=== adder_seq ===
Fig. 1: adder_seq, routing congestion map
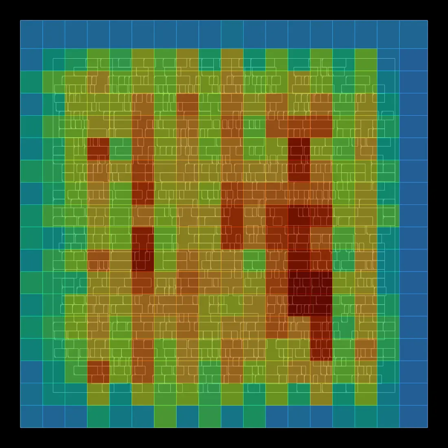

File: config.mk
export PLATFORM = sky130hd
export DESIGN_NAME = adder_seq
export DESIGN_NICKNAME = d
export VERILOG_FILES = /design/src/rtl/adder_pkg.sv /design/src/rtl/adder_n.sv /design/src/rtl/adder_seq.sv
export SDC_FILE = /design/constraint.sdc
export NUM_CORES = 1
export LEC_CHECK = 0
export CORE_MARGIN = 10
export CORE_UTILIZATION = 55
export CTS_BUF_LIST = sky130_fd_sc_hd__clkbuf_2
export DETAILED_ROUTE_END_ITERATION = 8
export PLACE_DENSITY_LB_ADDON = 0.05
export SKIP_LAST_GASP = 1
export SYNTH_ARGS = -nofsm -noshare
export SYNTH_HDL_FRONTEND = slang
export SYNTH_HIERARCHICAL = 1
export SYNTH_SLANG_ARGS = --single-unit
File: constraint.sdc
create_clock -name clk -period 6.5 [get_ports clk]
set_input_delay 1.625 -clock clk [delete_from_list [all_inputs] [get_ports clk]]
set_output_delay 1.625 -clock clk [all_outputs]
set_load 0.01 [all_outputs]
File: src/rtl/adder_pkg.sv
// Shared definitions for the sequential adder: FSM state encodings
// and a constant clog2 used to size the chunk counter.
package adder_pkg;

    typedef logic [1:0] state_t;

    localparam state_t ST_IDLE = 2'd0;
    localparam state_t ST_RUN  = 2'd1;
    localparam state_t ST_DONE = 2'd2;

    function automatic int clog2(input int n);
        int r;
        int v;
        r = 0;
        v = 1;
        while (v < n) begin
            v = v << 1;
            r++;
        end
        return r;
    endfunction

endpackage

File: src/rtl/adder_n.sv
// Combinational N-bit ripple adder, generalised form of adder_32.
// Ports: a, b, c_in -> s, c_out (carry out of MSB), c_msb (carry into MSB).
module adder_n #(
    parameter int N = 8
) (
    input  logic [N-1:0] a,
    input  logic [N-1:0] b,
    input  logic         c_in,
    output logic [N-1:0] s,
    output logic         c_out,
    output logic         c_msb
);

    logic cy;

    always_comb begin
        s     = '0;
        c_msb = 1'b0;
        cy    = c_in;
        for (int i = 0; i < N; i++) begin
            if (i == N - 1) begin
                c_msb = cy;
            end
            s[i] = a[i] ^ b[i] ^ cy;
            cy   = (a[i] & b[i]) | (cy & (a[i] ^ b[i]));
        end
        c_out = cy;
    end

endmodule

File: src/rtl/adder_seq.sv
// Multi-cycle add/subtract, CHUNK bits per clock, LSB chunk first.
// Ports: clk, rst, start, sub, a, b, c_in -> busy, done, s, c_out, ovf, zero.
module adder_seq
    import adder_pkg::*;
#(
    parameter int WIDTH = 32,
    parameter int CHUNK = 8
) (
    input  logic             clk,
    input  logic             rst,
    input  logic             start,
    input  logic             sub,
    input  logic [WIDTH-1:0] a,
    input  logic [WIDTH-1:0] b,
    input  logic             c_in,
    output logic             busy,
    output logic             done,
    output logic [WIDTH-1:0] s,
    output logic             c_out,
    output logic             ovf,
    output logic             zero
);

    localparam int NCHUNK = WIDTH / CHUNK;
    localparam int CW     = clog2(NCHUNK) + 1;
    localparam logic [CW-1:0] LAST = CW'(NCHUNK - 1);

    if (WIDTH % CHUNK != 0) begin : g_bad_chunk
        $error("adder_seq: WIDTH must be a multiple of CHUNK");
    end

    state_t          state;
    logic [CW-1:0]   cnt;
    logic            carry;
    logic [WIDTH-1:0] a_r;
    logic [WIDTH-1:0] b_r;
    logic [WIDTH-1:0] acc;
    logic [WIDTH-1:0] full;

    logic [CHUNK-1:0] ca;
    logic [CHUNK-1:0] cb;
    logic [CHUNK-1:0] cs;
    logic             cc;
    logic             cm;
    int               base;
    logic             accept;

    // Select the current chunk of each operand by the counter.
    always_comb begin
        base = int'(cnt) * CHUNK;
        ca   = a_r[base +: CHUNK];
        cb   = b_r[base +: CHUNK];
    end

    adder_n #(
        .N(CHUNK)
    ) u_add (
        .a    (ca),
        .b    (cb),
        .c_in (carry),
        .s    (cs),
        .c_out(cc),
        .c_msb(cm)
    );

    // Accumulated sum with the chunk being computed this cycle merged in.
    always_comb begin
        full              = acc;
        full[base +: CHUNK] = cs;
    end

    assign accept = start && (state != ST_RUN);

    always_ff @(posedge clk) begin
        if (rst) begin
            state <= ST_IDLE;
            cnt   <= '0;
            carry <= 1'b0;
            a_r   <= '0;
            b_r   <= '0;
            acc   <= '0;
            busy  <= 1'b0;
            done  <= 1'b0;
            s     <= '0;
            c_out <= 1'b0;
            ovf   <= 1'b0;
            zero  <= 1'b0;
        end else begin
            done <= 1'b0;
            if (state == ST_RUN) begin
                carry <= cc;
                acc   <= full;
                if (cnt == LAST) begin
                    s     <= full;
                    c_out <= cc;
                    // Last chunk holds the MSB, so its carries give overflow.
                    ovf   <= cm ^ cc;
                    zero  <= (full == '0);
                    busy  <= 1'b0;
                    done  <= 1'b1;
                    state <= ST_DONE;
                end else begin
                    cnt <= cnt + 1'b1;
                end
            end else if (accept) begin
                // Subtract as a + ~b + ~c_in; c_out=1 then means no borrow.
                a_r   <= a;
                b_r   <= sub ? ~b : b;
                carry <= c_in ^ sub;
                cnt   <= '0;
                acc   <= '0;
                busy  <= 1'b1;
                state <= ST_RUN;
            end else begin
                state <= ST_IDLE;
            end
        end
    end

endmodule

=== alarm_sequencer ===
### src/rtl/alarm_pkg.sv
// Shared types and constants for the alarm sequencer slice.
package alarm_pkg;

  typedef enum logic [1:0] {
    IDLE    = 2'd0,
    ARMED   = 2'd1,
    RINGING = 2'd2,
    SNOOZE  = 2'd3
  } alarm_state_t;

  localparam logic [2:0] FS_OFF  = 3'b000;
  localparam logic [2:0] FS_SLOW = 3'b001;
  localparam logic [2:0] FS_MED  = 3'b011;
  localparam logic [2:0] FS_FAST = 3'b111;

  localparam logic [4:0] HH_MAX = 5'd23;
  localparam logic [5:0] MM_MAX = 6'd59;

  function automatic int maxOf(input int a, input int b);
    return (a > b) ? a : b;
  endfunction

  // One escalation step; anything past medium saturates at fast.
  function automatic logic [2:0] flowStep(input logic [2:0] fs);
    if (fs == FS_SLOW) return FS_MED;
    return FS_FAST;
  endfunction

endpackage

### src/rtl/alarm_sequencer_sec_timer.sv
// sec_timer: loadable/clearable seconds counter; o_done flags the tick that reaches i_limit.
module sec_timer #(
  parameter int WIDTH = 9
) (
  input  logic             I_CLK,
  input  logic             Rst,
  input  logic             i_clr,
  input  logic             i_load,
  input  logic [WIDTH-1:0] i_loadVal,
  input  logic             i_tick,
  input  logic [WIDTH-1:0] i_limit,
  output logic             o_done
);

  logic [WIDTH-1:0] r_count;
  logic [WIDTH-1:0] w_countInc;

  assign w_countInc = r_count + WIDTH'(1);
  assign o_done     = i_tick && (w_countInc >= i_limit);

  always_ff @(posedge I_CLK) begin
    if (!Rst) begin
      r_count <= '0;
    end else if (i_clr) begin
      r_count <= '0;
    end else if (i_load) begin
      r_count <= i_loadVal;
    end else if (i_tick) begin
      r_count <= w_countInc;
    end
  end

endmodule

### src/rtl/alarm_sequencer.sv
// alarm_sequencer: alarm-time compare, ring/snooze FSM and flowspeed escalation.
// Snooze support is built only when ALARM_SNOOZE_EN is defined.
module alarm_sequencer
  import alarm_pkg::*;
#(
  parameter int SNOOZE_SEC = 300,
  parameter int RING_SEC   = 60,
  parameter int ESC_SEC    = 10,
  parameter int MAX_SNOOZE = 3
) (
  input  logic       I_CLK,
  input  logic       Rst,
  input  logic       sec_tick,
  input  logic       arm_en,
  input  logic [4:0] cur_hh,
  input  logic [5:0] cur_mm,
  input  logic       set_we,
  input  logic [4:0] set_hh,
  input  logic [5:0] set_mm,
  input  logic       snooze_btn,
  input  logic       stop_btn,
  output logic [2:0] flowspeed,
  output logic       ringing,
  output logic       snoozing,
  output logic [1:0] snooze_cnt,
  output logic [4:0] alm_hh,
  output logic [5:0] alm_mm,
  output logic       set_err
);

  localparam int CW = $clog2(maxOf(SNOOZE_SEC, RING_SEC) + 1);
  localparam logic [CW-1:0] RING_LIM = CW'(RING_SEC);
  localparam logic [CW-1:0] ESC_LIM  = CW'(ESC_SEC);

  alarm_state_t r_state;
  alarm_state_t w_nextState;
  logic [2:0]   r_flow;
  logic [2:0]   w_nextFlow;
  logic         r_ringing;
  logic         r_match;
  logic         r_matchPrev;
  logic         r_setErr;
  logic [4:0]   r_almHh;
  logic [5:0]   r_almMm;
  logic         w_matchRise;
  logic         w_setOk;
  logic         w_snzAccept;
  logic         w_snzDone;
  logic         w_ringTick;
  logic         w_enterRing;
  logic         w_escDone;
  logic         w_ringDone;

  assign w_matchRise = r_match && !r_matchPrev;
  assign w_setOk     = (set_hh <= HH_MAX) && (set_mm <= MM_MAX);
  assign w_enterRing = (w_nextState == RINGING) && (r_state != RINGING);
  // A tick that arrives with an accepted button belongs to the new state.
  assign w_ringTick  = sec_tick && (r_state == RINGING) && !stop_btn && !w_snzAccept;

  sec_timer #(.WIDTH(CW)) u_escTimer (
    .I_CLK     (I_CLK),
    .Rst       (Rst),
    .i_clr     (w_enterRing || w_escDone),
    .i_load    (1'b0),
    .i_loadVal ('0),
    .i_tick    (w_ringTick),
    .i_limit   (ESC_LIM),
    .o_done    (w_escDone)
  );

  sec_timer #(.WIDTH(CW)) u_ringTimer (
    .I_CLK     (I_CLK),
    .Rst       (Rst),
    .i_clr     (w_enterRing),
    .i_load    (1'b0),
    .i_loadVal ('0),
    .i_tick    (w_ringTick),
    .i_limit   (RING_LIM),
    .o_done    (w_ringDone)
  );

`ifdef ALARM_SNOOZE_EN
  localparam logic [CW-1:0] SNZ_LIM = CW'(SNOOZE_SEC);
  localparam logic [1:0]    CNT_MAX = 2'(MAX_SNOOZE);

  logic          r_snoozing;
  logic [1:0]    r_snoozeCnt;
  logic          w_snzTick;
  logic [CW-1:0] w_snzLoadVal;

  assign w_snzAccept  = arm_en && (r_state == RINGING) && snooze_btn && !stop_btn
                        && (r_snoozeCnt < CNT_MAX);
  assign w_snzTick    = sec_tick && (r_state == SNOOZE) && !stop_btn;
  assign w_snzLoadVal = sec_tick ? CW'(1) : '0;

  sec_timer #(.WIDTH(CW)) u_snoozeTimer (
    .I_CLK     (I_CLK),
    .Rst       (Rst),
    .i_clr     (1'b0),
    .i_load    (w_snzAccept),
    .i_loadVal (w_snzLoadVal),
    .i_tick    (w_snzTick),
    .i_limit   (SNZ_LIM),
    .o_done    (w_snzDone)
  );

  always_ff @(posedge I_CLK) begin
    if (!Rst) begin
      r_snoozing  <= 1'b0;
      r_snoozeCnt <= 2'b00;
    end else begin
      r_snoozing <= (w_nextState == SNOOZE);
      if ((w_nextState == ARMED) || (w_nextState == IDLE)) begin
        r_snoozeCnt <= 2'b00;
      end else if (w_snzAccept) begin
        r_snoozeCnt <= r_snoozeCnt + 2'd1;
      end
    end
  end

  assign snoozing   = r_snoozing;
  assign snooze_cnt = r_snoozeCnt;
`else
  logic w_unusedSnooze;

  assign w_unusedSnooze = snooze_btn;
  assign w_snzAccept    = 1'b0;
  assign w_snzDone      = 1'b0;
  assign snoozing       = 1'b0;
  assign snooze_cnt     = 2'b00;
`endif

  always_ff @(posedge I_CLK) begin
    if (!Rst) begin
      r_state <= IDLE;
    end else begin
      r_state <= w_nextState;
    end
  end

  always_comb begin
    w_nextState = r_state;
    if (!arm_en) begin
      w_nextState = IDLE;
    end else begin
      case (r_state)
        IDLE:    w_nextState = ARMED;
        ARMED:   if (w_matchRise) w_nextState = RINGING;
        RINGING: begin
          if (stop_btn)         w_nextState = ARMED;
          else if (w_snzAccept) w_nextState = SNOOZE;
          else if (w_ringDone)  w_nextState = ARMED;
        end
        SNOOZE: begin
          if (stop_btn)       w_nextState = ARMED;
          else if (w_snzDone) w_nextState = RINGING;
        end
        default: w_nextState = IDLE;
      endcase
    end
  end

  always_comb begin
    w_nextFlow = FS_OFF;
    if (w_nextState == RINGING) begin
      if (r_state != RINGING) w_nextFlow = FS_SLOW;
      else if (w_escDone)     w_nextFlow = flowStep(r_flow);
      else                    w_nextFlow = r_flow;
    end
  end

  // Outputs and the match pipeline are all registered off the next state.
  always_ff @(posedge I_CLK) begin
    if (!Rst) begin
      r_flow      <= FS_OFF;
      r_ringing   <= 1'b0;
      r_match     <= 1'b0;
      r_matchPrev <= 1'b0;
      r_setErr    <= 1'b0;
      r_almHh     <= '0;
      r_almMm     <= '0;
    end else begin
      r_flow      <= w_nextFlow;
      r_ringing   <= (w_nextState == RINGING);
      r_match     <= (cur_hh == r_almHh) && (cur_mm == r_almMm);
      r_matchPrev <= r_match;
      r_setErr    <= set_we && !w_setOk;
      if (set_we && w_setOk) begin
        r_almHh <= set_hh;
        r_almMm <= set_mm;
      end
    end
  end

  assign flowspeed = r_flow;
  assign ringing   = r_ringing;
  assign alm_hh    = r_almHh;
  assign alm_mm    = r_almMm;
  assign set_err   = r_setErr;

endmodule
### config.mk
export PLATFORM = sky130hd
export DESIGN_NAME = alarm_sequencer
export DESIGN_NICKNAME = d
export VERILOG_FILES = /design/src/rtl/alarm_pkg.sv /design/src/rtl/alarm_sequencer_sec_timer.sv /design/src/rtl/alarm_sequencer.sv
export SDC_FILE = /design/constraint.sdc
export NUM_CORES = 1
export LEC_CHECK = 0
export CORE_UTILIZATION = 49
export CTS_CLUSTER_DIAMETER = 200
export DETAILED_ROUTE_END_ITERATION = 8
export GPL_ROUTABILITY_DRIVEN = 1
export PLACE_DENSITY = 0.83
export SLEW_MARGIN = 0
export SYNTH_ARGS = -nofsm -noshare
export SYNTH_HDL_FRONTEND = slang
export SYNTH_SLANG_ARGS = --single-unit
### constraint.sdc
create_clock -name I_CLK -period 2.6 [get_ports I_CLK]
set_input_delay 0.39 -clock I_CLK [delete_from_list [all_inputs] [get_ports I_CLK]]
set_output_delay 0.39 -clock I_CLK [all_outputs]
set_load 0.02 [all_outputs]
=== branch_predictor ===
### config.mk
export PLATFORM = sky130hd
export DESIGN_NAME = branch_predictor
export DESIGN_NICKNAME = d
export VERILOG_FILES = /design/src/rtl/branch_predictor_pkg.sv /design/src/rtl/bp_cache.sv /design/src/rtl/branch_predictor.sv
export SDC_FILE = /design/constraint.sdc
export NUM_CORES = 1
export LEC_CHECK = 0
export CAP_MARGIN = 25
export CELL_PAD_IN_SITES_DETAIL_PLACEMENT = 1
export CELL_PAD_IN_SITES_GLOBAL_PLACEMENT = 1
export CORE_MARGIN = 1
export CORE_UTILIZATION = 30
export CTS_BUF_LIST = sky130_fd_sc_hd__clkbuf_16
export DETAILED_ROUTE_END_ITERATION = 12
export GPL_TIMING_DRIVEN = 0
export PLACE_DENSITY = 0.67
export RECOVER_POWER = 25
export SLEW_MARGIN = 20
export SYNTH_ARGS = -nofsm -noshare
export SYNTH_HDL_FRONTEND = slang
export SYNTH_HIERARCHICAL = 1
export SYNTH_SLANG_ARGS = --single-unit
### constraint.sdc
create_clock -name clk -period 4.85 [get_ports clk]
set_input_delay 1.455 -clock clk [delete_from_list [all_inputs] [get_ports clk]]
set_output_delay 1.455 -clock clk [all_outputs]
set_load 0.005 [all_outputs]
### src/rtl/branch_predictor_pkg.sv
// Shared types and width helpers for the branch predictor and its tag/counter table.
package branch_predictor_pkg;

  localparam logic [6:0] BR_OPCODE = 7'h63;

  typedef enum logic [1:0] {
    SNT = 2'b00,
    WNT = 2'b01,
    WT  = 2'b10,
    ST  = 2'b11
  } ctr_e;

  function automatic int unsigned idx_width(input int unsigned lines);
    return $clog2(lines);
  endfunction

  function automatic int unsigned tag_width(input int unsigned pc_width, input int unsigned lines);
    return pc_width - 2 - $clog2(lines);
  endfunction

endpackage

### src/rtl/bp_cache.sv
// Direct-mapped valid/tag/counter table: combinational lookups, one synchronous write port.
module bp_cache
  import branch_predictor_pkg::*;
#(
  parameter int unsigned LINES = 8,
  parameter int unsigned TAG_W = 27,
  localparam int unsigned IDX_W = idx_width(LINES)
) (
  input  logic             clk,
  input  logic             rst,
  input  logic [IDX_W-1:0] rd_idx,
  output logic             rd_valid,
  output logic [TAG_W-1:0] rd_tag,
  output ctr_e             rd_ctr,
  input  logic [IDX_W-1:0] chk_idx,
  output logic             chk_valid,
  output logic [TAG_W-1:0] chk_tag,
  output ctr_e             chk_ctr,
  input  logic             wr_en,
  input  logic [IDX_W-1:0] wr_idx,
  input  logic [TAG_W-1:0] wr_tag,
  input  ctr_e             wr_ctr
);

  logic [LINES-1:0] valid_q, valid_d;
  logic [TAG_W-1:0] tag_q [LINES];
  logic [TAG_W-1:0] tag_d [LINES];
  ctr_e             ctr_q [LINES];
  ctr_e             ctr_d [LINES];

  // Guess-side and check-side lookups both see the pre-write contents.
  assign rd_valid  = valid_q[rd_idx];
  assign rd_tag    = tag_q[rd_idx];
  assign rd_ctr    = ctr_q[rd_idx];
  assign chk_valid = valid_q[chk_idx];
  assign chk_tag   = tag_q[chk_idx];
  assign chk_ctr   = ctr_q[chk_idx];

  always_comb begin
    valid_d = valid_q;
    tag_d   = tag_q;
    ctr_d   = ctr_q;
    if (wr_en) begin
      valid_d[wr_idx] = 1'b1;
      tag_d[wr_idx]   = wr_tag;
      ctr_d[wr_idx]   = wr_ctr;
    end
  end

  always_ff @(posedge clk) begin
    if (rst) begin
      valid_q <= '0;
      for (int i = 0; i < int'(LINES); i++) ctr_q[i] <= SNT;
    end else begin
      valid_q <= valid_d;
      ctr_q   <= ctr_d;
    end
  end

  // Tags are qualified by valid, so they are left out of reset.
  always_ff @(posedge clk) begin
    tag_q <= tag_d;
  end

endmodule

### src/rtl/branch_predictor.sv
// Tagged 2-bit saturating-counter branch predictor with resolved/mispredict perf counters.
module branch_predictor
  import branch_predictor_pkg::*;
#(
  parameter int unsigned PC_WIDTH  = 32,
  parameter int unsigned LINES     = 8,
  parameter int unsigned CNT_WIDTH = 32
) (
  input  logic                 clk,
  input  logic                 rst,
  input  logic                 bp_enable,
  input  logic [PC_WIDTH-1:0]  pc_guess,
  input  logic                 is_br_guess,
  output logic                 hit,
  output logic                 pred_taken,
  input  logic [PC_WIDTH-1:0]  pc_check,
  input  logic                 is_br_check,
  input  logic                 br_taken_check,
  input  logic                 pred_taken_check,
  output logic [CNT_WIDTH-1:0] br_count,
  output logic [CNT_WIDTH-1:0] mispred_count
);

  localparam int unsigned IDX_W = idx_width(LINES);
  localparam int unsigned TAG_W = tag_width(PC_WIDTH, LINES);

  logic [IDX_W-1:0] guess_idx, check_idx;
  logic [TAG_W-1:0] guess_tag, check_tag;
  logic             rd_valid, chk_valid;
  logic [TAG_W-1:0] rd_tag, chk_tag;
  ctr_e             rd_ctr, chk_ctr;
  logic             wr_en_c;
  ctr_e             wr_ctr_c;
  logic             unused_pc_lsb_c;

  logic [CNT_WIDTH-1:0] br_count_q, br_count_d;
  logic [CNT_WIDTH-1:0] mispred_count_q, mispred_count_d;

  assign guess_idx       = pc_guess[2 +: IDX_W];
  assign guess_tag       = pc_guess[PC_WIDTH-1 -: TAG_W];
  assign check_idx       = pc_check[2 +: IDX_W];
  assign check_tag       = pc_check[PC_WIDTH-1 -: TAG_W];
  assign unused_pc_lsb_c = ^{pc_guess[1:0], pc_check[1:0]};

  bp_cache #(
    .LINES (LINES),
    .TAG_W (TAG_W)
  ) u_cache (
    .clk       (clk),
    .rst       (rst),
    .rd_idx    (guess_idx),
    .rd_valid  (rd_valid),
    .rd_tag    (rd_tag),
    .rd_ctr    (rd_ctr),
    .chk_idx   (check_idx),
    .chk_valid (chk_valid),
    .chk_tag   (chk_tag),
    .chk_ctr   (chk_ctr),
    .wr_en     (wr_en_c),
    .wr_idx    (check_idx),
    .wr_tag    (check_tag),
    .wr_ctr    (wr_ctr_c)
  );

  // Guess path: zero-latency lookup; misses fall back to static not-taken.
  assign hit        = ~rst & is_br_guess & rd_valid & (rd_tag == guess_tag);
  assign pred_taken = bp_enable & hit & rd_ctr[1];

  // Check path: train on a tag match, otherwise allocate with a weak counter.
  always_comb begin
    wr_en_c  = is_br_check & ~rst;
    wr_ctr_c = br_taken_check ? WT : WNT;
    if (chk_valid && (chk_tag == check_tag)) begin
      if (br_taken_check) wr_ctr_c = (chk_ctr == ST)  ? ST  : ctr_e'(chk_ctr + 2'd1);
      else                wr_ctr_c = (chk_ctr == SNT) ? SNT : ctr_e'(chk_ctr - 2'd1);
    end
  end

  always_comb begin
    br_count_d      = br_count_q;
    mispred_count_d = mispred_count_q;
    if (is_br_check) begin
      br_count_d = br_count_q + CNT_WIDTH'(1);
      if (br_taken_check != pred_taken_check) mispred_count_d = mispred_count_q + CNT_WIDTH'(1);
    end
  end

  always_ff @(posedge clk) begin
    if (rst) begin
      br_count_q      <= '0;
      mispred_count_q <= '0;
    end else begin
      br_count_q      <= br_count_d;
      mispred_count_q <= mispred_count_d;
    end
  end

  assign br_count      = br_count_q;
  assign mispred_count = mispred_count_q;

endmodule

Fig. 2: adder_seq, signal wires by layer
The bar under the picture is 50 microns long.
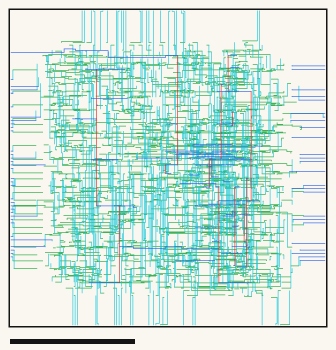
legend:
  metal 4:
    color: red
    wire_length: 362 microns
  metal 1:
    color: green
    wire_length: 6290 microns
  metal 3:
    color: blue
    wire_length: 961 microns
  metal 2:
    color: cyan
    wire_length: 7490 microns
gr usage total: 19.0%
via count: 5167
WL/cell: 16.2 microns

Notes on Fig. 1 above:
Final Util: 68.7%
most used routing layer: met2
met1 global-route usage: 22.5%

==> impl_metrics.csv, adder_seq <==
group,metric,value,unit
yosys,yosys.area_share.adder,4.01,%
worst_setup_path,cp_slowest_cell,"fa_1",
grt,antenna_found_initial,0,
pwr,power.group.top,"registers",
pwr,p_sw_share,28.3,%
final_timing,fin_crit_sh,87.1,%
yosys,edf_count,0,
final_layout,clk_share,3.23,%
pwr,p_clk,0.000522,W
placed_design,gp_congestion,0.872,
yosys,synthTopCellsByArea,"dfxtp_1 (45%), nand2_1 (6.8%), mux4_2 (5.8%)",
worst_setup_path,r2r_slack,0.84,ns
worst_setup_path,path_max_fanout,12,
pwr,p_leak,2.70,nW
yosys,ys_seq_share,45.0,%
pwr,pg_seq,0.000905,W
yosys,ys_types,42,
yosys,synth-simple-area-share,17.6,%
die,io_pins,106,
grt,grt_pass1_wl,25.0,mm
final_layout,largest_cell_class,"multi-input combinational cells",
pwr,cellInternalPower,0.00122,W
die,die_area,0.0159,sq mm
run_status,outcome,"complete, no violations",
yosys,top_area_share,45.0,%
-- adder_seq: logic make-up after synthesis --
logic type,count (synthesis)
AND/OR/NAND/NOR,250
AND-OR/OR-AND,168
flip-flops,139
buffers and inverters,70
XOR/XNOR,34
multiplexers,24
adder cells (fa/ha/maj),15
-- adder_seq: through the flow --
step	instance area (sq um)	util, %	std cells	setup slack (ns)
floorplan	6180	-	700	1.05
global placement	7270	66.5	900	1.05
detailed placement	7270	66.5	900	0.896
CTS	7510	68.7	932	0.866
global route	7510	68.7	932	0.603
finish	7510	68.7	932	0.841
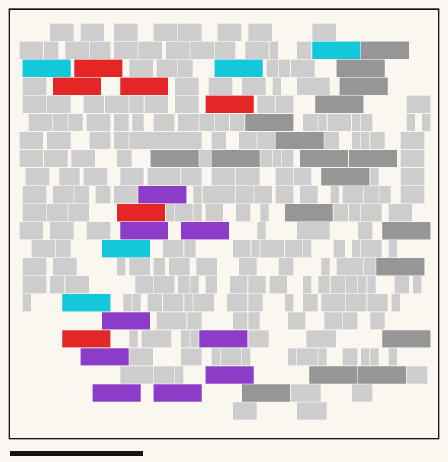
Fig. 3. Where the registers sit (alarm_sequencer).
The bar under the picture is 20 microns long. Other sequential cells in the stronger gray, the rest of the logic in the fainter gray.
legend:
  alm_hh:
    color: cyan
    placed_flops: 5
  u_ringTimer.r_count:
    color: purple
    placed_flops: 9
  alm_mm:
    color: red
    placed_flops: 6

Fig. 4: alarm_sequencer, signal wires by layer
The bar under the picture is 20 microns long.
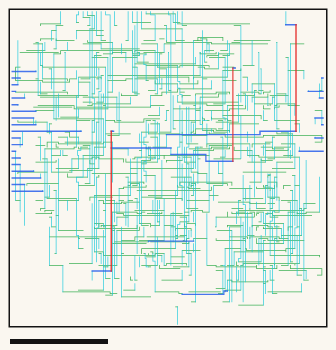
legend:
  metal 3:
    color: blue
    wire_length: 158 microns
  metal 4:
    color: red
    wire_length: 69.4 microns
  metal 2:
    color: cyan
    wire_length: 1970 microns
  metal 1:
    color: green
    wire_length: 1750 microns

==> impl_metrics.csv, alarm_sequencer <==
group,metric,value,unit
final_layout,final-nonclk-buf-share,18.7,%
yosys,edf_count,0,
yosys,ys_seq_share,39.7,%
clocking,cts.sinks,38,
grt,met2_usage,38.2,%
run_status,outcome,"complete, no violations",
placed_design,dp_hpwl,2.92,mm
final_layout,drive_above_1_share,6.15,%
worst_setup_path,cp-endpoint,"u_escTimer.r_count[1]$_SDFFE_PP0P_",
placed_design,gp_congestion,0.746,
yosys,syn_area,0.00192,sq mm
placed_design,portBuffers,43,
yosys,ys_types,40,
yosys,synth-simple-area-share,26.0,%
detailed_routing,post-route-drc-count,0,
pwr,p_seq_share,48.4,%
final_layout,flops,38,
clocking,postCtsSetupBuffers,0,
worst_setup_path,cp_slowest_cell,"dfxtp_1",
pwr,switchingPower,0.000287,W
yosys,synth_area_leader_cell,"dfxtp_1",
pwr,power,0.00125,W
worst_setup_path,cp-startpoint,"u_escTimer.r_count[1]$_SDFFE_PP0P_",
yosys,ys_sh_xor,13.2,%
worst_hold_path,min_from,"r_match$_SDFF_PN0_",
final_timing,setup_viol,0,
detailed_routing,drtPass1Iterations,4,
final_layout,final_util,67.4,%
worst_setup_path,rr_startpoint,"u_escTimer.r_count[1]$_SDFFE_PP0P_",
yosys,ys_area,0.00192,sq mm
worst_hold_path,min_path_type,"flop to flop",
pwr,pg_seq,0.000605,W
final_layout,regArea,761,sq um
final_layout,comb_cells,162,
worst_setup_path,crit_path_end_kind,"flop",
grt,grt_pass1_vias,1610,
-- alarm_sequencer: synth_stat cells (2+ instances only) --
cell      number
xnor2_1       19
and2_1         2
buf_4          3
a21oi_1        4
ha_1           4
inv_1          4
and3_1         3
nand3_1       10
nor2b_1       11
nor3b_1        2
dfxtp_1       38
nor3_1         3
nand3b_1       5
nand2_1       12
xor2_1        10
clkbuf_1       5
mux2i_1       14
nand4_1       11
o211ai_1       4
nor2_1        25
or3_1          3
nand2b_1       3
Fig. 5: branch_predictor, routing congestion map
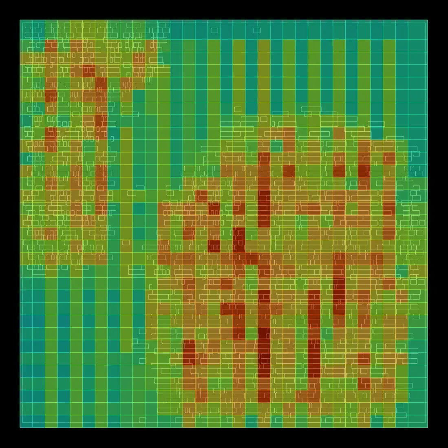
most used routing layer: met2
met1 global-route usage: 21.5%
WL/cell: 22.6 microns
M3 GR Usage: 3.68%
gr usage total: 16.5%

==> impl_metrics.csv, branch_predictor <==
group,metric,value,unit
run_status,outcome,"finished with violations",
run_status,violations,"setup timing",
grt,grt_pass1_vias,9942,
clocking,cts-root-buf,"clkbuf_16",
final_timing,relSlewSlack,36.4,%
final_timing,hold_viol,0,
final_layout,layout_top_cell,"edfxtp_1",
final_timing,final.setup.tns,-0.980,ns
clocking,clk_latency,0.56,ns
job,warnings,33,
final_layout,comb_area_share,34.0,%
final_timing,setup_viol,2,
pwr,power,0.00598,W
die,die_h,225,microns
final_layout,largest_register_ffs,216,
final_timing,worst_slack,-0.514,ns
clocking,clk_pin_slew_worst_paths,0.05,ns
pwr,cellInternalPower,0.00458,W
final_layout,comb_cells,570,
## branch_predictor: worst paths after layout
path,endpoint,cells after the start,from,slack [ns]
worst max-delay path,pred_taken,11,pc_guess[2],-0.51
worst min-delay path,u_cache/ctr_q[2]$_SDFFE_PP0P_,2,u_cache/ctr_q[2]$_SDFFE_PP0P_,0.46
worst max register to register,u_cache/ctr_q[8]$_SDFFE_PP0P_,10,u_cache/tag_q[52]$_DFFE_PP_,1.83
worst min register to register,u_cache/ctr_q[2]$_SDFFE_PP0P_,2,u_cache/ctr_q[2]$_SDFFE_PP0P_,0.46

=== vga_timing_ctrl ===
Fig. 6: vga_timing_ctrl, routing congestion map
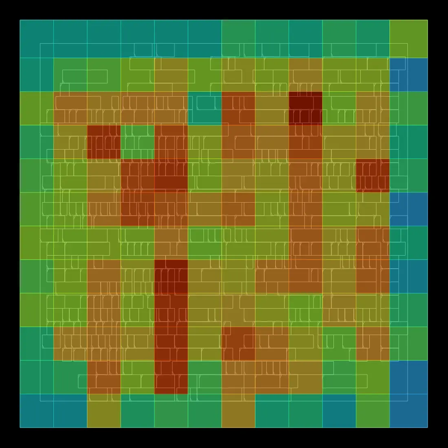

==> config.mk <==
export PLATFORM = sky130hd
export DESIGN_NAME = vga_timing_ctrl
export DESIGN_NICKNAME = d
export VERILOG_FILES = /design/src/rtl/vga_timing_pkg.sv /design/src/rtl/vga_timing_ctrl_pix_tick_div.sv /design/src/rtl/vga_timing_ctrl.sv
export SDC_FILE = /design/constraint.sdc
export NUM_CORES = 1
export LEC_CHECK = 0
export ABC_AREA = 1
export CAP_MARGIN = 30
export CORE_MARGIN = 4
export CORE_UTILIZATION = 57
export CTS_BUF_LIST = sky130_fd_sc_hd__clkbuf_8
export CTS_CLUSTER_DIAMETER = 40
export DETAILED_ROUTE_END_ITERATION = 8
export PLACE_DENSITY = 0.88
export RECOVER_POWER = 100
export SETUP_SLACK_MARGIN = 0.02
export SLEW_MARGIN = 15
export SYNTH_ARGS = -nofsm -noshare
export SYNTH_HDL_FRONTEND = slang
export SYNTH_SLANG_ARGS = --single-unit
==> constraint.sdc <==
create_clock -name clk -period 4.8 [get_ports clk]
set_input_delay 0.96 -clock clk [delete_from_list [all_inputs] [get_ports clk]]
set_output_delay 0.96 -clock clk [all_outputs]
set_load 0.02 [all_outputs]
==> src/rtl/vga_timing_pkg.sv <==
// Shared timing defaults (640x480@60), derived totals, colour widths and
// the scan-flag payload carried through the sync/blank delay line.
package vga_timing_pkg;

    localparam int unsigned CLK_DIV_DEF  = 4;
    localparam int unsigned PIX_LAT_DEF  = 2;

    localparam int unsigned H_ACTIVE_DEF = 640;
    localparam int unsigned H_FP_DEF     = 16;
    localparam int unsigned H_SYNC_DEF   = 96;
    localparam int unsigned H_BP_DEF     = 48;
    localparam int unsigned V_ACTIVE_DEF = 480;
    localparam int unsigned V_FP_DEF     = 10;
    localparam int unsigned V_SYNC_DEF   = 2;
    localparam int unsigned V_BP_DEF     = 33;

    localparam int unsigned H_TOTAL_DEF  = H_ACTIVE_DEF + H_FP_DEF + H_SYNC_DEF + H_BP_DEF;
    localparam int unsigned V_TOTAL_DEF  = V_ACTIVE_DEF + V_FP_DEF + V_SYNC_DEF + V_BP_DEF;

    localparam int unsigned CTR_W        = 11;
    localparam int unsigned RGB_W        = 4;
    localparam int unsigned COLOR_W      = 3 * RGB_W;

    localparam logic [COLOR_W-1:0] BLANK_COLOR = 12'h000;

    // Decoded scan state, all flags active-high regardless of pin polarity.
    typedef struct packed {
        logic active;
        logic hs;
        logic vs;
    } scan_flags_t;

    localparam scan_flags_t SCAN_IDLE = '{active: 1'b0, hs: 1'b0, vs: 1'b0};

endpackage

==> src/rtl/vga_timing_ctrl_pix_tick_div.sv <==
// Clock divider producing a registered one-clk pixel strobe every CLK_DIV clks.
module pix_tick_div #(
    parameter int unsigned CLK_DIV = 4
) (
    input  logic clk,
    input  logic rst,
    output logic pix_tick,
    output logic tick_pre_c
);

    localparam int unsigned DIV_W = (CLK_DIV > 2) ? $clog2(CLK_DIV) : 1;
    localparam logic [DIV_W-1:0] DIV_LAST = DIV_W'(CLK_DIV - 1);
    localparam logic [DIV_W-1:0] DIV_PRE  = DIV_W'(CLK_DIV - 2);

    logic [DIV_W-1:0] div;

    // High in the clk before div reaches its last value, so the registered
    // strobe lines up exactly with div == CLK_DIV-1.
    assign tick_pre_c = (div == DIV_PRE);

    always_ff @(posedge clk or posedge rst) begin
        if (rst) begin
            div      <= '0;
            pix_tick <= 1'b0;
        end else begin
            div      <= (div == DIV_LAST) ? '0 : div + DIV_W'(1);
            pix_tick <= tick_pre_c;
        end
    end

endmodule

==> src/rtl/vga_timing_ctrl.sv <==
// VGA scan timing: pixel tick, h/v counters, sync/blank decode with a
// latency-matching delay line, colour latch and registered output pins.
module vga_timing_ctrl
    import vga_timing_pkg::*;
#(
    parameter int unsigned CLK_DIV      = CLK_DIV_DEF,
    parameter int unsigned H_ACTIVE     = H_ACTIVE_DEF,
    parameter int unsigned H_FP         = H_FP_DEF,
    parameter int unsigned H_SYNC       = H_SYNC_DEF,
    parameter int unsigned H_BP         = H_BP_DEF,
    parameter int unsigned V_ACTIVE     = V_ACTIVE_DEF,
    parameter int unsigned V_FP         = V_FP_DEF,
    parameter int unsigned V_SYNC       = V_SYNC_DEF,
    parameter int unsigned V_BP         = V_BP_DEF,
    parameter int unsigned PIX_LAT      = PIX_LAT_DEF,
    parameter bit          SYNC_ACT_LOW = 1'b1
) (
    input  logic                clk,
    input  logic                rst,
    input  logic                pixel_on,
    input  logic [COLOR_W-1:0]  fg_color,
    input  logic [COLOR_W-1:0]  bg_color,
    output logic [CTR_W-1:0]    h_ctr,
    output logic [CTR_W-1:0]    v_ctr,
    output logic                pix_tick,
    output logic                frame_start,
    output logic                vga_hsync,
    output logic                vga_vsync,
    output logic [RGB_W-1:0]    vga_r,
    output logic [RGB_W-1:0]    vga_g,
    output logic [RGB_W-1:0]    vga_b
);

    localparam int unsigned H_TOTAL = H_ACTIVE + H_FP + H_SYNC + H_BP;
    localparam int unsigned V_TOTAL = V_ACTIVE + V_FP + V_SYNC + V_BP;

    localparam logic [CTR_W-1:0] H_LAST     = CTR_W'(H_TOTAL - 1);
    localparam logic [CTR_W-1:0] V_LAST     = CTR_W'(V_TOTAL - 1);
    localparam logic [CTR_W-1:0] H_ACT_END  = CTR_W'(H_ACTIVE);
    localparam logic [CTR_W-1:0] V_ACT_END  = CTR_W'(V_ACTIVE);
    localparam logic [CTR_W-1:0] HS_START   = CTR_W'(H_ACTIVE + H_FP);
    localparam logic [CTR_W-1:0] HS_END     = CTR_W'(H_ACTIVE + H_FP + H_SYNC);
    localparam logic [CTR_W-1:0] VS_START   = CTR_W'(V_ACTIVE + V_FP);
    localparam logic [CTR_W-1:0] VS_END     = CTR_W'(V_ACTIVE + V_FP + V_SYNC);

    logic               tick_pre_c;
    logic [COLOR_W-1:0] fg_latched;
    logic [COLOR_W-1:0] bg_latched;
    logic [COLOR_W-1:0] rgb;
    scan_flags_t        raw_c;
    scan_flags_t        dly_c;

    pix_tick_div #(
        .CLK_DIV    (CLK_DIV)
    ) u_div (
        .clk        (clk),
        .rst        (rst),
        .pix_tick   (pix_tick),
        .tick_pre_c (tick_pre_c)
    );

    // Scan counters, advanced once per pixel tick.
    always_ff @(posedge clk or posedge rst) begin
        if (rst) begin
            h_ctr <= '0;
            v_ctr <= '0;
        end else if (pix_tick) begin
            if (h_ctr == H_LAST) begin
                h_ctr <= '0;
                v_ctr <= (v_ctr == V_LAST) ? '0 : v_ctr + CTR_W'(1);
            end else begin
                h_ctr <= h_ctr + CTR_W'(1);
            end
        end
    end

    // Counters are stable through the pre-tick clk, so (0,0) here marks the frame tick.
    always_ff @(posedge clk or posedge rst) begin
        if (rst) begin
            frame_start <= 1'b0;
        end else begin
            frame_start <= tick_pre_c && (h_ctr == '0) && (v_ctr == '0);
        end
    end

    always_ff @(posedge clk or posedge rst) begin
        if (rst) begin
            fg_latched <= '0;
            bg_latched <= '0;
        end else if (frame_start) begin
            fg_latched <= fg_color;
            bg_latched <= bg_color;
        end
    end

    always_comb begin
        raw_c        = SCAN_IDLE;
        raw_c.active = (h_ctr < H_ACT_END) && (v_ctr < V_ACT_END);
        raw_c.hs     = (h_ctr >= HS_START) && (h_ctr < HS_END);
        raw_c.vs     = (v_ctr >= VS_START) && (v_ctr < VS_END);
    end

    generate
        if (PIX_LAT == 0) begin : g_direct
            assign dly_c = raw_c;
        end else begin : g_dly
            scan_flags_t dl [PIX_LAT];

            always_ff @(posedge clk or posedge rst) begin
                if (rst) begin
                    for (int i = 0; i < int'(PIX_LAT); i++) begin
                        dl[i] <= SCAN_IDLE;
                    end
                end else if (pix_tick) begin
                    dl[0] <= raw_c;
                    for (int i = 1; i < int'(PIX_LAT); i++) begin
                        dl[i] <= dl[i-1];
                    end
                end
            end

            assign dly_c = dl[PIX_LAT-1];
        end
    endgenerate

    // Output stage adds the final tick of latency shared by sync and colour.
    always_ff @(posedge clk or posedge rst) begin
        if (rst) begin
            rgb       <= BLANK_COLOR;
            vga_hsync <= SYNC_ACT_LOW;
            vga_vsync <= SYNC_ACT_LOW;
        end else if (pix_tick) begin
            rgb       <= dly_c.active ? (pixel_on ? fg_latched : bg_latched) : BLANK_COLOR;
            vga_hsync <= dly_c.hs ^ SYNC_ACT_LOW;
            vga_vsync <= dly_c.vs ^ SYNC_ACT_LOW;
        end
    end

    assign vga_r = rgb[3*RGB_W-1:2*RGB_W];
    assign vga_g = rgb[2*RGB_W-1:RGB_W];
    assign vga_b = rgb[RGB_W-1:0];

endmodule

=== modeselect_bank ===
$ cat config.mk
export PLATFORM = sky130hd
export DESIGN_NAME = modeselect_bank
export DESIGN_NICKNAME = d
export VERILOG_FILES = /design/src/rtl/modeselect_bank.sv
export SDC_FILE = /design/constraint.sdc
export NUM_CORES = 1
export LEC_CHECK = 0
export CAP_MARGIN = 40
export CORE_ASPECT_RATIO = 0.7
export CORE_UTILIZATION = 61
export DETAILED_ROUTE_END_ITERATION = 8
export PLACE_DENSITY = 0.85
export SETUP_SLACK_MARGIN = 0.3
export SLEW_MARGIN = 20
export SYNTH_ARGS = -nofsm -noshare
export SYNTH_HDL_FRONTEND = slang
export SYNTH_SLANG_ARGS = --single-unit
$ cat constraint.sdc
create_clock -name clk -period 3.6 [get_ports clk]
set_clock_uncertainty 0.05 [all_clocks]
set_input_delay 0.54 -clock clk [delete_from_list [all_inputs] [get_ports clk]]
set_output_delay 0.54 -clock clk [all_outputs]
set_load 0.02 [all_outputs]
$ cat src/rtl/modeselect_bank.sv
// Limit-preset bank for a BCD counter: stores per-slot limits and drives
// single / carry / max mode outputs from the selected slot, all registered.
module modeselect_bank #(
   parameter  int DIGITS = 6,
   parameter  int SLOTS  = 4,
   localparam int SW     = (SLOTS > 1) ? $clog2(SLOTS) : 1,
   localparam int DW     = 4 * DIGITS
) (
   input  logic          clk,
   input  logic          rst_n,
   input  logic [DW-1:0] cnt_in,
   input  logic [1:0]    mode_req,
   input  logic [SW-1:0] rd_slot,
   input  logic          store,
   input  logic [SW-1:0] wr_slot,
   input  logic          clear_all,
   output logic [DW-1:0] max_out,
   output logic          carry_en,
   output logic          max_en,
   output logic          hit,
   output logic          store_ack,
   output logic          store_err,
   output logic          mode_err
);

   typedef enum logic [1:0] {SINGLE, CARRY, MAX, GAP} state_t;

   state_t          state_q, state_d;
   logic [DW-1:0]   lim_q [SLOTS];
   logic [DW-1:0]   lim_d [SLOTS];
   logic [SLOTS-1:0] vld_q, vld_d;

   logic [DW-1:0]   max_out_q, max_out_d;
   logic            carry_en_q, carry_en_d;
   logic            max_en_q, max_en_d;
   logic            hit_q, hit_d;
   logic            store_ack_q, store_ack_d;
   logic            store_err_q, store_err_d;
   logic            mode_err_q, mode_err_d;

   logic [DW-1:0]     rd_lim;
   logic              rd_vld;
   logic              req_carry, req_max;
   logic [DW-1:0]     carry_map;
   logic [DIGITS-1:0] digit_bad;
   logic              cnt_bad;

   // Per-digit decode: carry flag of the selected limit and BCD validity of cnt_in.
   generate
      for (genvar gi = 0; gi < DIGITS; gi++) begin : g_digit
         assign carry_map[4*gi]         = |rd_lim[4*gi +: 4];
         assign carry_map[4*gi+3:4*gi+1] = 3'b000;
         assign digit_bad[gi]           = (cnt_in[4*gi +: 4] > 4'd9);
      end
   endgenerate

   assign cnt_bad = |digit_bad;

   always_comb begin
      rd_lim    = lim_q[rd_slot];
      rd_vld    = vld_q[rd_slot];
      req_carry = (mode_req == 2'b01);
      req_max   = (mode_req == 2'b10);

      state_d = SINGLE;
      case (state_q)
         CARRY: begin
            if (rd_vld && req_carry)    state_d = CARRY;
            else if (rd_vld && req_max) state_d = GAP;
         end
         MAX: begin
            if (rd_vld && req_max)        state_d = MAX;
            else if (rd_vld && req_carry) state_d = GAP;
         end
         default: begin
            if (rd_vld && req_carry)    state_d = CARRY;
            else if (rd_vld && req_max) state_d = MAX;
         end
      endcase

      max_out_d = '0;
      case (state_d)
         CARRY:   max_out_d = carry_map;
         MAX:     max_out_d = rd_lim;
         default: max_out_d = '0;
      endcase

      carry_en_d = (state_d == CARRY);
      max_en_d   = (state_d == MAX);
      hit_d      = (state_d == MAX) && (cnt_in == rd_lim);
      mode_err_d = (req_carry || req_max) && !rd_vld;
   end

   // Slot update: clear_all overrides any store in the same cycle.
   always_comb begin
      lim_d       = lim_q;
      vld_d       = vld_q;
      store_ack_d = 1'b0;
      store_err_d = 1'b0;
      if (clear_all) begin
         vld_d = '0;
      end else if (store) begin
         if (cnt_bad) begin
            store_err_d = 1'b1;
         end else begin
            lim_d[wr_slot] = cnt_in;
            vld_d[wr_slot] = 1'b1;
            store_ack_d    = 1'b1;
         end
      end
   end

   always_ff @(posedge clk or negedge rst_n) begin
      if (!rst_n) begin
         state_q     <= SINGLE;
         vld_q       <= '0;
         for (int i = 0; i < SLOTS; i++) lim_q[i] <= '0;
         max_out_q   <= '0;
         carry_en_q  <= 1'b0;
         max_en_q    <= 1'b0;
         hit_q       <= 1'b0;
         store_ack_q <= 1'b0;
         store_err_q <= 1'b0;
         mode_err_q  <= 1'b0;
      end else begin
         state_q     <= state_d;
         vld_q       <= vld_d;
         lim_q       <= lim_d;
         max_out_q   <= max_out_d;
         carry_en_q  <= carry_en_d;
         max_en_q    <= max_en_d;
         hit_q       <= hit_d;
         store_ack_q <= store_ack_d;
         store_err_q <= store_err_d;
         mode_err_q  <= mode_err_d;
      end
   end

   assign max_out   = max_out_q;
   assign carry_en  = carry_en_q;
   assign max_en    = max_en_q;
   assign hit       = hit_q;
   assign store_ack = store_ack_q;
   assign store_err = store_err_q;
   assign mode_err  = mode_err_q;

endmodule

Fig. 7: modeselect_bank, where the registers sit
The bar under the picture is 20 microns long. Other sequential cells in the stronger gray, the rest of the logic in the fainter gray.
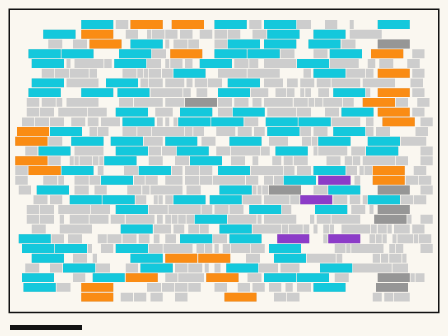
legend:
  vld_q:
    color: purple
    placed_flops: 4
  max_out:
    color: orange
    placed_flops: 24
    where: widely spread
  lim_q:
    color: cyan
    placed_flops: 96
    where: widely spread

==> impl_metrics.csv, modeselect_bank <==
group,metric,value,unit
placed_design,dp_hpwl,8.06,mm
die,tap_cells,124,
clocking,clk_pin_slew_worst_paths,0.05,ns
yosys,ys_warn_count,0,
detailed_routing,post-route-drc-count,0,
worst_setup_path,r2r_slack,1.49,ns
pwr,power.density,500,mW/mm^2
final_layout,num-nets-final,518,
placed_design,gp_congestion,0.778,
final_layout,final_util,79.1,%
worst_setup_path,rr_startpoint,"state_q[0]$_DFF_PN0_",
final_layout,largest_cell_class,"sequential cells",
grt,grtUsageTotal,27.7,%
run_status,outcome,"complete, no violations",
yosys,syn-num-nets,439,
clocking,ctsHoldBuffers,0,
final_timing,period_needed,2.84,ns
final_layout,inv_count,13,
yosys,synthTopLogicFamily,"multiplexers",
worst_setup_path,cp_top_family,"simple AND/OR/NAND/NOR gates",
yosys,edf_count,0,
grt,grt_pass1_wl,20.4,mm
placed_design,pre_cts_ws,0.401,ns
worst_setup_path,crit_path_max_incr_delay,0.61,ns
die,die_x,120,microns
yosys,ys_sh_xor,3.56,%
final_layout,drive_above_1_share,32.9,%
worst_setup_path,cp-startpoint,"cnt_in[14]",
worst_setup_path,crit_path_end_kind,"flop",
clocking,cts-root-buf,"clkbuf_16",
worst_setup_path,path_buffers,2,
yosys,yosys.area_share.adder,0.848,%
detailed_routing,drt.antenna.violating_nets,0,
worst_setup_path,critPathLaunchType,"input pin",
final_layout,stdcell_area,0.00729,sq mm
pwr,ir_drop,0.000361,V
die,io_pins,64,
worst_setup_path,arrival,3.08,ns
final_layout,syn_to_final_growth,23.5,%
die,core,0.00922,sq mm
yosys,top_area_share,56.0,%
clocking,postCtsSetupBuffers,0,
detailed_routing,vias_per_cell,5.87,
final_layout,lay_top_cells,"dfrtp_1 (132), mux2_2 (83), clkdlybuf4s50_1 (62)",
yosys,ys_sh_mux,30.0,%
[modeselect_bank: state kept, by name, summed over array words and instances (netlist names)]
name,cells
hit,1
mode_err,1
max_en,1
state_q,2
carry_en,1
lim_q,96
store_err,1
vld_q,4
max_out,24
store_ack,1
[modeselect_bank: power breakdown]
part           total (W)  leakage (nW)  internal (W)  switching [W]
Combinational   0.000400          1.43      0.000218       0.000182
Sequential       0.00165          1.81       0.00159      0.0000550
Clock            0.00160         0.272       0.00102       0.000577
[modeselect_bank: layer usage]
layer	wire length, microns	GRT usage [%]
met1	5590	38.0
met2	6120	43.5
met3	618	7.88
met4	147	8.52
met5	0	0
Fig. 8: vga_timing_ctrl, signal wires by layer
The bar under the picture is 20 microns long.
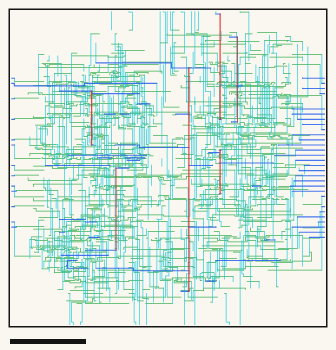
legend:
  metal 3:
    color: blue
    wire_length: 496 microns
  metal 4:
    color: red
    wire_length: 157 microns
  metal 2:
    color: cyan
    wire_length: 3750 microns
  metal 1:
    color: green
    wire_length: 3290 microns
WL/cell: 15.1 microns
via count: 2770
total wire length: 7.69 mm
gr usage total: 23.1%

Notes on Fig. 6 above:
most used routing layer: met2
Final Util: 74.7%
Global Route met2 Usage: 38.1%

==> impl_metrics.csv, vga_timing_ctrl <==
group,metric,value,unit
final_layout,n_antenna_cell,0,
yosys,ys_sh_mux,4.14,%
worst_setup_path,crit_type,"flop to output port",
final_layout,instances_no_fill,510,
final_timing,max_slew.worst_pin.slew,1.56,ns
yosys,ys_seq_share,53.7,%
run_status,violations,"capacitance limit, slew limit",
die,rows,27,
final_timing,worst_clock_skew,0.00531,ns
run_status,outcome,"finished with violations",
worst_setup_path,arrival,2.63,ns
detailed_routing,route.met2.wl,3.75,mm
final_layout,drive_above_1_share,7.76,%
pwr,power.density,302,mW/mm^2
yosys,synthTopLogicFamily,"simple AND/OR/NAND/NOR gates",
final_layout,clk_share,5.71,%
pwr,p_sw_share,21.2,%
grt,antenna_found_initial,0,
final_layout,regArea,0.00175,sq mm
final_timing,slew_viol_final,69,
job,maxCapViolations,2,
detailed_routing,vias_per_cell,5.43,
worst_setup_path,reg2regPathDepth,6,
detailed_routing,drtIter0Drc,161,
clocking,clk_path_buf_depth,2,
yosys,ys_area,0.00327,sq mm
clocking,tritoncts,"yes",
clocking,numCtsBuffers,9,
final_timing,hold_viol,0,
yosys,synthCells,370,
clocking,clk_latency,0.35,ns
vga_timing_ctrl: power by group through the flow:
| stage | clock [W] | combinational [W] | sequential [W] |
|---|---|---|---|
| 6_report | 0.000559 | 0.0000740 | 0.000616 |
| 5_1_grt | 0.000597 | 0.0000814 | 0.000617 |
| 4_1_cts | 0.000569 | 0.0000825 | 0.000616 |
| 3_5_place_dp | 0 | 0.0000814 | 0.000627 |
| 3_3_place_gp | 0 | 0.0000790 | 0.000626 |
| 2_1_floorplan | 0 | 0.0000251 | 0.000635 |

==> layout pictures side by side <==
Zoomed window.
image #1
The bar under the picture is 5 microns long. Window x 50 to 70, y 49 to 69 microns. Cells in gray, sequential cells in the stronger gray; small squares are vias.
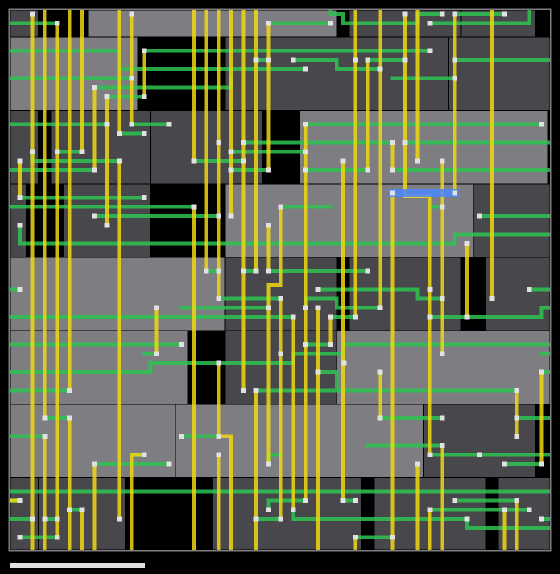
image #2
The bar under the picture is 5 microns long. Window x 32 to 52, y 49 to 69 microns. Cells in gray, sequential cells in the stronger gray; small squares are vias.
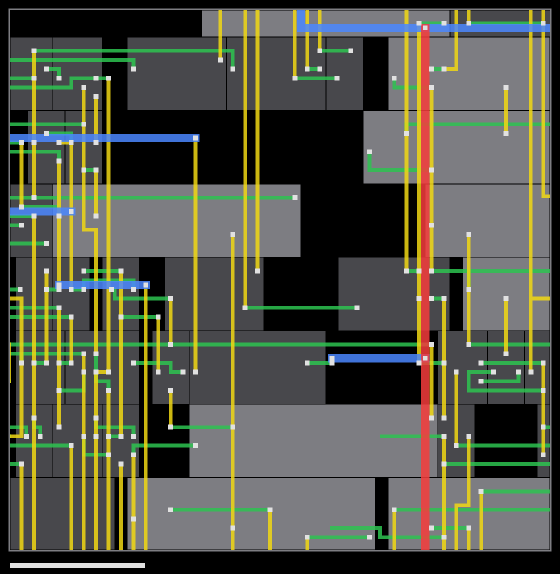
image #2 -> vga_timing_ctrl
image #1 -> modeselect_bank

Key to image #2:
legend:
  metal 4:
    color: red
  metal 3:
    color: blue
  metal 1:
    color: green
  metal 2:
    color: yellow
netlist names of flops here include: fg_latched (2), v_ctr (2)
cells with their middle in the window: 29
most frequent: nand2_1 (9), dfrtp_1 (7), dlygate4sd3_1 (3)
sequential cells in the window: 7


=== dmem_arbiter ===
`src/rtl/dmem_arb_pkg.sv`:
```
// Shared types and default widths for the data-memory arbiter.
// Round-robin arbitration is enabled by defining DMEM_ARB_RR_EN.
package dmem_arb_pkg;

    localparam int DEF_ADDR_W = 7;
    localparam int DEF_DATA_W = 32;
    localparam int LAT_CNT_W  = 4;

    typedef enum logic [1:0] {
        IDLE,
        ACCESS,
        WAIT,
        RESP
    } arb_state_t;

    typedef enum logic {
        CORE,
        LOADER
    } owner_t;

endpackage

```
`src/rtl/dmem_arb_pick.sv`:
```
// Combinational owner selection between the core and the loader.
// With DMEM_ARB_RR_EN defined, ties go to whoever was not served last; otherwise the core always wins.
module dmem_arb_pick
    import dmem_arb_pkg::*;
(
    input  logic   core_req,
    input  logic   ldr_req,
`ifdef DMEM_ARB_RR_EN
    input  owner_t last_owner,
`endif
    output owner_t owner
);

    always_comb begin
        owner = CORE;
`ifdef DMEM_ARB_RR_EN
        if (core_req && ldr_req) begin
            owner = (last_owner == CORE) ? LOADER : CORE;
        end else if (ldr_req) begin
            owner = LOADER;
        end
`else
        if (ldr_req && !core_req) begin
            owner = LOADER;
        end
`endif
    end

endmodule

```
`src/rtl/dmem_arbiter.sv`:
```
// Two-requester arbiter for a single-port data memory with fixed read latency MEM_LAT.
// Define DMEM_ARB_RR_EN to switch tie-breaking from core-priority to round-robin.
module dmem_arbiter
    import dmem_arb_pkg::*;
#(
    parameter int ADDR_W  = DEF_ADDR_W,
    parameter int DATA_W  = DEF_DATA_W,
    parameter int MEM_LAT = 1
) (
    input  logic              clk,
    input  logic              rst,

    input  logic              core_req,
    input  logic              core_we,
    input  logic [ADDR_W-1:0] core_addr,
    input  logic [DATA_W-1:0] core_wdata,
    output logic [DATA_W-1:0] core_rdata,
    output logic              core_ack,
    output logic              core_stall,

    input  logic              ldr_req,
    input  logic              ldr_we,
    input  logic [ADDR_W-1:0] ldr_addr,
    input  logic [DATA_W-1:0] ldr_wdata,
    output logic [DATA_W-1:0] ldr_rdata,
    output logic              ldr_ack,

    output logic              mem_en,
    output logic              mem_we,
    output logic [ADDR_W-1:0] mem_addr,
    output logic [DATA_W-1:0] mem_wdata,
    input  logic [DATA_W-1:0] mem_rdata,

    output logic              busy
);

    localparam logic [LAT_CNT_W-1:0] LAT_INIT = LAT_CNT_W'(MEM_LAT - 1);

    arb_state_t             r_state;
    arb_state_t             w_next_state;
    owner_t                 r_owner;
    owner_t                 w_pick_owner;
    logic                   r_we;
    logic [LAT_CNT_W-1:0]   r_lat_cnt;

    logic                   r_mem_en;
    logic                   r_mem_we;
    logic [ADDR_W-1:0]      r_mem_addr;
    logic [DATA_W-1:0]      r_mem_wdata;

    logic [DATA_W-1:0]      r_core_rdata;
    logic [DATA_W-1:0]      r_ldr_rdata;
    logic                   r_core_ack;
    logic                   r_ldr_ack;

    logic                   w_any_req;
    logic                   w_lat_done;
    logic                   w_sel_we;
    logic [ADDR_W-1:0]      w_sel_addr;
    logic [DATA_W-1:0]      w_sel_wdata;
    logic [DATA_W-1:0]      w_resp_data;

`ifdef DMEM_ARB_RR_EN
    owner_t                 r_last_owner;

    dmem_arb_pick u_pick (
        .core_req   (core_req),
        .ldr_req    (ldr_req),
        .last_owner (r_last_owner),
        .owner      (w_pick_owner)
    );
`else
    dmem_arb_pick u_pick (
        .core_req   (core_req),
        .ldr_req    (ldr_req),
        .owner      (w_pick_owner)
    );
`endif

    assign w_any_req   = core_req | ldr_req;
    assign w_lat_done  = (r_lat_cnt == '0);
    assign w_sel_we    = (w_pick_owner == CORE) ? core_we    : ldr_we;
    assign w_sel_addr  = (w_pick_owner == CORE) ? core_addr  : ldr_addr;
    assign w_sel_wdata = (w_pick_owner == CORE) ? core_wdata : ldr_wdata;
    assign w_resp_data = r_we ? '0 : mem_rdata;

    always_ff @(posedge clk or posedge rst) begin
        if (rst) begin
            r_state <= IDLE;
        end else begin
            r_state <= w_next_state;
        end
    end

    always_comb begin
        w_next_state = r_state;
        case (r_state)
            IDLE:    if (w_any_req) w_next_state = ACCESS;
            ACCESS:  w_next_state = WAIT;
            WAIT:    if (w_lat_done) w_next_state = RESP;
            RESP:    w_next_state = IDLE;
            default: w_next_state = IDLE;
        endcase
    end

    // The mem_* registers carry the latched request for the single ACCESS cycle and are zero otherwise.
    always_ff @(posedge clk or posedge rst) begin
        if (rst) begin
            r_owner      <= CORE;
            r_we         <= 1'b0;
            r_lat_cnt    <= '0;
            r_mem_en     <= 1'b0;
            r_mem_we     <= 1'b0;
            r_mem_addr   <= '0;
            r_mem_wdata  <= '0;
            r_core_rdata <= '0;
            r_ldr_rdata  <= '0;
            r_core_ack   <= 1'b0;
            r_ldr_ack    <= 1'b0;
        end else begin
            r_mem_en    <= 1'b0;
            r_mem_we    <= 1'b0;
            r_mem_addr  <= '0;
            r_mem_wdata <= '0;
            r_core_ack  <= 1'b0;
            r_ldr_ack   <= 1'b0;
            case (r_state)
                IDLE: begin
                    if (w_any_req) begin
                        r_owner     <= w_pick_owner;
                        r_we        <= w_sel_we;
                        r_mem_en    <= 1'b1;
                        r_mem_we    <= w_sel_we;
                        r_mem_addr  <= w_sel_addr;
                        r_mem_wdata <= w_sel_wdata;
                    end
                end
                ACCESS: begin
                    r_lat_cnt <= LAT_INIT;
                end
                WAIT: begin
                    if (!w_lat_done) begin
                        r_lat_cnt <= r_lat_cnt - 1'b1;
                    end else if (r_owner == CORE) begin
                        r_core_rdata <= w_resp_data;
                        r_core_ack   <= 1'b1;
                    end else begin
                        r_ldr_rdata  <= w_resp_data;
                        r_ldr_ack    <= 1'b1;
                    end
                end
                default: ;
            endcase
        end
    end

`ifdef DMEM_ARB_RR_EN
    // Recorded at ACCESS so a transaction killed by reset before then does not shift priority.
    always_ff @(posedge clk or posedge rst) begin
        if (rst) begin
            r_last_owner <= LOADER;
        end else if (r_state == ACCESS) begin
            r_last_owner <= r_owner;
        end
    end
`endif

    assign mem_en     = r_mem_en;
    assign mem_we     = r_mem_we;
    assign mem_addr   = r_mem_addr;
    assign mem_wdata  = r_mem_wdata;
    assign core_rdata = r_core_rdata;
    assign ldr_rdata  = r_ldr_rdata;
    assign core_ack   = r_core_ack;
    assign ldr_ack    = r_ldr_ack;
    assign busy       = (r_state != IDLE);
    assign core_stall = core_req & ~r_core_ack;

endmodule

```
`config.mk`:
```
export PLATFORM = sky130hd
export DESIGN_NAME = dmem_arbiter
export DESIGN_NICKNAME = d
export VERILOG_FILES = /design/src/rtl/dmem_arb_pkg.sv /design/src/rtl/dmem_arb_pick.sv /design/src/rtl/dmem_arbiter.sv
export SDC_FILE = /design/constraint.sdc
export NUM_CORES = 1
export LEC_CHECK = 0
export ABC_AREA = 1
export CAP_MARGIN = 10
export CORE_UTILIZATION = 44
export CTS_BUF_LIST = sky130_fd_sc_hd__clkbuf_4
export DETAILED_ROUTE_END_ITERATION = 10
export PLACE_DENSITY = 0.92
export SYNTH_ARGS = -nofsm -noshare
export SYNTH_HDL_FRONTEND = slang
export SYNTH_HIERARCHICAL = 1
export SYNTH_SLANG_ARGS = --single-unit
```
`constraint.sdc`:
```
create_clock -name clk -period 4.35 [get_ports clk]
set_clock_uncertainty 0.1 [all_clocks]
set_input_delay 0.87 -clock clk [delete_from_list [all_inputs] [get_ports clk]]
set_output_delay 0.87 -clock clk [all_outputs]
set_load 0.1 [all_outputs]
```
=== gesture_time_config ===
==> src/rtl/gesture_time_config.sv <==
// Edit-and-commit owner of the power gesture window; shows the setting on two
// scanned 7-segment digits that blink while the value is being edited.
module gesture_time_config #(
    parameter int CLKS_PER_SEC = 100_000_000,
    parameter int DEFAULT_SEC  = 5,
    parameter int MIN_SEC      = 1,
    parameter int MAX_SEC      = 10,
    parameter int TIMEOUT_SEC  = 10,
    parameter int SCAN_DIV     = 100_000,
    parameter int BLINK_DIV    = 50_000_000
) (
    input  logic        clk,
    input  logic        rst,
    input  logic        power_status,
    input  logic        set_btn,
    input  logic        up_btn,
    input  logic        down_btn,
    output logic [29:0] gesture_time,
    output logic        editing,
    output logic [7:0]  seg_en,
    output logic [7:0]  seg_out
);
    localparam int TIMEOUT_CYC = TIMEOUT_SEC * CLKS_PER_SEC;
    localparam int SCAN_W      = $clog2(SCAN_DIV + 1);
    localparam int BLINK_W     = $clog2(BLINK_DIV + 1);

    typedef enum logic [1:0] {IDLE, EDIT, COMMIT} state_t;

    state_t               state_q, state_d;
    logic                 set_prev_q, set_prev_d, up_prev_q, up_prev_d, down_prev_q, down_prev_d;
    logic                 press_set_q, press_set_d, press_up_q, press_up_d, press_down_q, press_down_d;
    logic [6:0]           cur_sec_q, cur_sec_d, edit_sec_q, edit_sec_d;
    logic [29:0]          gesture_time_q, gesture_time_d;
    logic                 editing_q, editing_d;
    logic [29:0]          timeout_q, timeout_d;
    logic [SCAN_W-1:0]    scan_cnt_q, scan_cnt_d;
    logic                 digit_sel_q, digit_sel_d;
    logic [BLINK_W-1:0]   blink_cnt_q, blink_cnt_d;
    logic                 blink_phase_q, blink_phase_d;
    logic [7:0]           seg_en_q, seg_en_d, seg_out_q, seg_out_d;
    logic [6:0]           shown, tens, units;

    function automatic logic [7:0] seg_code(input logic [3:0] d);
        case (d)
            4'd0:    seg_code = 8'h3F;
            4'd1:    seg_code = 8'h06;
            4'd2:    seg_code = 8'h5B;
            4'd3:    seg_code = 8'h4F;
            4'd4:    seg_code = 8'h66;
            4'd5:    seg_code = 8'h6D;
            4'd6:    seg_code = 8'h7D;
            4'd7:    seg_code = 8'h07;
            4'd8:    seg_code = 8'h7F;
            4'd9:    seg_code = 8'h6F;
            default: seg_code = 8'h00;
        endcase
    endfunction

    always_comb begin
        state_d        = state_q;
        cur_sec_d      = cur_sec_q;
        edit_sec_d     = edit_sec_q;
        gesture_time_d = gesture_time_q;
        timeout_d      = timeout_q;
        scan_cnt_d     = scan_cnt_q;
        digit_sel_d    = digit_sel_q;
        blink_cnt_d    = blink_cnt_q;
        blink_phase_d  = blink_phase_q;
        seg_en_d       = 8'h00;
        seg_out_d      = 8'h00;

        // Presses are registered one-shots, so the FSM acts one cycle after the edge is seen.
        set_prev_d   = set_btn;
        up_prev_d    = up_btn;
        down_prev_d  = down_btn;
        press_set_d  = set_btn & ~set_prev_q;
        press_up_d   = up_btn & ~up_prev_q;
        press_down_d = down_btn & ~down_prev_q;

        case (state_q)
            IDLE: begin
                if (press_set_q && power_status) begin
                    state_d    = EDIT;
                    edit_sec_d = cur_sec_q;
                    timeout_d  = '0;
                end
            end
            EDIT: begin
                if (!power_status) begin
                    state_d = IDLE;
                end else if (press_set_q) begin
                    state_d = COMMIT;
                end else if (press_up_q || press_down_q) begin
                    timeout_d = '0;
                    if (press_up_q && !press_down_q && edit_sec_q < 7'(MAX_SEC))
                        edit_sec_d = edit_sec_q + 7'd1;
                    else if (press_down_q && !press_up_q && edit_sec_q > 7'(MIN_SEC))
                        edit_sec_d = edit_sec_q - 7'd1;
                end else if (timeout_q == 30'(TIMEOUT_CYC - 1)) begin
                    state_d = IDLE;
                end else begin
                    timeout_d = timeout_q + 30'd1;
                end
            end
            COMMIT: begin
                cur_sec_d      = edit_sec_q;
                gesture_time_d = 30'(edit_sec_q) * 30'(CLKS_PER_SEC);
                state_d        = IDLE;
            end
            default: state_d = IDLE;
        endcase

        editing_d = (state_q == EDIT);

        if (!power_status) begin
            scan_cnt_d  = '0;
            digit_sel_d = 1'b0;
        end else if (scan_cnt_q == SCAN_W'(SCAN_DIV - 1)) begin
            scan_cnt_d  = '0;
            digit_sel_d = ~digit_sel_q;
        end else begin
            scan_cnt_d = scan_cnt_q + 1'b1;
        end

        // Held at zero outside EDIT so each edit session starts in the visible phase.
        if (state_q != EDIT) begin
            blink_cnt_d   = '0;
            blink_phase_d = 1'b0;
        end else if (blink_cnt_q == BLINK_W'(BLINK_DIV - 1)) begin
            blink_cnt_d   = '0;
            blink_phase_d = ~blink_phase_q;
        end else begin
            blink_cnt_d = blink_cnt_q + 1'b1;
        end

        shown = (state_q == EDIT) ? edit_sec_q : cur_sec_q;
        tens  = shown / 7'd10;
        units = shown % 7'd10;
        if (power_status && !(state_q == EDIT && blink_phase_q)) begin
            if (!digit_sel_q) begin
                seg_en_d  = 8'h01;
                seg_out_d = seg_code(units[3:0]);
            end else if (tens != 7'd0) begin
                seg_en_d  = 8'h02;
                seg_out_d = seg_code(tens[3:0]);
            end
        end
    end

    always_ff @(posedge clk or negedge rst) begin
        if (!rst) begin
            state_q        <= IDLE;
            set_prev_q     <= 1'b0;
            up_prev_q      <= 1'b0;
            down_prev_q    <= 1'b0;
            press_set_q    <= 1'b0;
            press_up_q     <= 1'b0;
            press_down_q   <= 1'b0;
            cur_sec_q      <= 7'(DEFAULT_SEC);
            edit_sec_q     <= 7'(DEFAULT_SEC);
            gesture_time_q <= 30'(DEFAULT_SEC * CLKS_PER_SEC);
            editing_q      <= 1'b0;
            timeout_q      <= '0;
            scan_cnt_q     <= '0;
            digit_sel_q    <= 1'b0;
            blink_cnt_q    <= '0;
            blink_phase_q  <= 1'b0;
            seg_en_q       <= 8'h00;
            seg_out_q      <= 8'h00;
        end else begin
            state_q        <= state_d;
            set_prev_q     <= set_prev_d;
            up_prev_q      <= up_prev_d;
            down_prev_q    <= down_prev_d;
            press_set_q    <= press_set_d;
            press_up_q     <= press_up_d;
            press_down_q   <= press_down_d;
            cur_sec_q      <= cur_sec_d;
            edit_sec_q     <= edit_sec_d;
            gesture_time_q <= gesture_time_d;
            editing_q      <= editing_d;
            timeout_q      <= timeout_d;
            scan_cnt_q     <= scan_cnt_d;
            digit_sel_q    <= digit_sel_d;
            blink_cnt_q    <= blink_cnt_d;
            blink_phase_q  <= blink_phase_d;
            seg_en_q       <= seg_en_d;
            seg_out_q      <= seg_out_d;
        end
    end

    assign gesture_time = gesture_time_q;
    assign editing      = editing_q;
    assign seg_en       = seg_en_q;
    assign seg_out      = seg_out_q;
endmodule

==> config.mk <==
export PLATFORM = sky130hd
export DESIGN_NAME = gesture_time_config
export DESIGN_NICKNAME = d
export VERILOG_FILES = /design/src/rtl/gesture_time_config.sv
export SDC_FILE = /design/constraint.sdc
export NUM_CORES = 1
export LEC_CHECK = 0
export ABC_AREA = 1
export CORE_MARGIN = 2
export CORE_UTILIZATION = 30
export CTS_CLUSTER_DIAMETER = 150
export CTS_CLUSTER_SIZE = 16
export DETAILED_ROUTE_END_ITERATION = 8
export SLEW_MARGIN = 40
export SYNTH_ARGS = -nofsm -noshare
export SYNTH_HDL_FRONTEND = slang
export SYNTH_SLANG_ARGS = --single-unit
==> constraint.sdc <==
create_clock -name clk -period 10.9 [get_ports clk]
set_input_delay 1.635 -clock clk [delete_from_list [all_inputs] [get_ports clk]]
set_output_delay 1.635 -clock clk [all_outputs]
set_load 0.01 [all_outputs]
=== act_requant ===
**src/rtl/act_requant.sv**
```systemverilog
// act_requant: buffers one vector of signed accumulator sums, derives a
// power-of-two scale from the vector's absolute maximum, then drains the
// vector as rounded, saturated signed activations.
module act_requant #(
  parameter int VEC_LEN = 16,
  parameter int IN_W    = 20,
  parameter int OUT_W   = 8
) (
  input  logic                    clk,
  input  logic                    rst_n,
  input  logic                    in_valid,
  output logic                    in_ready,
  input  logic signed [IN_W-1:0]  in_data,
  output logic                    out_valid,
  input  logic                    out_ready,
  output logic signed [OUT_W-1:0] out_data,
  output logic                    out_last,
  output logic [3:0]              out_shift
);

  localparam int IDX_W = $clog2(VEC_LEN);
  localparam int BL_W  = $clog2(IN_W + 1);
  // Magnitude bits available in a signed activation (7 for OUT_W = 8).
  localparam int MAG_W = OUT_W - 1;

  localparam logic [IDX_W-1:0]     LAST_IDX = IDX_W'(VEC_LEN - 1);
  localparam logic signed [IN_W:0] SAT_MAX  = (IN_W + 1)'((1 << MAG_W) - 1);
  localparam logic signed [IN_W:0] SAT_MIN  = -SAT_MAX;

  typedef enum logic [1:0] {
    S_FILL  = 2'd0,
    S_SCALE = 2'd1,
    S_DRAIN = 2'd2
  } state_t;

  state_t                 state, state_next;
  logic [IDX_W-1:0]       idx;
  logic [IN_W-1:0]        absmax;
  logic [3:0]             shift;
  logic signed [IN_W-1:0] mem [VEC_LEN];

  logic                   fill_hs;
  logic                   drain_hs;
  logic                   at_last;
  logic [IN_W-1:0]        abs_in;
  logic [BL_W-1:0]        bitlen;
  logic [3:0]             shift_calc;
  logic signed [IN_W-1:0] x;
  logic signed [IN_W:0]   x_ext;
  logic signed [IN_W:0]   half;
  logic signed [IN_W:0]   rounded;
  logic signed [IN_W:0]   clamped;

  assign fill_hs  = in_valid & in_ready;
  assign drain_hs = out_valid & out_ready;
  assign at_last  = (idx == LAST_IDX);

  // Magnitude in IN_W unsigned bits: the most negative input maps to 2^(IN_W-1).
  assign abs_in = in_data[IN_W-1] ? $unsigned(-in_data) : $unsigned(in_data);

  // State register.
  always_ff @(posedge clk or negedge rst_n) begin
    if (!rst_n) state <= S_FILL;
    else        state <= state_next;
  end

  // Next-state and handshake outputs.
  always_comb begin
    // NOTE: every output of this block gets a default first, so no path leaves one unassigned and no latch is inferred.
    state_next = state;
    in_ready   = 1'b0;
    out_valid  = 1'b0;
    case (state)
      S_FILL: begin
        in_ready = 1'b1;
        if (in_valid && at_last) state_next = S_SCALE;
      end
      S_SCALE: state_next = S_DRAIN;
      S_DRAIN: begin
        out_valid = 1'b1;
        if (out_ready && at_last) state_next = S_FILL;
      end
      default: state_next = S_FILL;
    endcase
  end

  // Index, running absolute maximum and the registered shift.
  always_ff @(posedge clk or negedge rst_n) begin
    // NOTE: sequential state uses non-blocking assignments so every register samples pre-edge values.
    if (!rst_n) begin
      idx    <= '0;
      absmax <= '0;
      shift  <= '0;
    end else begin
      case (state)
        S_FILL: if (fill_hs) begin
          idx <= at_last ? '0 : idx + IDX_W'(1);
          if (abs_in > absmax) absmax <= abs_in;
        end
        S_SCALE: shift <= shift_calc;
        S_DRAIN: if (drain_hs) begin
          if (at_last) begin
            idx    <= '0;
            absmax <= '0;
          end else begin
            idx <= idx + IDX_W'(1);
          end
        end
        default: ;
      endcase
    end
  end

  // Vector storage, written during fill.
  always_ff @(posedge clk) begin
    // NOTE: the buffer has no reset; the index and state reset, so stale contents are never drained.
    if (state == S_FILL && fill_hs) mem[idx] <= in_data;
  end

  // Shift choice: smallest s with absmax >> s fitting in MAG_W bits.
  always_comb begin
    bitlen = '0;
    for (int i = 0; i < IN_W; i++) begin
      if (absmax[i]) bitlen = BL_W'(i + 1);
    end
    shift_calc = '0;
    if (bitlen > BL_W'(MAG_W)) shift_calc = 4'(bitlen - BL_W'(MAG_W));
  end

  // Round half toward +inf, arithmetic shift, then symmetric saturation.
  always_comb begin
    x       = mem[idx];
    x_ext   = {x[IN_W-1], x};
    half    = '0;
    if (shift != 4'd0) half = (IN_W + 1)'(1) <<< (shift - 4'd1);
    rounded = (x_ext + half) >>> shift;
    clamped = rounded;
    if (rounded > SAT_MAX) clamped = SAT_MAX;
    if (rounded < SAT_MIN) clamped = SAT_MIN;
  end

  assign out_data  = out_valid ? OUT_W'(clamped) : '0;
  assign out_last  = out_valid & at_last;
  assign out_shift = out_valid ? shift : 4'd0;

endmodule

```
**config.mk**
```make
export PLATFORM = sky130hd
export DESIGN_NAME = act_requant
export DESIGN_NICKNAME = d
export VERILOG_FILES = /design/src/rtl/act_requant.sv
export SDC_FILE = /design/constraint.sdc
export NUM_CORES = 1
export LEC_CHECK = 0
export CELL_PAD_IN_SITES_DETAIL_PLACEMENT = 1
export CELL_PAD_IN_SITES_GLOBAL_PLACEMENT = 1
export CORE_ASPECT_RATIO = 0.8
export CORE_UTILIZATION = 53
export CTS_BUF_LIST = sky130_fd_sc_hd__clkbuf_16
export CTS_CLUSTER_DIAMETER = 100
export DETAILED_ROUTE_END_ITERATION = 12
export MAX_ROUTING_LAYER = met4
export PLACE_DENSITY_LB_ADDON = 0.1
export SKIP_LAST_GASP = 1
export SLEW_MARGIN = 25
export SYNTH_ARGS = -nofsm -noshare
export SYNTH_HDL_FRONTEND = slang
export SYNTH_SLANG_ARGS = --single-unit
```
**constraint.sdc**
```tcl
create_clock -name clk -period 8.5 [get_ports clk]
set_input_delay 1.275 -clock clk [delete_from_list [all_inputs] [get_ports clk]]
set_output_delay 1.275 -clock clk [all_outputs]
set_load 0.05 [all_outputs]
```
=== hazard_scoreboard_flat ===
`config.mk`:
```
export PLATFORM = sky130hd
export DESIGN_NAME = hazard_scoreboard_flat
export DESIGN_NICKNAME = d
export VERILOG_FILES = /design/src/rtl/hazard_scoreboard_if.sv /design/src/rtl/hazard_scoreboard.sv /design/src/flat_wrapper.sv
export SDC_FILE = /design/constraint.sdc
export NUM_CORES = 1
export LEC_CHECK = 0
export CAP_MARGIN = 20
export CORE_ASPECT_RATIO = 0.9
export CORE_MARGIN = 10
export CORE_UTILIZATION = 42
export DETAILED_ROUTE_END_ITERATION = 12
export PLACE_DENSITY = 0.95
export SLEW_MARGIN = 15
export SYNTH_ARGS = -nofsm -noshare
export SYNTH_HDL_FRONTEND = slang
export SYNTH_SLANG_ARGS = --single-unit
```
`constraint.sdc`:
```
create_clock -name clk -period 4.15 [get_ports clk]
set_input_delay 0.6225 -clock clk [delete_from_list [all_inputs] [get_ports clk]]
set_output_delay 0.6225 -clock clk [all_outputs]
set_load 0.05 [all_outputs]
```
`src/rtl/hazard_scoreboard_if.sv`:
```
// Pipeline hazard bus: stage register fields into the scoreboard and
// forward/stall/flush controls back out to the pipeline.
interface hazard_scoreboard_if #(
  parameter int NLANES = 2,
  parameter int RW     = 4,
  parameter int FW     = $clog2(2*NLANES+1)
);
  logic [NLANES*2*RW-1:0] d_src;
  logic [NLANES*2-1:0]    d_src_vld;
  logic [NLANES*RW-1:0]   d_dst;
  logic [NLANES-1:0]      d_we;
  logic [NLANES-1:0]      d_long;
  logic [NLANES*2*RW-1:0] e_src;
  logic [NLANES*2-1:0]    e_src_vld;
  logic [NLANES*RW-1:0]   e_dst;
  logic [NLANES-1:0]      e_we;
  logic [NLANES-1:0]      e_load;
  logic                   e_long_issue;
  logic [RW-1:0]          e_long_dst;
  logic [NLANES*RW-1:0]   m_dst;
  logic [NLANES-1:0]      m_we;
  logic [NLANES*RW-1:0]   w_dst;
  logic [NLANES-1:0]      w_we;
  logic                   branch_taken_e;
  logic [NLANES*FW-1:0]   fwd_a;
  logic [NLANES*FW-1:0]   fwd_b;
  logic                   stall_f;
  logic                   stall_d;
  logic                   flush_d;
  logic                   flush_e;
  logic                   long_busy;
  logic                   long_wb;
  logic [RW-1:0]          long_wb_dst;

  modport master (
    output d_src, d_src_vld, d_dst, d_we, d_long,
    output e_src, e_src_vld, e_dst, e_we, e_load, e_long_issue, e_long_dst,
    output m_dst, m_we, w_dst, w_we, branch_taken_e,
    input  fwd_a, fwd_b, stall_f, stall_d, flush_d, flush_e,
    input  long_busy, long_wb, long_wb_dst
  );

  modport slave (
    input  d_src, d_src_vld, d_dst, d_we, d_long,
    input  e_src, e_src_vld, e_dst, e_we, e_load, e_long_issue, e_long_dst,
    input  m_dst, m_we, w_dst, w_we, branch_taken_e,
    output fwd_a, fwd_b, stall_f, stall_d, flush_d, flush_e,
    output long_busy, long_wb, long_wb_dst
  );
endinterface

```
`src/rtl/hazard_scoreboard.sv`:
```
// Multi-lane hazard unit: E-stage forwarding selects, load-use stall FSM and
// a single-entry long-latency scoreboard with its own writeback pulse.
module hazard_scoreboard #(
  parameter int NLANES  = 2,
  parameter int RW      = 4,
  parameter int LOADLAT = 1,
  parameter int LONGLAT = 4,
  parameter int FW      = $clog2(2*NLANES+1)
) (
  input logic           clk,
  input logic           reset,
  hazard_scoreboard_if.slave hz
);
  localparam int CW  = $clog2(LONGLAT);
  localparam int LCW = (LOADLAT > 1) ? $clog2(LOADLAT) : 1;

  typedef enum logic {LD_IDLE, LD_WAIT} ld_state_t;

  ld_state_t            ld_state, ld_state_next;
  logic [LCW-1:0]       ldcnt, ldcnt_next;
  logic                 ld_stall;
  logic                 load_use;
  logic                 busy;
  logic [CW-1:0]        cnt;
  logic [RW-1:0]        pdst;
  logic                 sb_hit;
  logic                 sb_stall;
  logic                 hold;
  logic                 wb;
  logic [FW-1:0]        sel_tmp;
  logic [NLANES*FW-1:0] fwd_a_c;
  logic [NLANES*FW-1:0] fwd_b_c;

  // Later matches override earlier ones: W before M, older lane before younger
  always_comb begin
    fwd_a_c = '0;
    fwd_b_c = '0;
    sel_tmp = '0;
    for (int g = 0; g < 2*NLANES; g++) begin
      sel_tmp = '0;
      if (hz.e_src_vld[g]) begin
        for (int k = 0; k < NLANES; k++)
          if (hz.w_we[k] && hz.w_dst[k*RW +: RW] == hz.e_src[g*RW +: RW])
            sel_tmp = FW'(NLANES + k + 1);
        for (int k = 0; k < NLANES; k++)
          if (hz.m_we[k] && hz.m_dst[k*RW +: RW] == hz.e_src[g*RW +: RW])
            sel_tmp = FW'(k + 1);
      end
      if (g % 2 == 0) fwd_a_c[(g/2)*FW +: FW] = sel_tmp;
      else            fwd_b_c[(g/2)*FW +: FW] = sel_tmp;
    end
  end

  assign hz.fwd_a = fwd_a_c;
  assign hz.fwd_b = fwd_b_c;

  always_comb begin
    load_use = 1'b0;
    for (int e = 0; e < NLANES; e++)
      if (hz.e_load[e] && hz.e_we[e])
        for (int s = 0; s < 2*NLANES; s++)
          if (hz.d_src_vld[s] && hz.d_src[s*RW +: RW] == hz.e_dst[e*RW +: RW])
            load_use = 1'b1;
    if (hz.branch_taken_e) load_use = 1'b0;
  end

  always_ff @(posedge clk) begin
    if (reset) begin
      ld_state <= LD_IDLE;
      ldcnt    <= '0;
    end else begin
      ld_state <= ld_state_next;
      ldcnt    <= ldcnt_next;
    end
  end

  // The hazard cycle itself is the first stall cycle; LD_WAIT covers the rest
  always_comb begin
    ld_state_next = ld_state;
    ldcnt_next    = ldcnt;
    ld_stall      = 1'b0;
    case (ld_state)
      LD_IDLE: begin
        if (load_use) begin
          ld_stall = 1'b1;
          if (LOADLAT > 1) begin
            ld_state_next = LD_WAIT;
            ldcnt_next    = LCW'(LOADLAT - 1);
          end
        end
      end
      LD_WAIT: begin
        if (hz.branch_taken_e) begin
          ld_state_next = LD_IDLE;
          ldcnt_next    = '0;
        end else begin
          ld_stall = 1'b1;
          if (ldcnt <= LCW'(1)) begin
            ld_state_next = LD_IDLE;
            ldcnt_next    = '0;
          end else begin
            ldcnt_next = ldcnt - LCW'(1);
          end
        end
      end
      default: begin
        ld_state_next = LD_IDLE;
        ldcnt_next    = '0;
      end
    endcase
  end

  // A second issue while busy is dropped; branches never cancel the op
  always_ff @(posedge clk) begin
    if (reset) begin
      busy <= 1'b0;
      cnt  <= '0;
      pdst <= '0;
    end else if (busy) begin
      if (cnt == '0) busy <= 1'b0;
      else           cnt  <= cnt - CW'(1);
    end else if (hz.e_long_issue && !hz.branch_taken_e) begin
      busy <= 1'b1;
      cnt  <= CW'(LONGLAT - 1);
      pdst <= hz.e_long_dst;
    end
  end

  always_comb begin
    sb_hit = 1'b0;
    for (int l = 0; l < NLANES; l++) begin
      if (hz.d_long[l]) sb_hit = 1'b1;
      if (hz.d_we[l] && hz.d_dst[l*RW +: RW] == pdst) sb_hit = 1'b1;
      for (int s = 0; s < 2; s++)
        if (hz.d_src_vld[2*l+s] && hz.d_src[(2*l+s)*RW +: RW] == pdst)
          sb_hit = 1'b1;
    end
  end

  assign sb_stall = busy && sb_hit;
  assign hold     = !reset && !hz.branch_taken_e && (ld_stall || sb_stall);
  assign wb       = !reset && busy && (cnt == '0);

  assign hz.stall_f     = hold;
  assign hz.stall_d     = hold;
  assign hz.flush_d     = !reset && hz.branch_taken_e;
  assign hz.flush_e     = !reset && (hz.branch_taken_e || ld_stall);
  assign hz.long_busy   = busy;
  assign hz.long_wb     = wb;
  assign hz.long_wb_dst = wb ? pdst : '0;
endmodule
```
`src/flat_wrapper.sv`:
```
// flat-port wrapper written by rule: the top's interface ports become plain ports
module hazard_scoreboard_flat 
#(
  parameter int NLANES  = 2,
  parameter int RW      = 4,
  parameter int LOADLAT = 1,
  parameter int LONGLAT = 4,
  parameter int FW      = $clog2(2*NLANES+1)
)
  (clk, reset, hz_d_src, hz_d_src_vld, hz_d_dst, hz_d_we, hz_d_long, hz_e_src, hz_e_src_vld, hz_e_dst, hz_e_we, hz_e_load, hz_e_long_issue, hz_e_long_dst, hz_m_dst, hz_m_we, hz_w_dst, hz_w_we, hz_branch_taken_e, hz_fwd_a, hz_fwd_b, hz_stall_f, hz_stall_d, hz_flush_d, hz_flush_e, hz_long_busy, hz_long_wb, hz_long_wb_dst);
  hazard_scoreboard_if #(.NLANES(NLANES), .RW(RW), .FW(FW)) hz_i ();
  input logic clk;
  input logic reset;
  input wire logic [$bits(hz_i.d_src)-1:0] hz_d_src;
  input wire logic [$bits(hz_i.d_src_vld)-1:0] hz_d_src_vld;
  input wire logic [$bits(hz_i.d_dst)-1:0] hz_d_dst;
  input wire logic [$bits(hz_i.d_we)-1:0] hz_d_we;
  input wire logic [$bits(hz_i.d_long)-1:0] hz_d_long;
  input wire logic [$bits(hz_i.e_src)-1:0] hz_e_src;
  input wire logic [$bits(hz_i.e_src_vld)-1:0] hz_e_src_vld;
  input wire logic [$bits(hz_i.e_dst)-1:0] hz_e_dst;
  input wire logic [$bits(hz_i.e_we)-1:0] hz_e_we;
  input wire logic [$bits(hz_i.e_load)-1:0] hz_e_load;
  input wire logic [$bits(hz_i.e_long_issue)-1:0] hz_e_long_issue;
  input wire logic [$bits(hz_i.e_long_dst)-1:0] hz_e_long_dst;
  input wire logic [$bits(hz_i.m_dst)-1:0] hz_m_dst;
  input wire logic [$bits(hz_i.m_we)-1:0] hz_m_we;
  input wire logic [$bits(hz_i.w_dst)-1:0] hz_w_dst;
  input wire logic [$bits(hz_i.w_we)-1:0] hz_w_we;
  input wire logic [$bits(hz_i.branch_taken_e)-1:0] hz_branch_taken_e;
  output wire logic [$bits(hz_i.fwd_a)-1:0] hz_fwd_a;
  output wire logic [$bits(hz_i.fwd_b)-1:0] hz_fwd_b;
  output wire logic [$bits(hz_i.stall_f)-1:0] hz_stall_f;
  output wire logic [$bits(hz_i.stall_d)-1:0] hz_stall_d;
  output wire logic [$bits(hz_i.flush_d)-1:0] hz_flush_d;
  output wire logic [$bits(hz_i.flush_e)-1:0] hz_flush_e;
  output wire logic [$bits(hz_i.long_busy)-1:0] hz_long_busy;
  output wire logic [$bits(hz_i.long_wb)-1:0] hz_long_wb;
  output wire logic [$bits(hz_i.long_wb_dst)-1:0] hz_long_wb_dst;
  assign hz_i.d_src = hz_d_src;
  assign hz_i.d_src_vld = hz_d_src_vld;
  assign hz_i.d_dst = hz_d_dst;
  assign hz_i.d_we = hz_d_we;
  assign hz_i.d_long = hz_d_long;
  assign hz_i.e_src = hz_e_src;
  assign hz_i.e_src_vld = hz_e_src_vld;
  assign hz_i.e_dst = hz_e_dst;
  assign hz_i.e_we = hz_e_we;
  assign hz_i.e_load = hz_e_load;
  assign hz_i.e_long_issue = hz_e_long_issue;
  assign hz_i.e_long_dst = hz_e_long_dst;
  assign hz_i.m_dst = hz_m_dst;
  assign hz_i.m_we = hz_m_we;
  assign hz_i.w_dst = hz_w_dst;
  assign hz_i.w_we = hz_w_we;
  assign hz_i.branch_taken_e = hz_branch_taken_e;
  assign hz_fwd_a = hz_i.fwd_a;
  assign hz_fwd_b = hz_i.fwd_b;
  assign hz_stall_f = hz_i.stall_f;
  assign hz_stall_d = hz_i.stall_d;
  assign hz_flush_d = hz_i.flush_d;
  assign hz_flush_e = hz_i.flush_e;
  assign hz_long_busy = hz_i.long_busy;
  assign hz_long_wb = hz_i.long_wb;
  assign hz_long_wb_dst = hz_i.long_wb_dst;
  hazard_scoreboard #(.NLANES(NLANES), .RW(RW), .LOADLAT(LOADLAT), .LONGLAT(LONGLAT), .FW(FW)) u_core (.clk(clk), .reset(reset), .hz(hz_i));
endmodule
```
Fig. 9: hazard_scoreboard_flat, where the registers sit
The bar under the picture is 20 microns long. Other sequential cells in the stronger gray, the rest of the logic in the fainter gray.
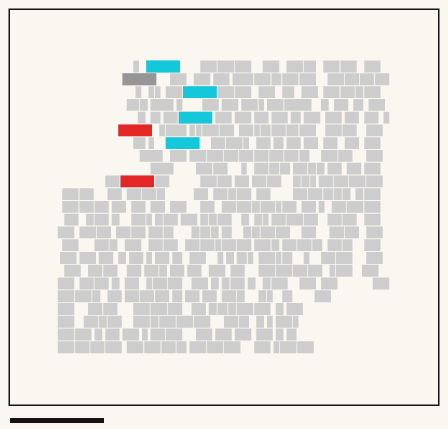
legend:
  u_core.cnt:
    color: red
    placed_flops: 2
  u_core.pdst:
    color: cyan
    placed_flops: 4
    where: top center
Final Util: 69.8%
register share of the cell area: 4.53%
sequential cell area: 140 sq um

==> impl_metrics.csv, hazard_scoreboard_flat <==
group,metric,value,unit
detailed_routing,post-route-drc-count,0,
final_timing,final.setup.tns,0,ns
final_timing,slew_viol_final,0,
die,rows,23,
worst_hold_path,min_from,"u_core.cnt[0]$_SDFFE_PP0P_",
yosys,ys_types,31,
die,die_x,91.3,microns
die,die_area,0.00768,sq mm
grt,grt_util_met1,21.1,%
worst_setup_path,r2r-end,"u_core.pdst[0]$_SDFFE_PP0P_",
yosys,syn_area,0.00192,sq mm
clocking,cts-htree-levels,1,
final_layout,num-nets-final,455,
placed_design,portBuffers,113,
final_timing,fmax,273,MHz
yosys,ys_sh_xor,54.7,%
run_status,outcome,"complete, no violations",
detailed_routing,wirelength,7.58,mm
final_layout,comb_area_share,54.2,%
final_layout,comb_cells,230,
final_timing,max_slew.worst_pin.slew,0.620,ns
detailed_routing,vias_per_cell,5.16,
detailed_routing,drtIter0Drc,54,
final_timing,setup_viol,0,
worst_setup_path,crit_path_end_kind,"output port",
yosys,syn_avg_cell_area,7.47,sq um
placed_design,placed_cells,419,
final_layout,nFillCells,388,
final_layout,buffers,113,
detailed_routing,met1_length,3.10,mm
clocking,ctsHoldBuffers,0,
clocking,postCtsSetupBuffers,0,
final_layout,lay_top_cells,"clkdlybuf4s50_1 (111), xor2_1 (90), xnor2_1 (30)",
yosys,ys_sh_mux,2.08,%
yosys,ys_ff,7,
final_timing,worst_clock_skew,0.000377,ns
==> hazard_scoreboard_flat: registers in the layout (all words and copies together), names as in the netlist <==
signal,flops
u_core.pdst,4
u_core.hz.long_busy,1
u_core.cnt,2
==> hazard_scoreboard_flat: through the flow <==
step                util [%]  area (sq um)
finish                  69.8          3090
floorplan                  -          1920
detailed placement      68.8          3050
global placement        68.8          3050
global route            69.8          3090
CTS                     69.8          3090
==> hazard_scoreboard_flat: worst max-delay path, stage by stage <==
cell,delay [ns]
clkdlybuf4s50_1,0.55
xor2_1,0.20
nor4_1,0.54
inv_1,0.10
a21oi_1,0.17
clkdlybuf4s50_1,0.85
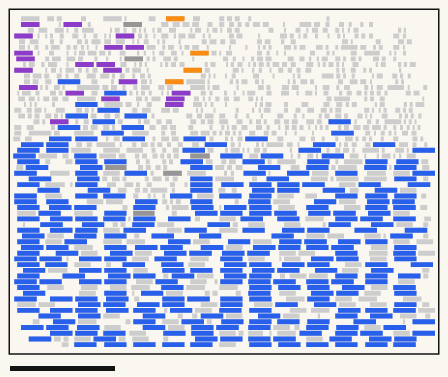
Fig. 10. Where the registers sit (act_requant).
The bar under the picture is 50 microns long. Other sequential cells in the stronger gray, the rest of the logic in the fainter gray.
legend:
  mem:
    color: blue
    placed_flops: 320
  shift:
    color: orange
    placed_flops: 4
    where: top center
  absmax:
    color: purple
    placed_flops: 20
    where: upper left
Final Util: 61.8%

==> impl_metrics.csv, act_requant <==
group,metric,value,unit
detailed_routing,wirelength,50.5,mm
final_timing,worst_clock_skew,0.0214,ns
detailed_routing,drt.antenna.violating_nets,0,
yosys,top_area_share,55.7,%
yosys,ys_sh_mux,14.0,%
yosys,top_cell,"edfxtp_1",
final_layout,inv_count,40,
final_timing,hold_viol,0,
clocking,ctsHoldBuffers,0,
worst_hold_path,hold-path-endpoint,"absmax[0]$_DFFE_PN0P_",
detailed_routing,drtIter0Drc,1292,
clocking,tritoncts,"yes",
final_layout,layout_top_cell,"edfxtp_1",
run_status,outcome,"complete, no violations",
final_layout,num-nets-final,1330,
grt,use_met3,6.23,%
yosys,synth_area_leader_cell,"edfxtp_1",
grt,overflow,0,
## act_requant: worst max-delay path: stages, from the launching register on
cell	delay, ns
dfrtp_4	0.55
buf_4	0.22
mux4_2	0.52
mux4_2	0.52
ha_1	0.52
o211ai_1	0.17
a21o_1	0.27
a31oi_1	0.40
xnor2_1	0.24
a221o_1	0.26
o2111ai_1	0.14
or4_1	0.61
nor4_4	0.38
o2111ai_1	0.16
or4_1	0.55
a31o_2	0.27
clkdlybuf4s50_1	0.70
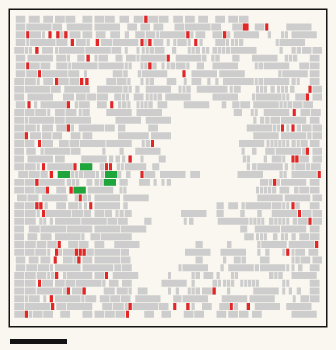
Fig. 11. Gate families picked out (dmem_arbiter).
The bar under the picture is 20 microns long.
legend:
  inv cells:
    color: red
    cells: 83
    where: widely spread
  fa/ha/maj cells:
    color: green
    cells: 5
    where: middle left
Commonest Layout Cell: clkdlybuf4s50_1
Comb/total area: 23.0%
fin cells: 948

==> impl_metrics.csv, dmem_arbiter <==
group,metric,value,unit
clocking,clk_path_buf_depth,2,
worst_setup_path,cp_slowest_cell,"clkdlybuf4s50_1",
yosys,synthTopLogicFamily,"simple AND/OR/NAND/NOR gates",
clocking,ctsHoldBuffers,0,
die,core,0.0115,sq mm
worst_hold_path,min_path_cells,2,
job,warnings,29,
worst_hold_path,min_from,"core_rdata[31]$_DFFE_PP0P_",
worst_setup_path,path_max_fanout,3,
final_timing,slew_viol_final,0,
worst_setup_path,crit_type,"flop to output port",
yosys,syn_area,0.00520,sq mm
run_status,outcome,"complete, no violations",
clocking,numCtsBuffers,17,
clocking,postCtsSetupBuffers,0,
placed_design,portBuffers,224,
dmem_arbiter: per-layer routing:
metal	vias up	wire [microns]
met4	0	446
li1	2204	-
met2	213	6910
met1	2125	5420
met3	31	1070
met5	-	0
dmem_arbiter: cell type report:
type,instances,area (sq um)
timing repair buffer,229,2290
clock inverter,15,236
sequential,115,2880
tap,143,179
inverter,83,314
clock buffer,17,128
fill,819,3640
multi-input combinational,346,1800
dmem_arbiter: critical path: cells and delay by family, from the launching register on:
| kind | cells | cell delay [ns] |
|---|---|---|
| DFF | 1 | 0.37 |
| adders and majority gates | 1 | 0.23 |
| buffers and inverters | 3 | 1.38 |
Fig. 12: gesture_time_config, signal wires by layer
The bar under the picture is 50 microns long.
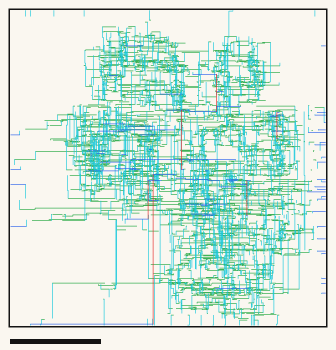
legend:
  metal 4:
    color: red
    wire_length: 190 microns
  metal 1:
    color: green
    wire_length: 9070 microns
  metal 2:
    color: cyan
    wire_length: 8070 microns
  metal 3:
    color: blue
    wire_length: 673 microns
via count: 6932
WL/cell: 11.8 microns
gr usage total: 12.7%

==> impl_metrics.csv, gesture_time_config <==
group,metric,value,unit
run_status,outcome,"complete, no violations",
detailed_routing,vias_per_cell,4.53,
final_timing,relSlewSlack,54.3,%
yosys,syn_area,0.00864,sq mm
die,initCoreUtil,30.3,%
yosys,synthTopCellsByArea,"dfrtp_1 (32%), nand2_1 (8.9%), ha_1 (8.8%)",
grt,grt_pass1_vias,6635,
yosys,edf_count,0,
clocking,clk_path_buf_depth,2,
die,tap_cells,384,
clocking,cts.sinks,124,
clocking,cts_resized,0,
final_layout,buffers,39,
clocking,ctsHoldBuffers,0,
final_layout,nFillCells,3013,
final_layout,comb_cells,764,
worst_hold_path,min_path_type,"flop to flop",
yosys,ys_sh_xor,2.53,%
worst_setup_path,cp-endpoint,"timeout_q[24]$_DFFE_PN0P_",
worst_setup_path,crit_path_end_kind,"flop",
grt,use_met3,2.59,%
final_layout,flops,124,
[gesture_time_config: registers in the layout, indices dropped and copies added (netlist names)]
signal,flops
scan_cnt_q,17
edit_sec_q,7
digit_sel_q,1
down_prev_q,1
state_q,2
blink_phase_q,1
press_set_q,1
press_up_q,1
seg_out,7
set_prev_q,1
seg_en,2
up_prev_q,1
cur_sec_q,7
gesture_time,17
editing,1
blink_cnt_q,26
press_down_q,1
timeout_q,30


==> notes/layouts.md <==
Pictures saved along the way, in no particular order.

Where the registers sit.
(a)
The bar under the picture is 50 microns long. Other sequential cells in the stronger gray, the rest of the logic in the fainter gray.
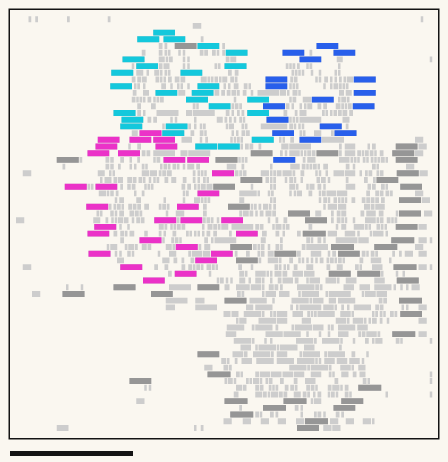
(b)
The bar under the picture is 20 microns long. Other sequential cells in the stronger gray, the rest of the logic in the fainter gray.
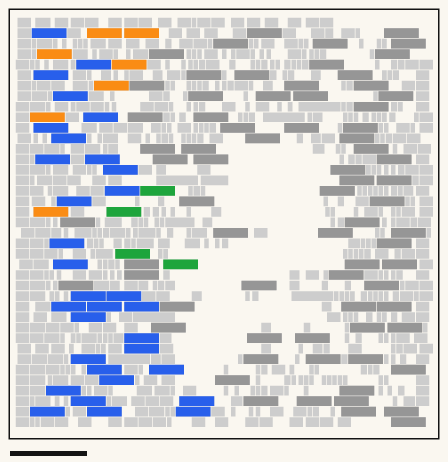
(c)
The bar under the picture is 50 microns long. Other sequential cells in the stronger gray, the rest of the logic in the fainter gray.
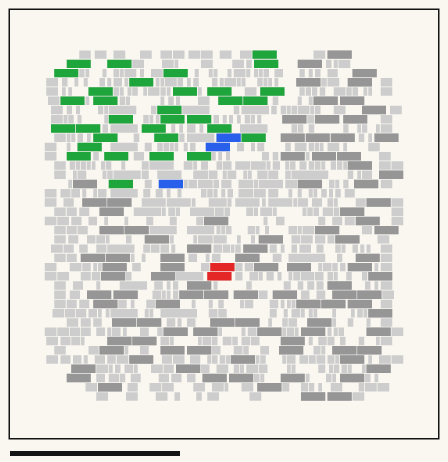
(d)
The bar under the picture is 50 microns long. Other sequential cells in the stronger gray, the rest of the logic in the fainter gray.
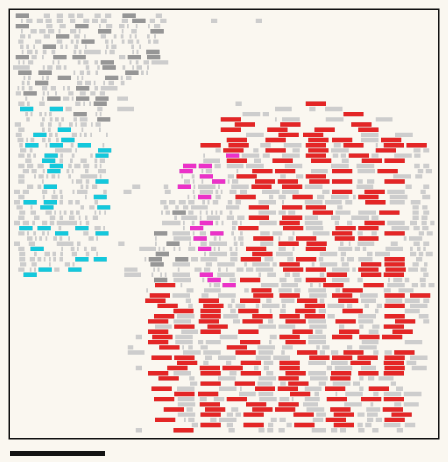
(e)
The bar under the picture is 20 microns long. Other sequential cells in the stronger gray, the rest of the logic in the fainter gray.
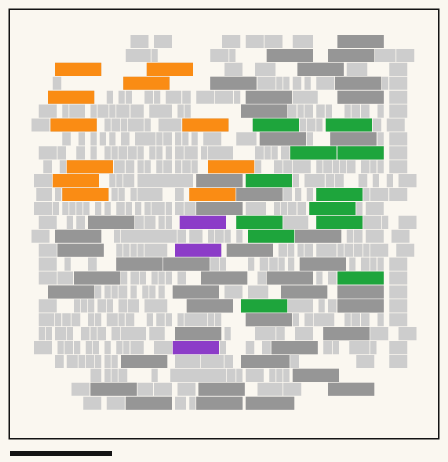
The one with the fewest sequential cells is (e).
The one with the fewest cells is (e).
gesture_time_config -> (a)
vga_timing_ctrl -> (e)
adder_seq -> (c)
branch_predictor -> (d)
dmem_arbiter -> (b)

Key to (d):
legend:
  mispred_count:
    color: cyan
    placed_flops: 32
    where: middle left
  u_cache/ctr_q:
    color: magenta
    placed_flops: 16
    where: center
  u_cache/tag_q:
    color: red
    placed_flops: 216


==> gallery <==
Gate families picked out.
Plate I
The bar under the picture is 50 microns long.
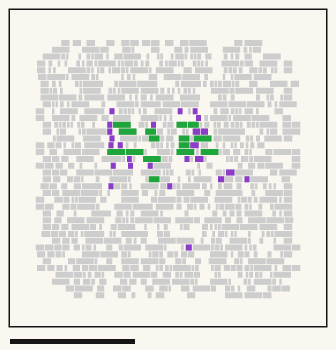
Plate II
The bar under the picture is 50 microns long.
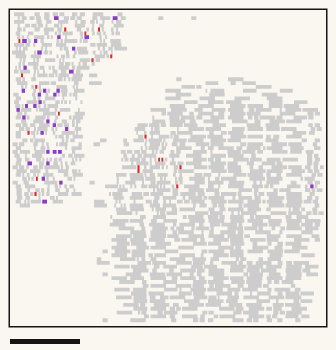
Plate III
The bar under the picture is 20 microns long.
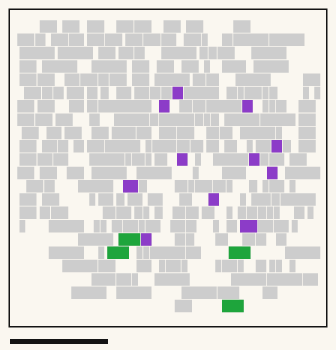
Plate IV
The bar under the picture is 50 microns long.
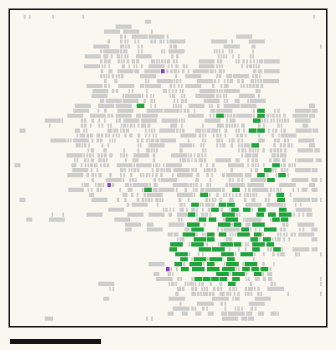
Plate V
The bar under the picture is 50 microns long.
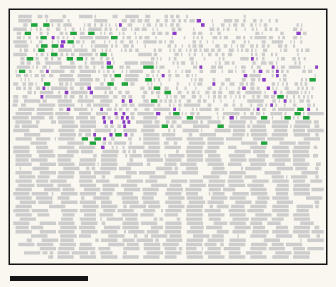
Plate VI
The bar under the picture is 20 microns long.
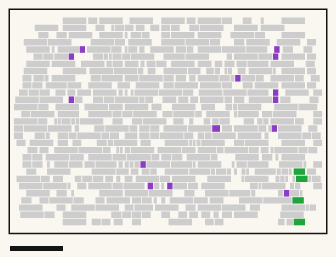
For modeselect_bank, see Plate VI.
For adder_seq, see Plate I.
For branch_predictor, see Plate II.
For alarm_sequencer, see Plate III.
For gesture_time_config, see Plate IV.
For act_requant, see Plate V.
The one with the largest die is Plate II.

Key to Plate VI:
legend:
  and/or cells:
    color: purple
    cells: 14
    where: widely spread
  fa/ha/maj cells:
    color: green
    cells: 4
    where: lower right

Power figures rest on the tool's default switching activity, not on a simulated workload.
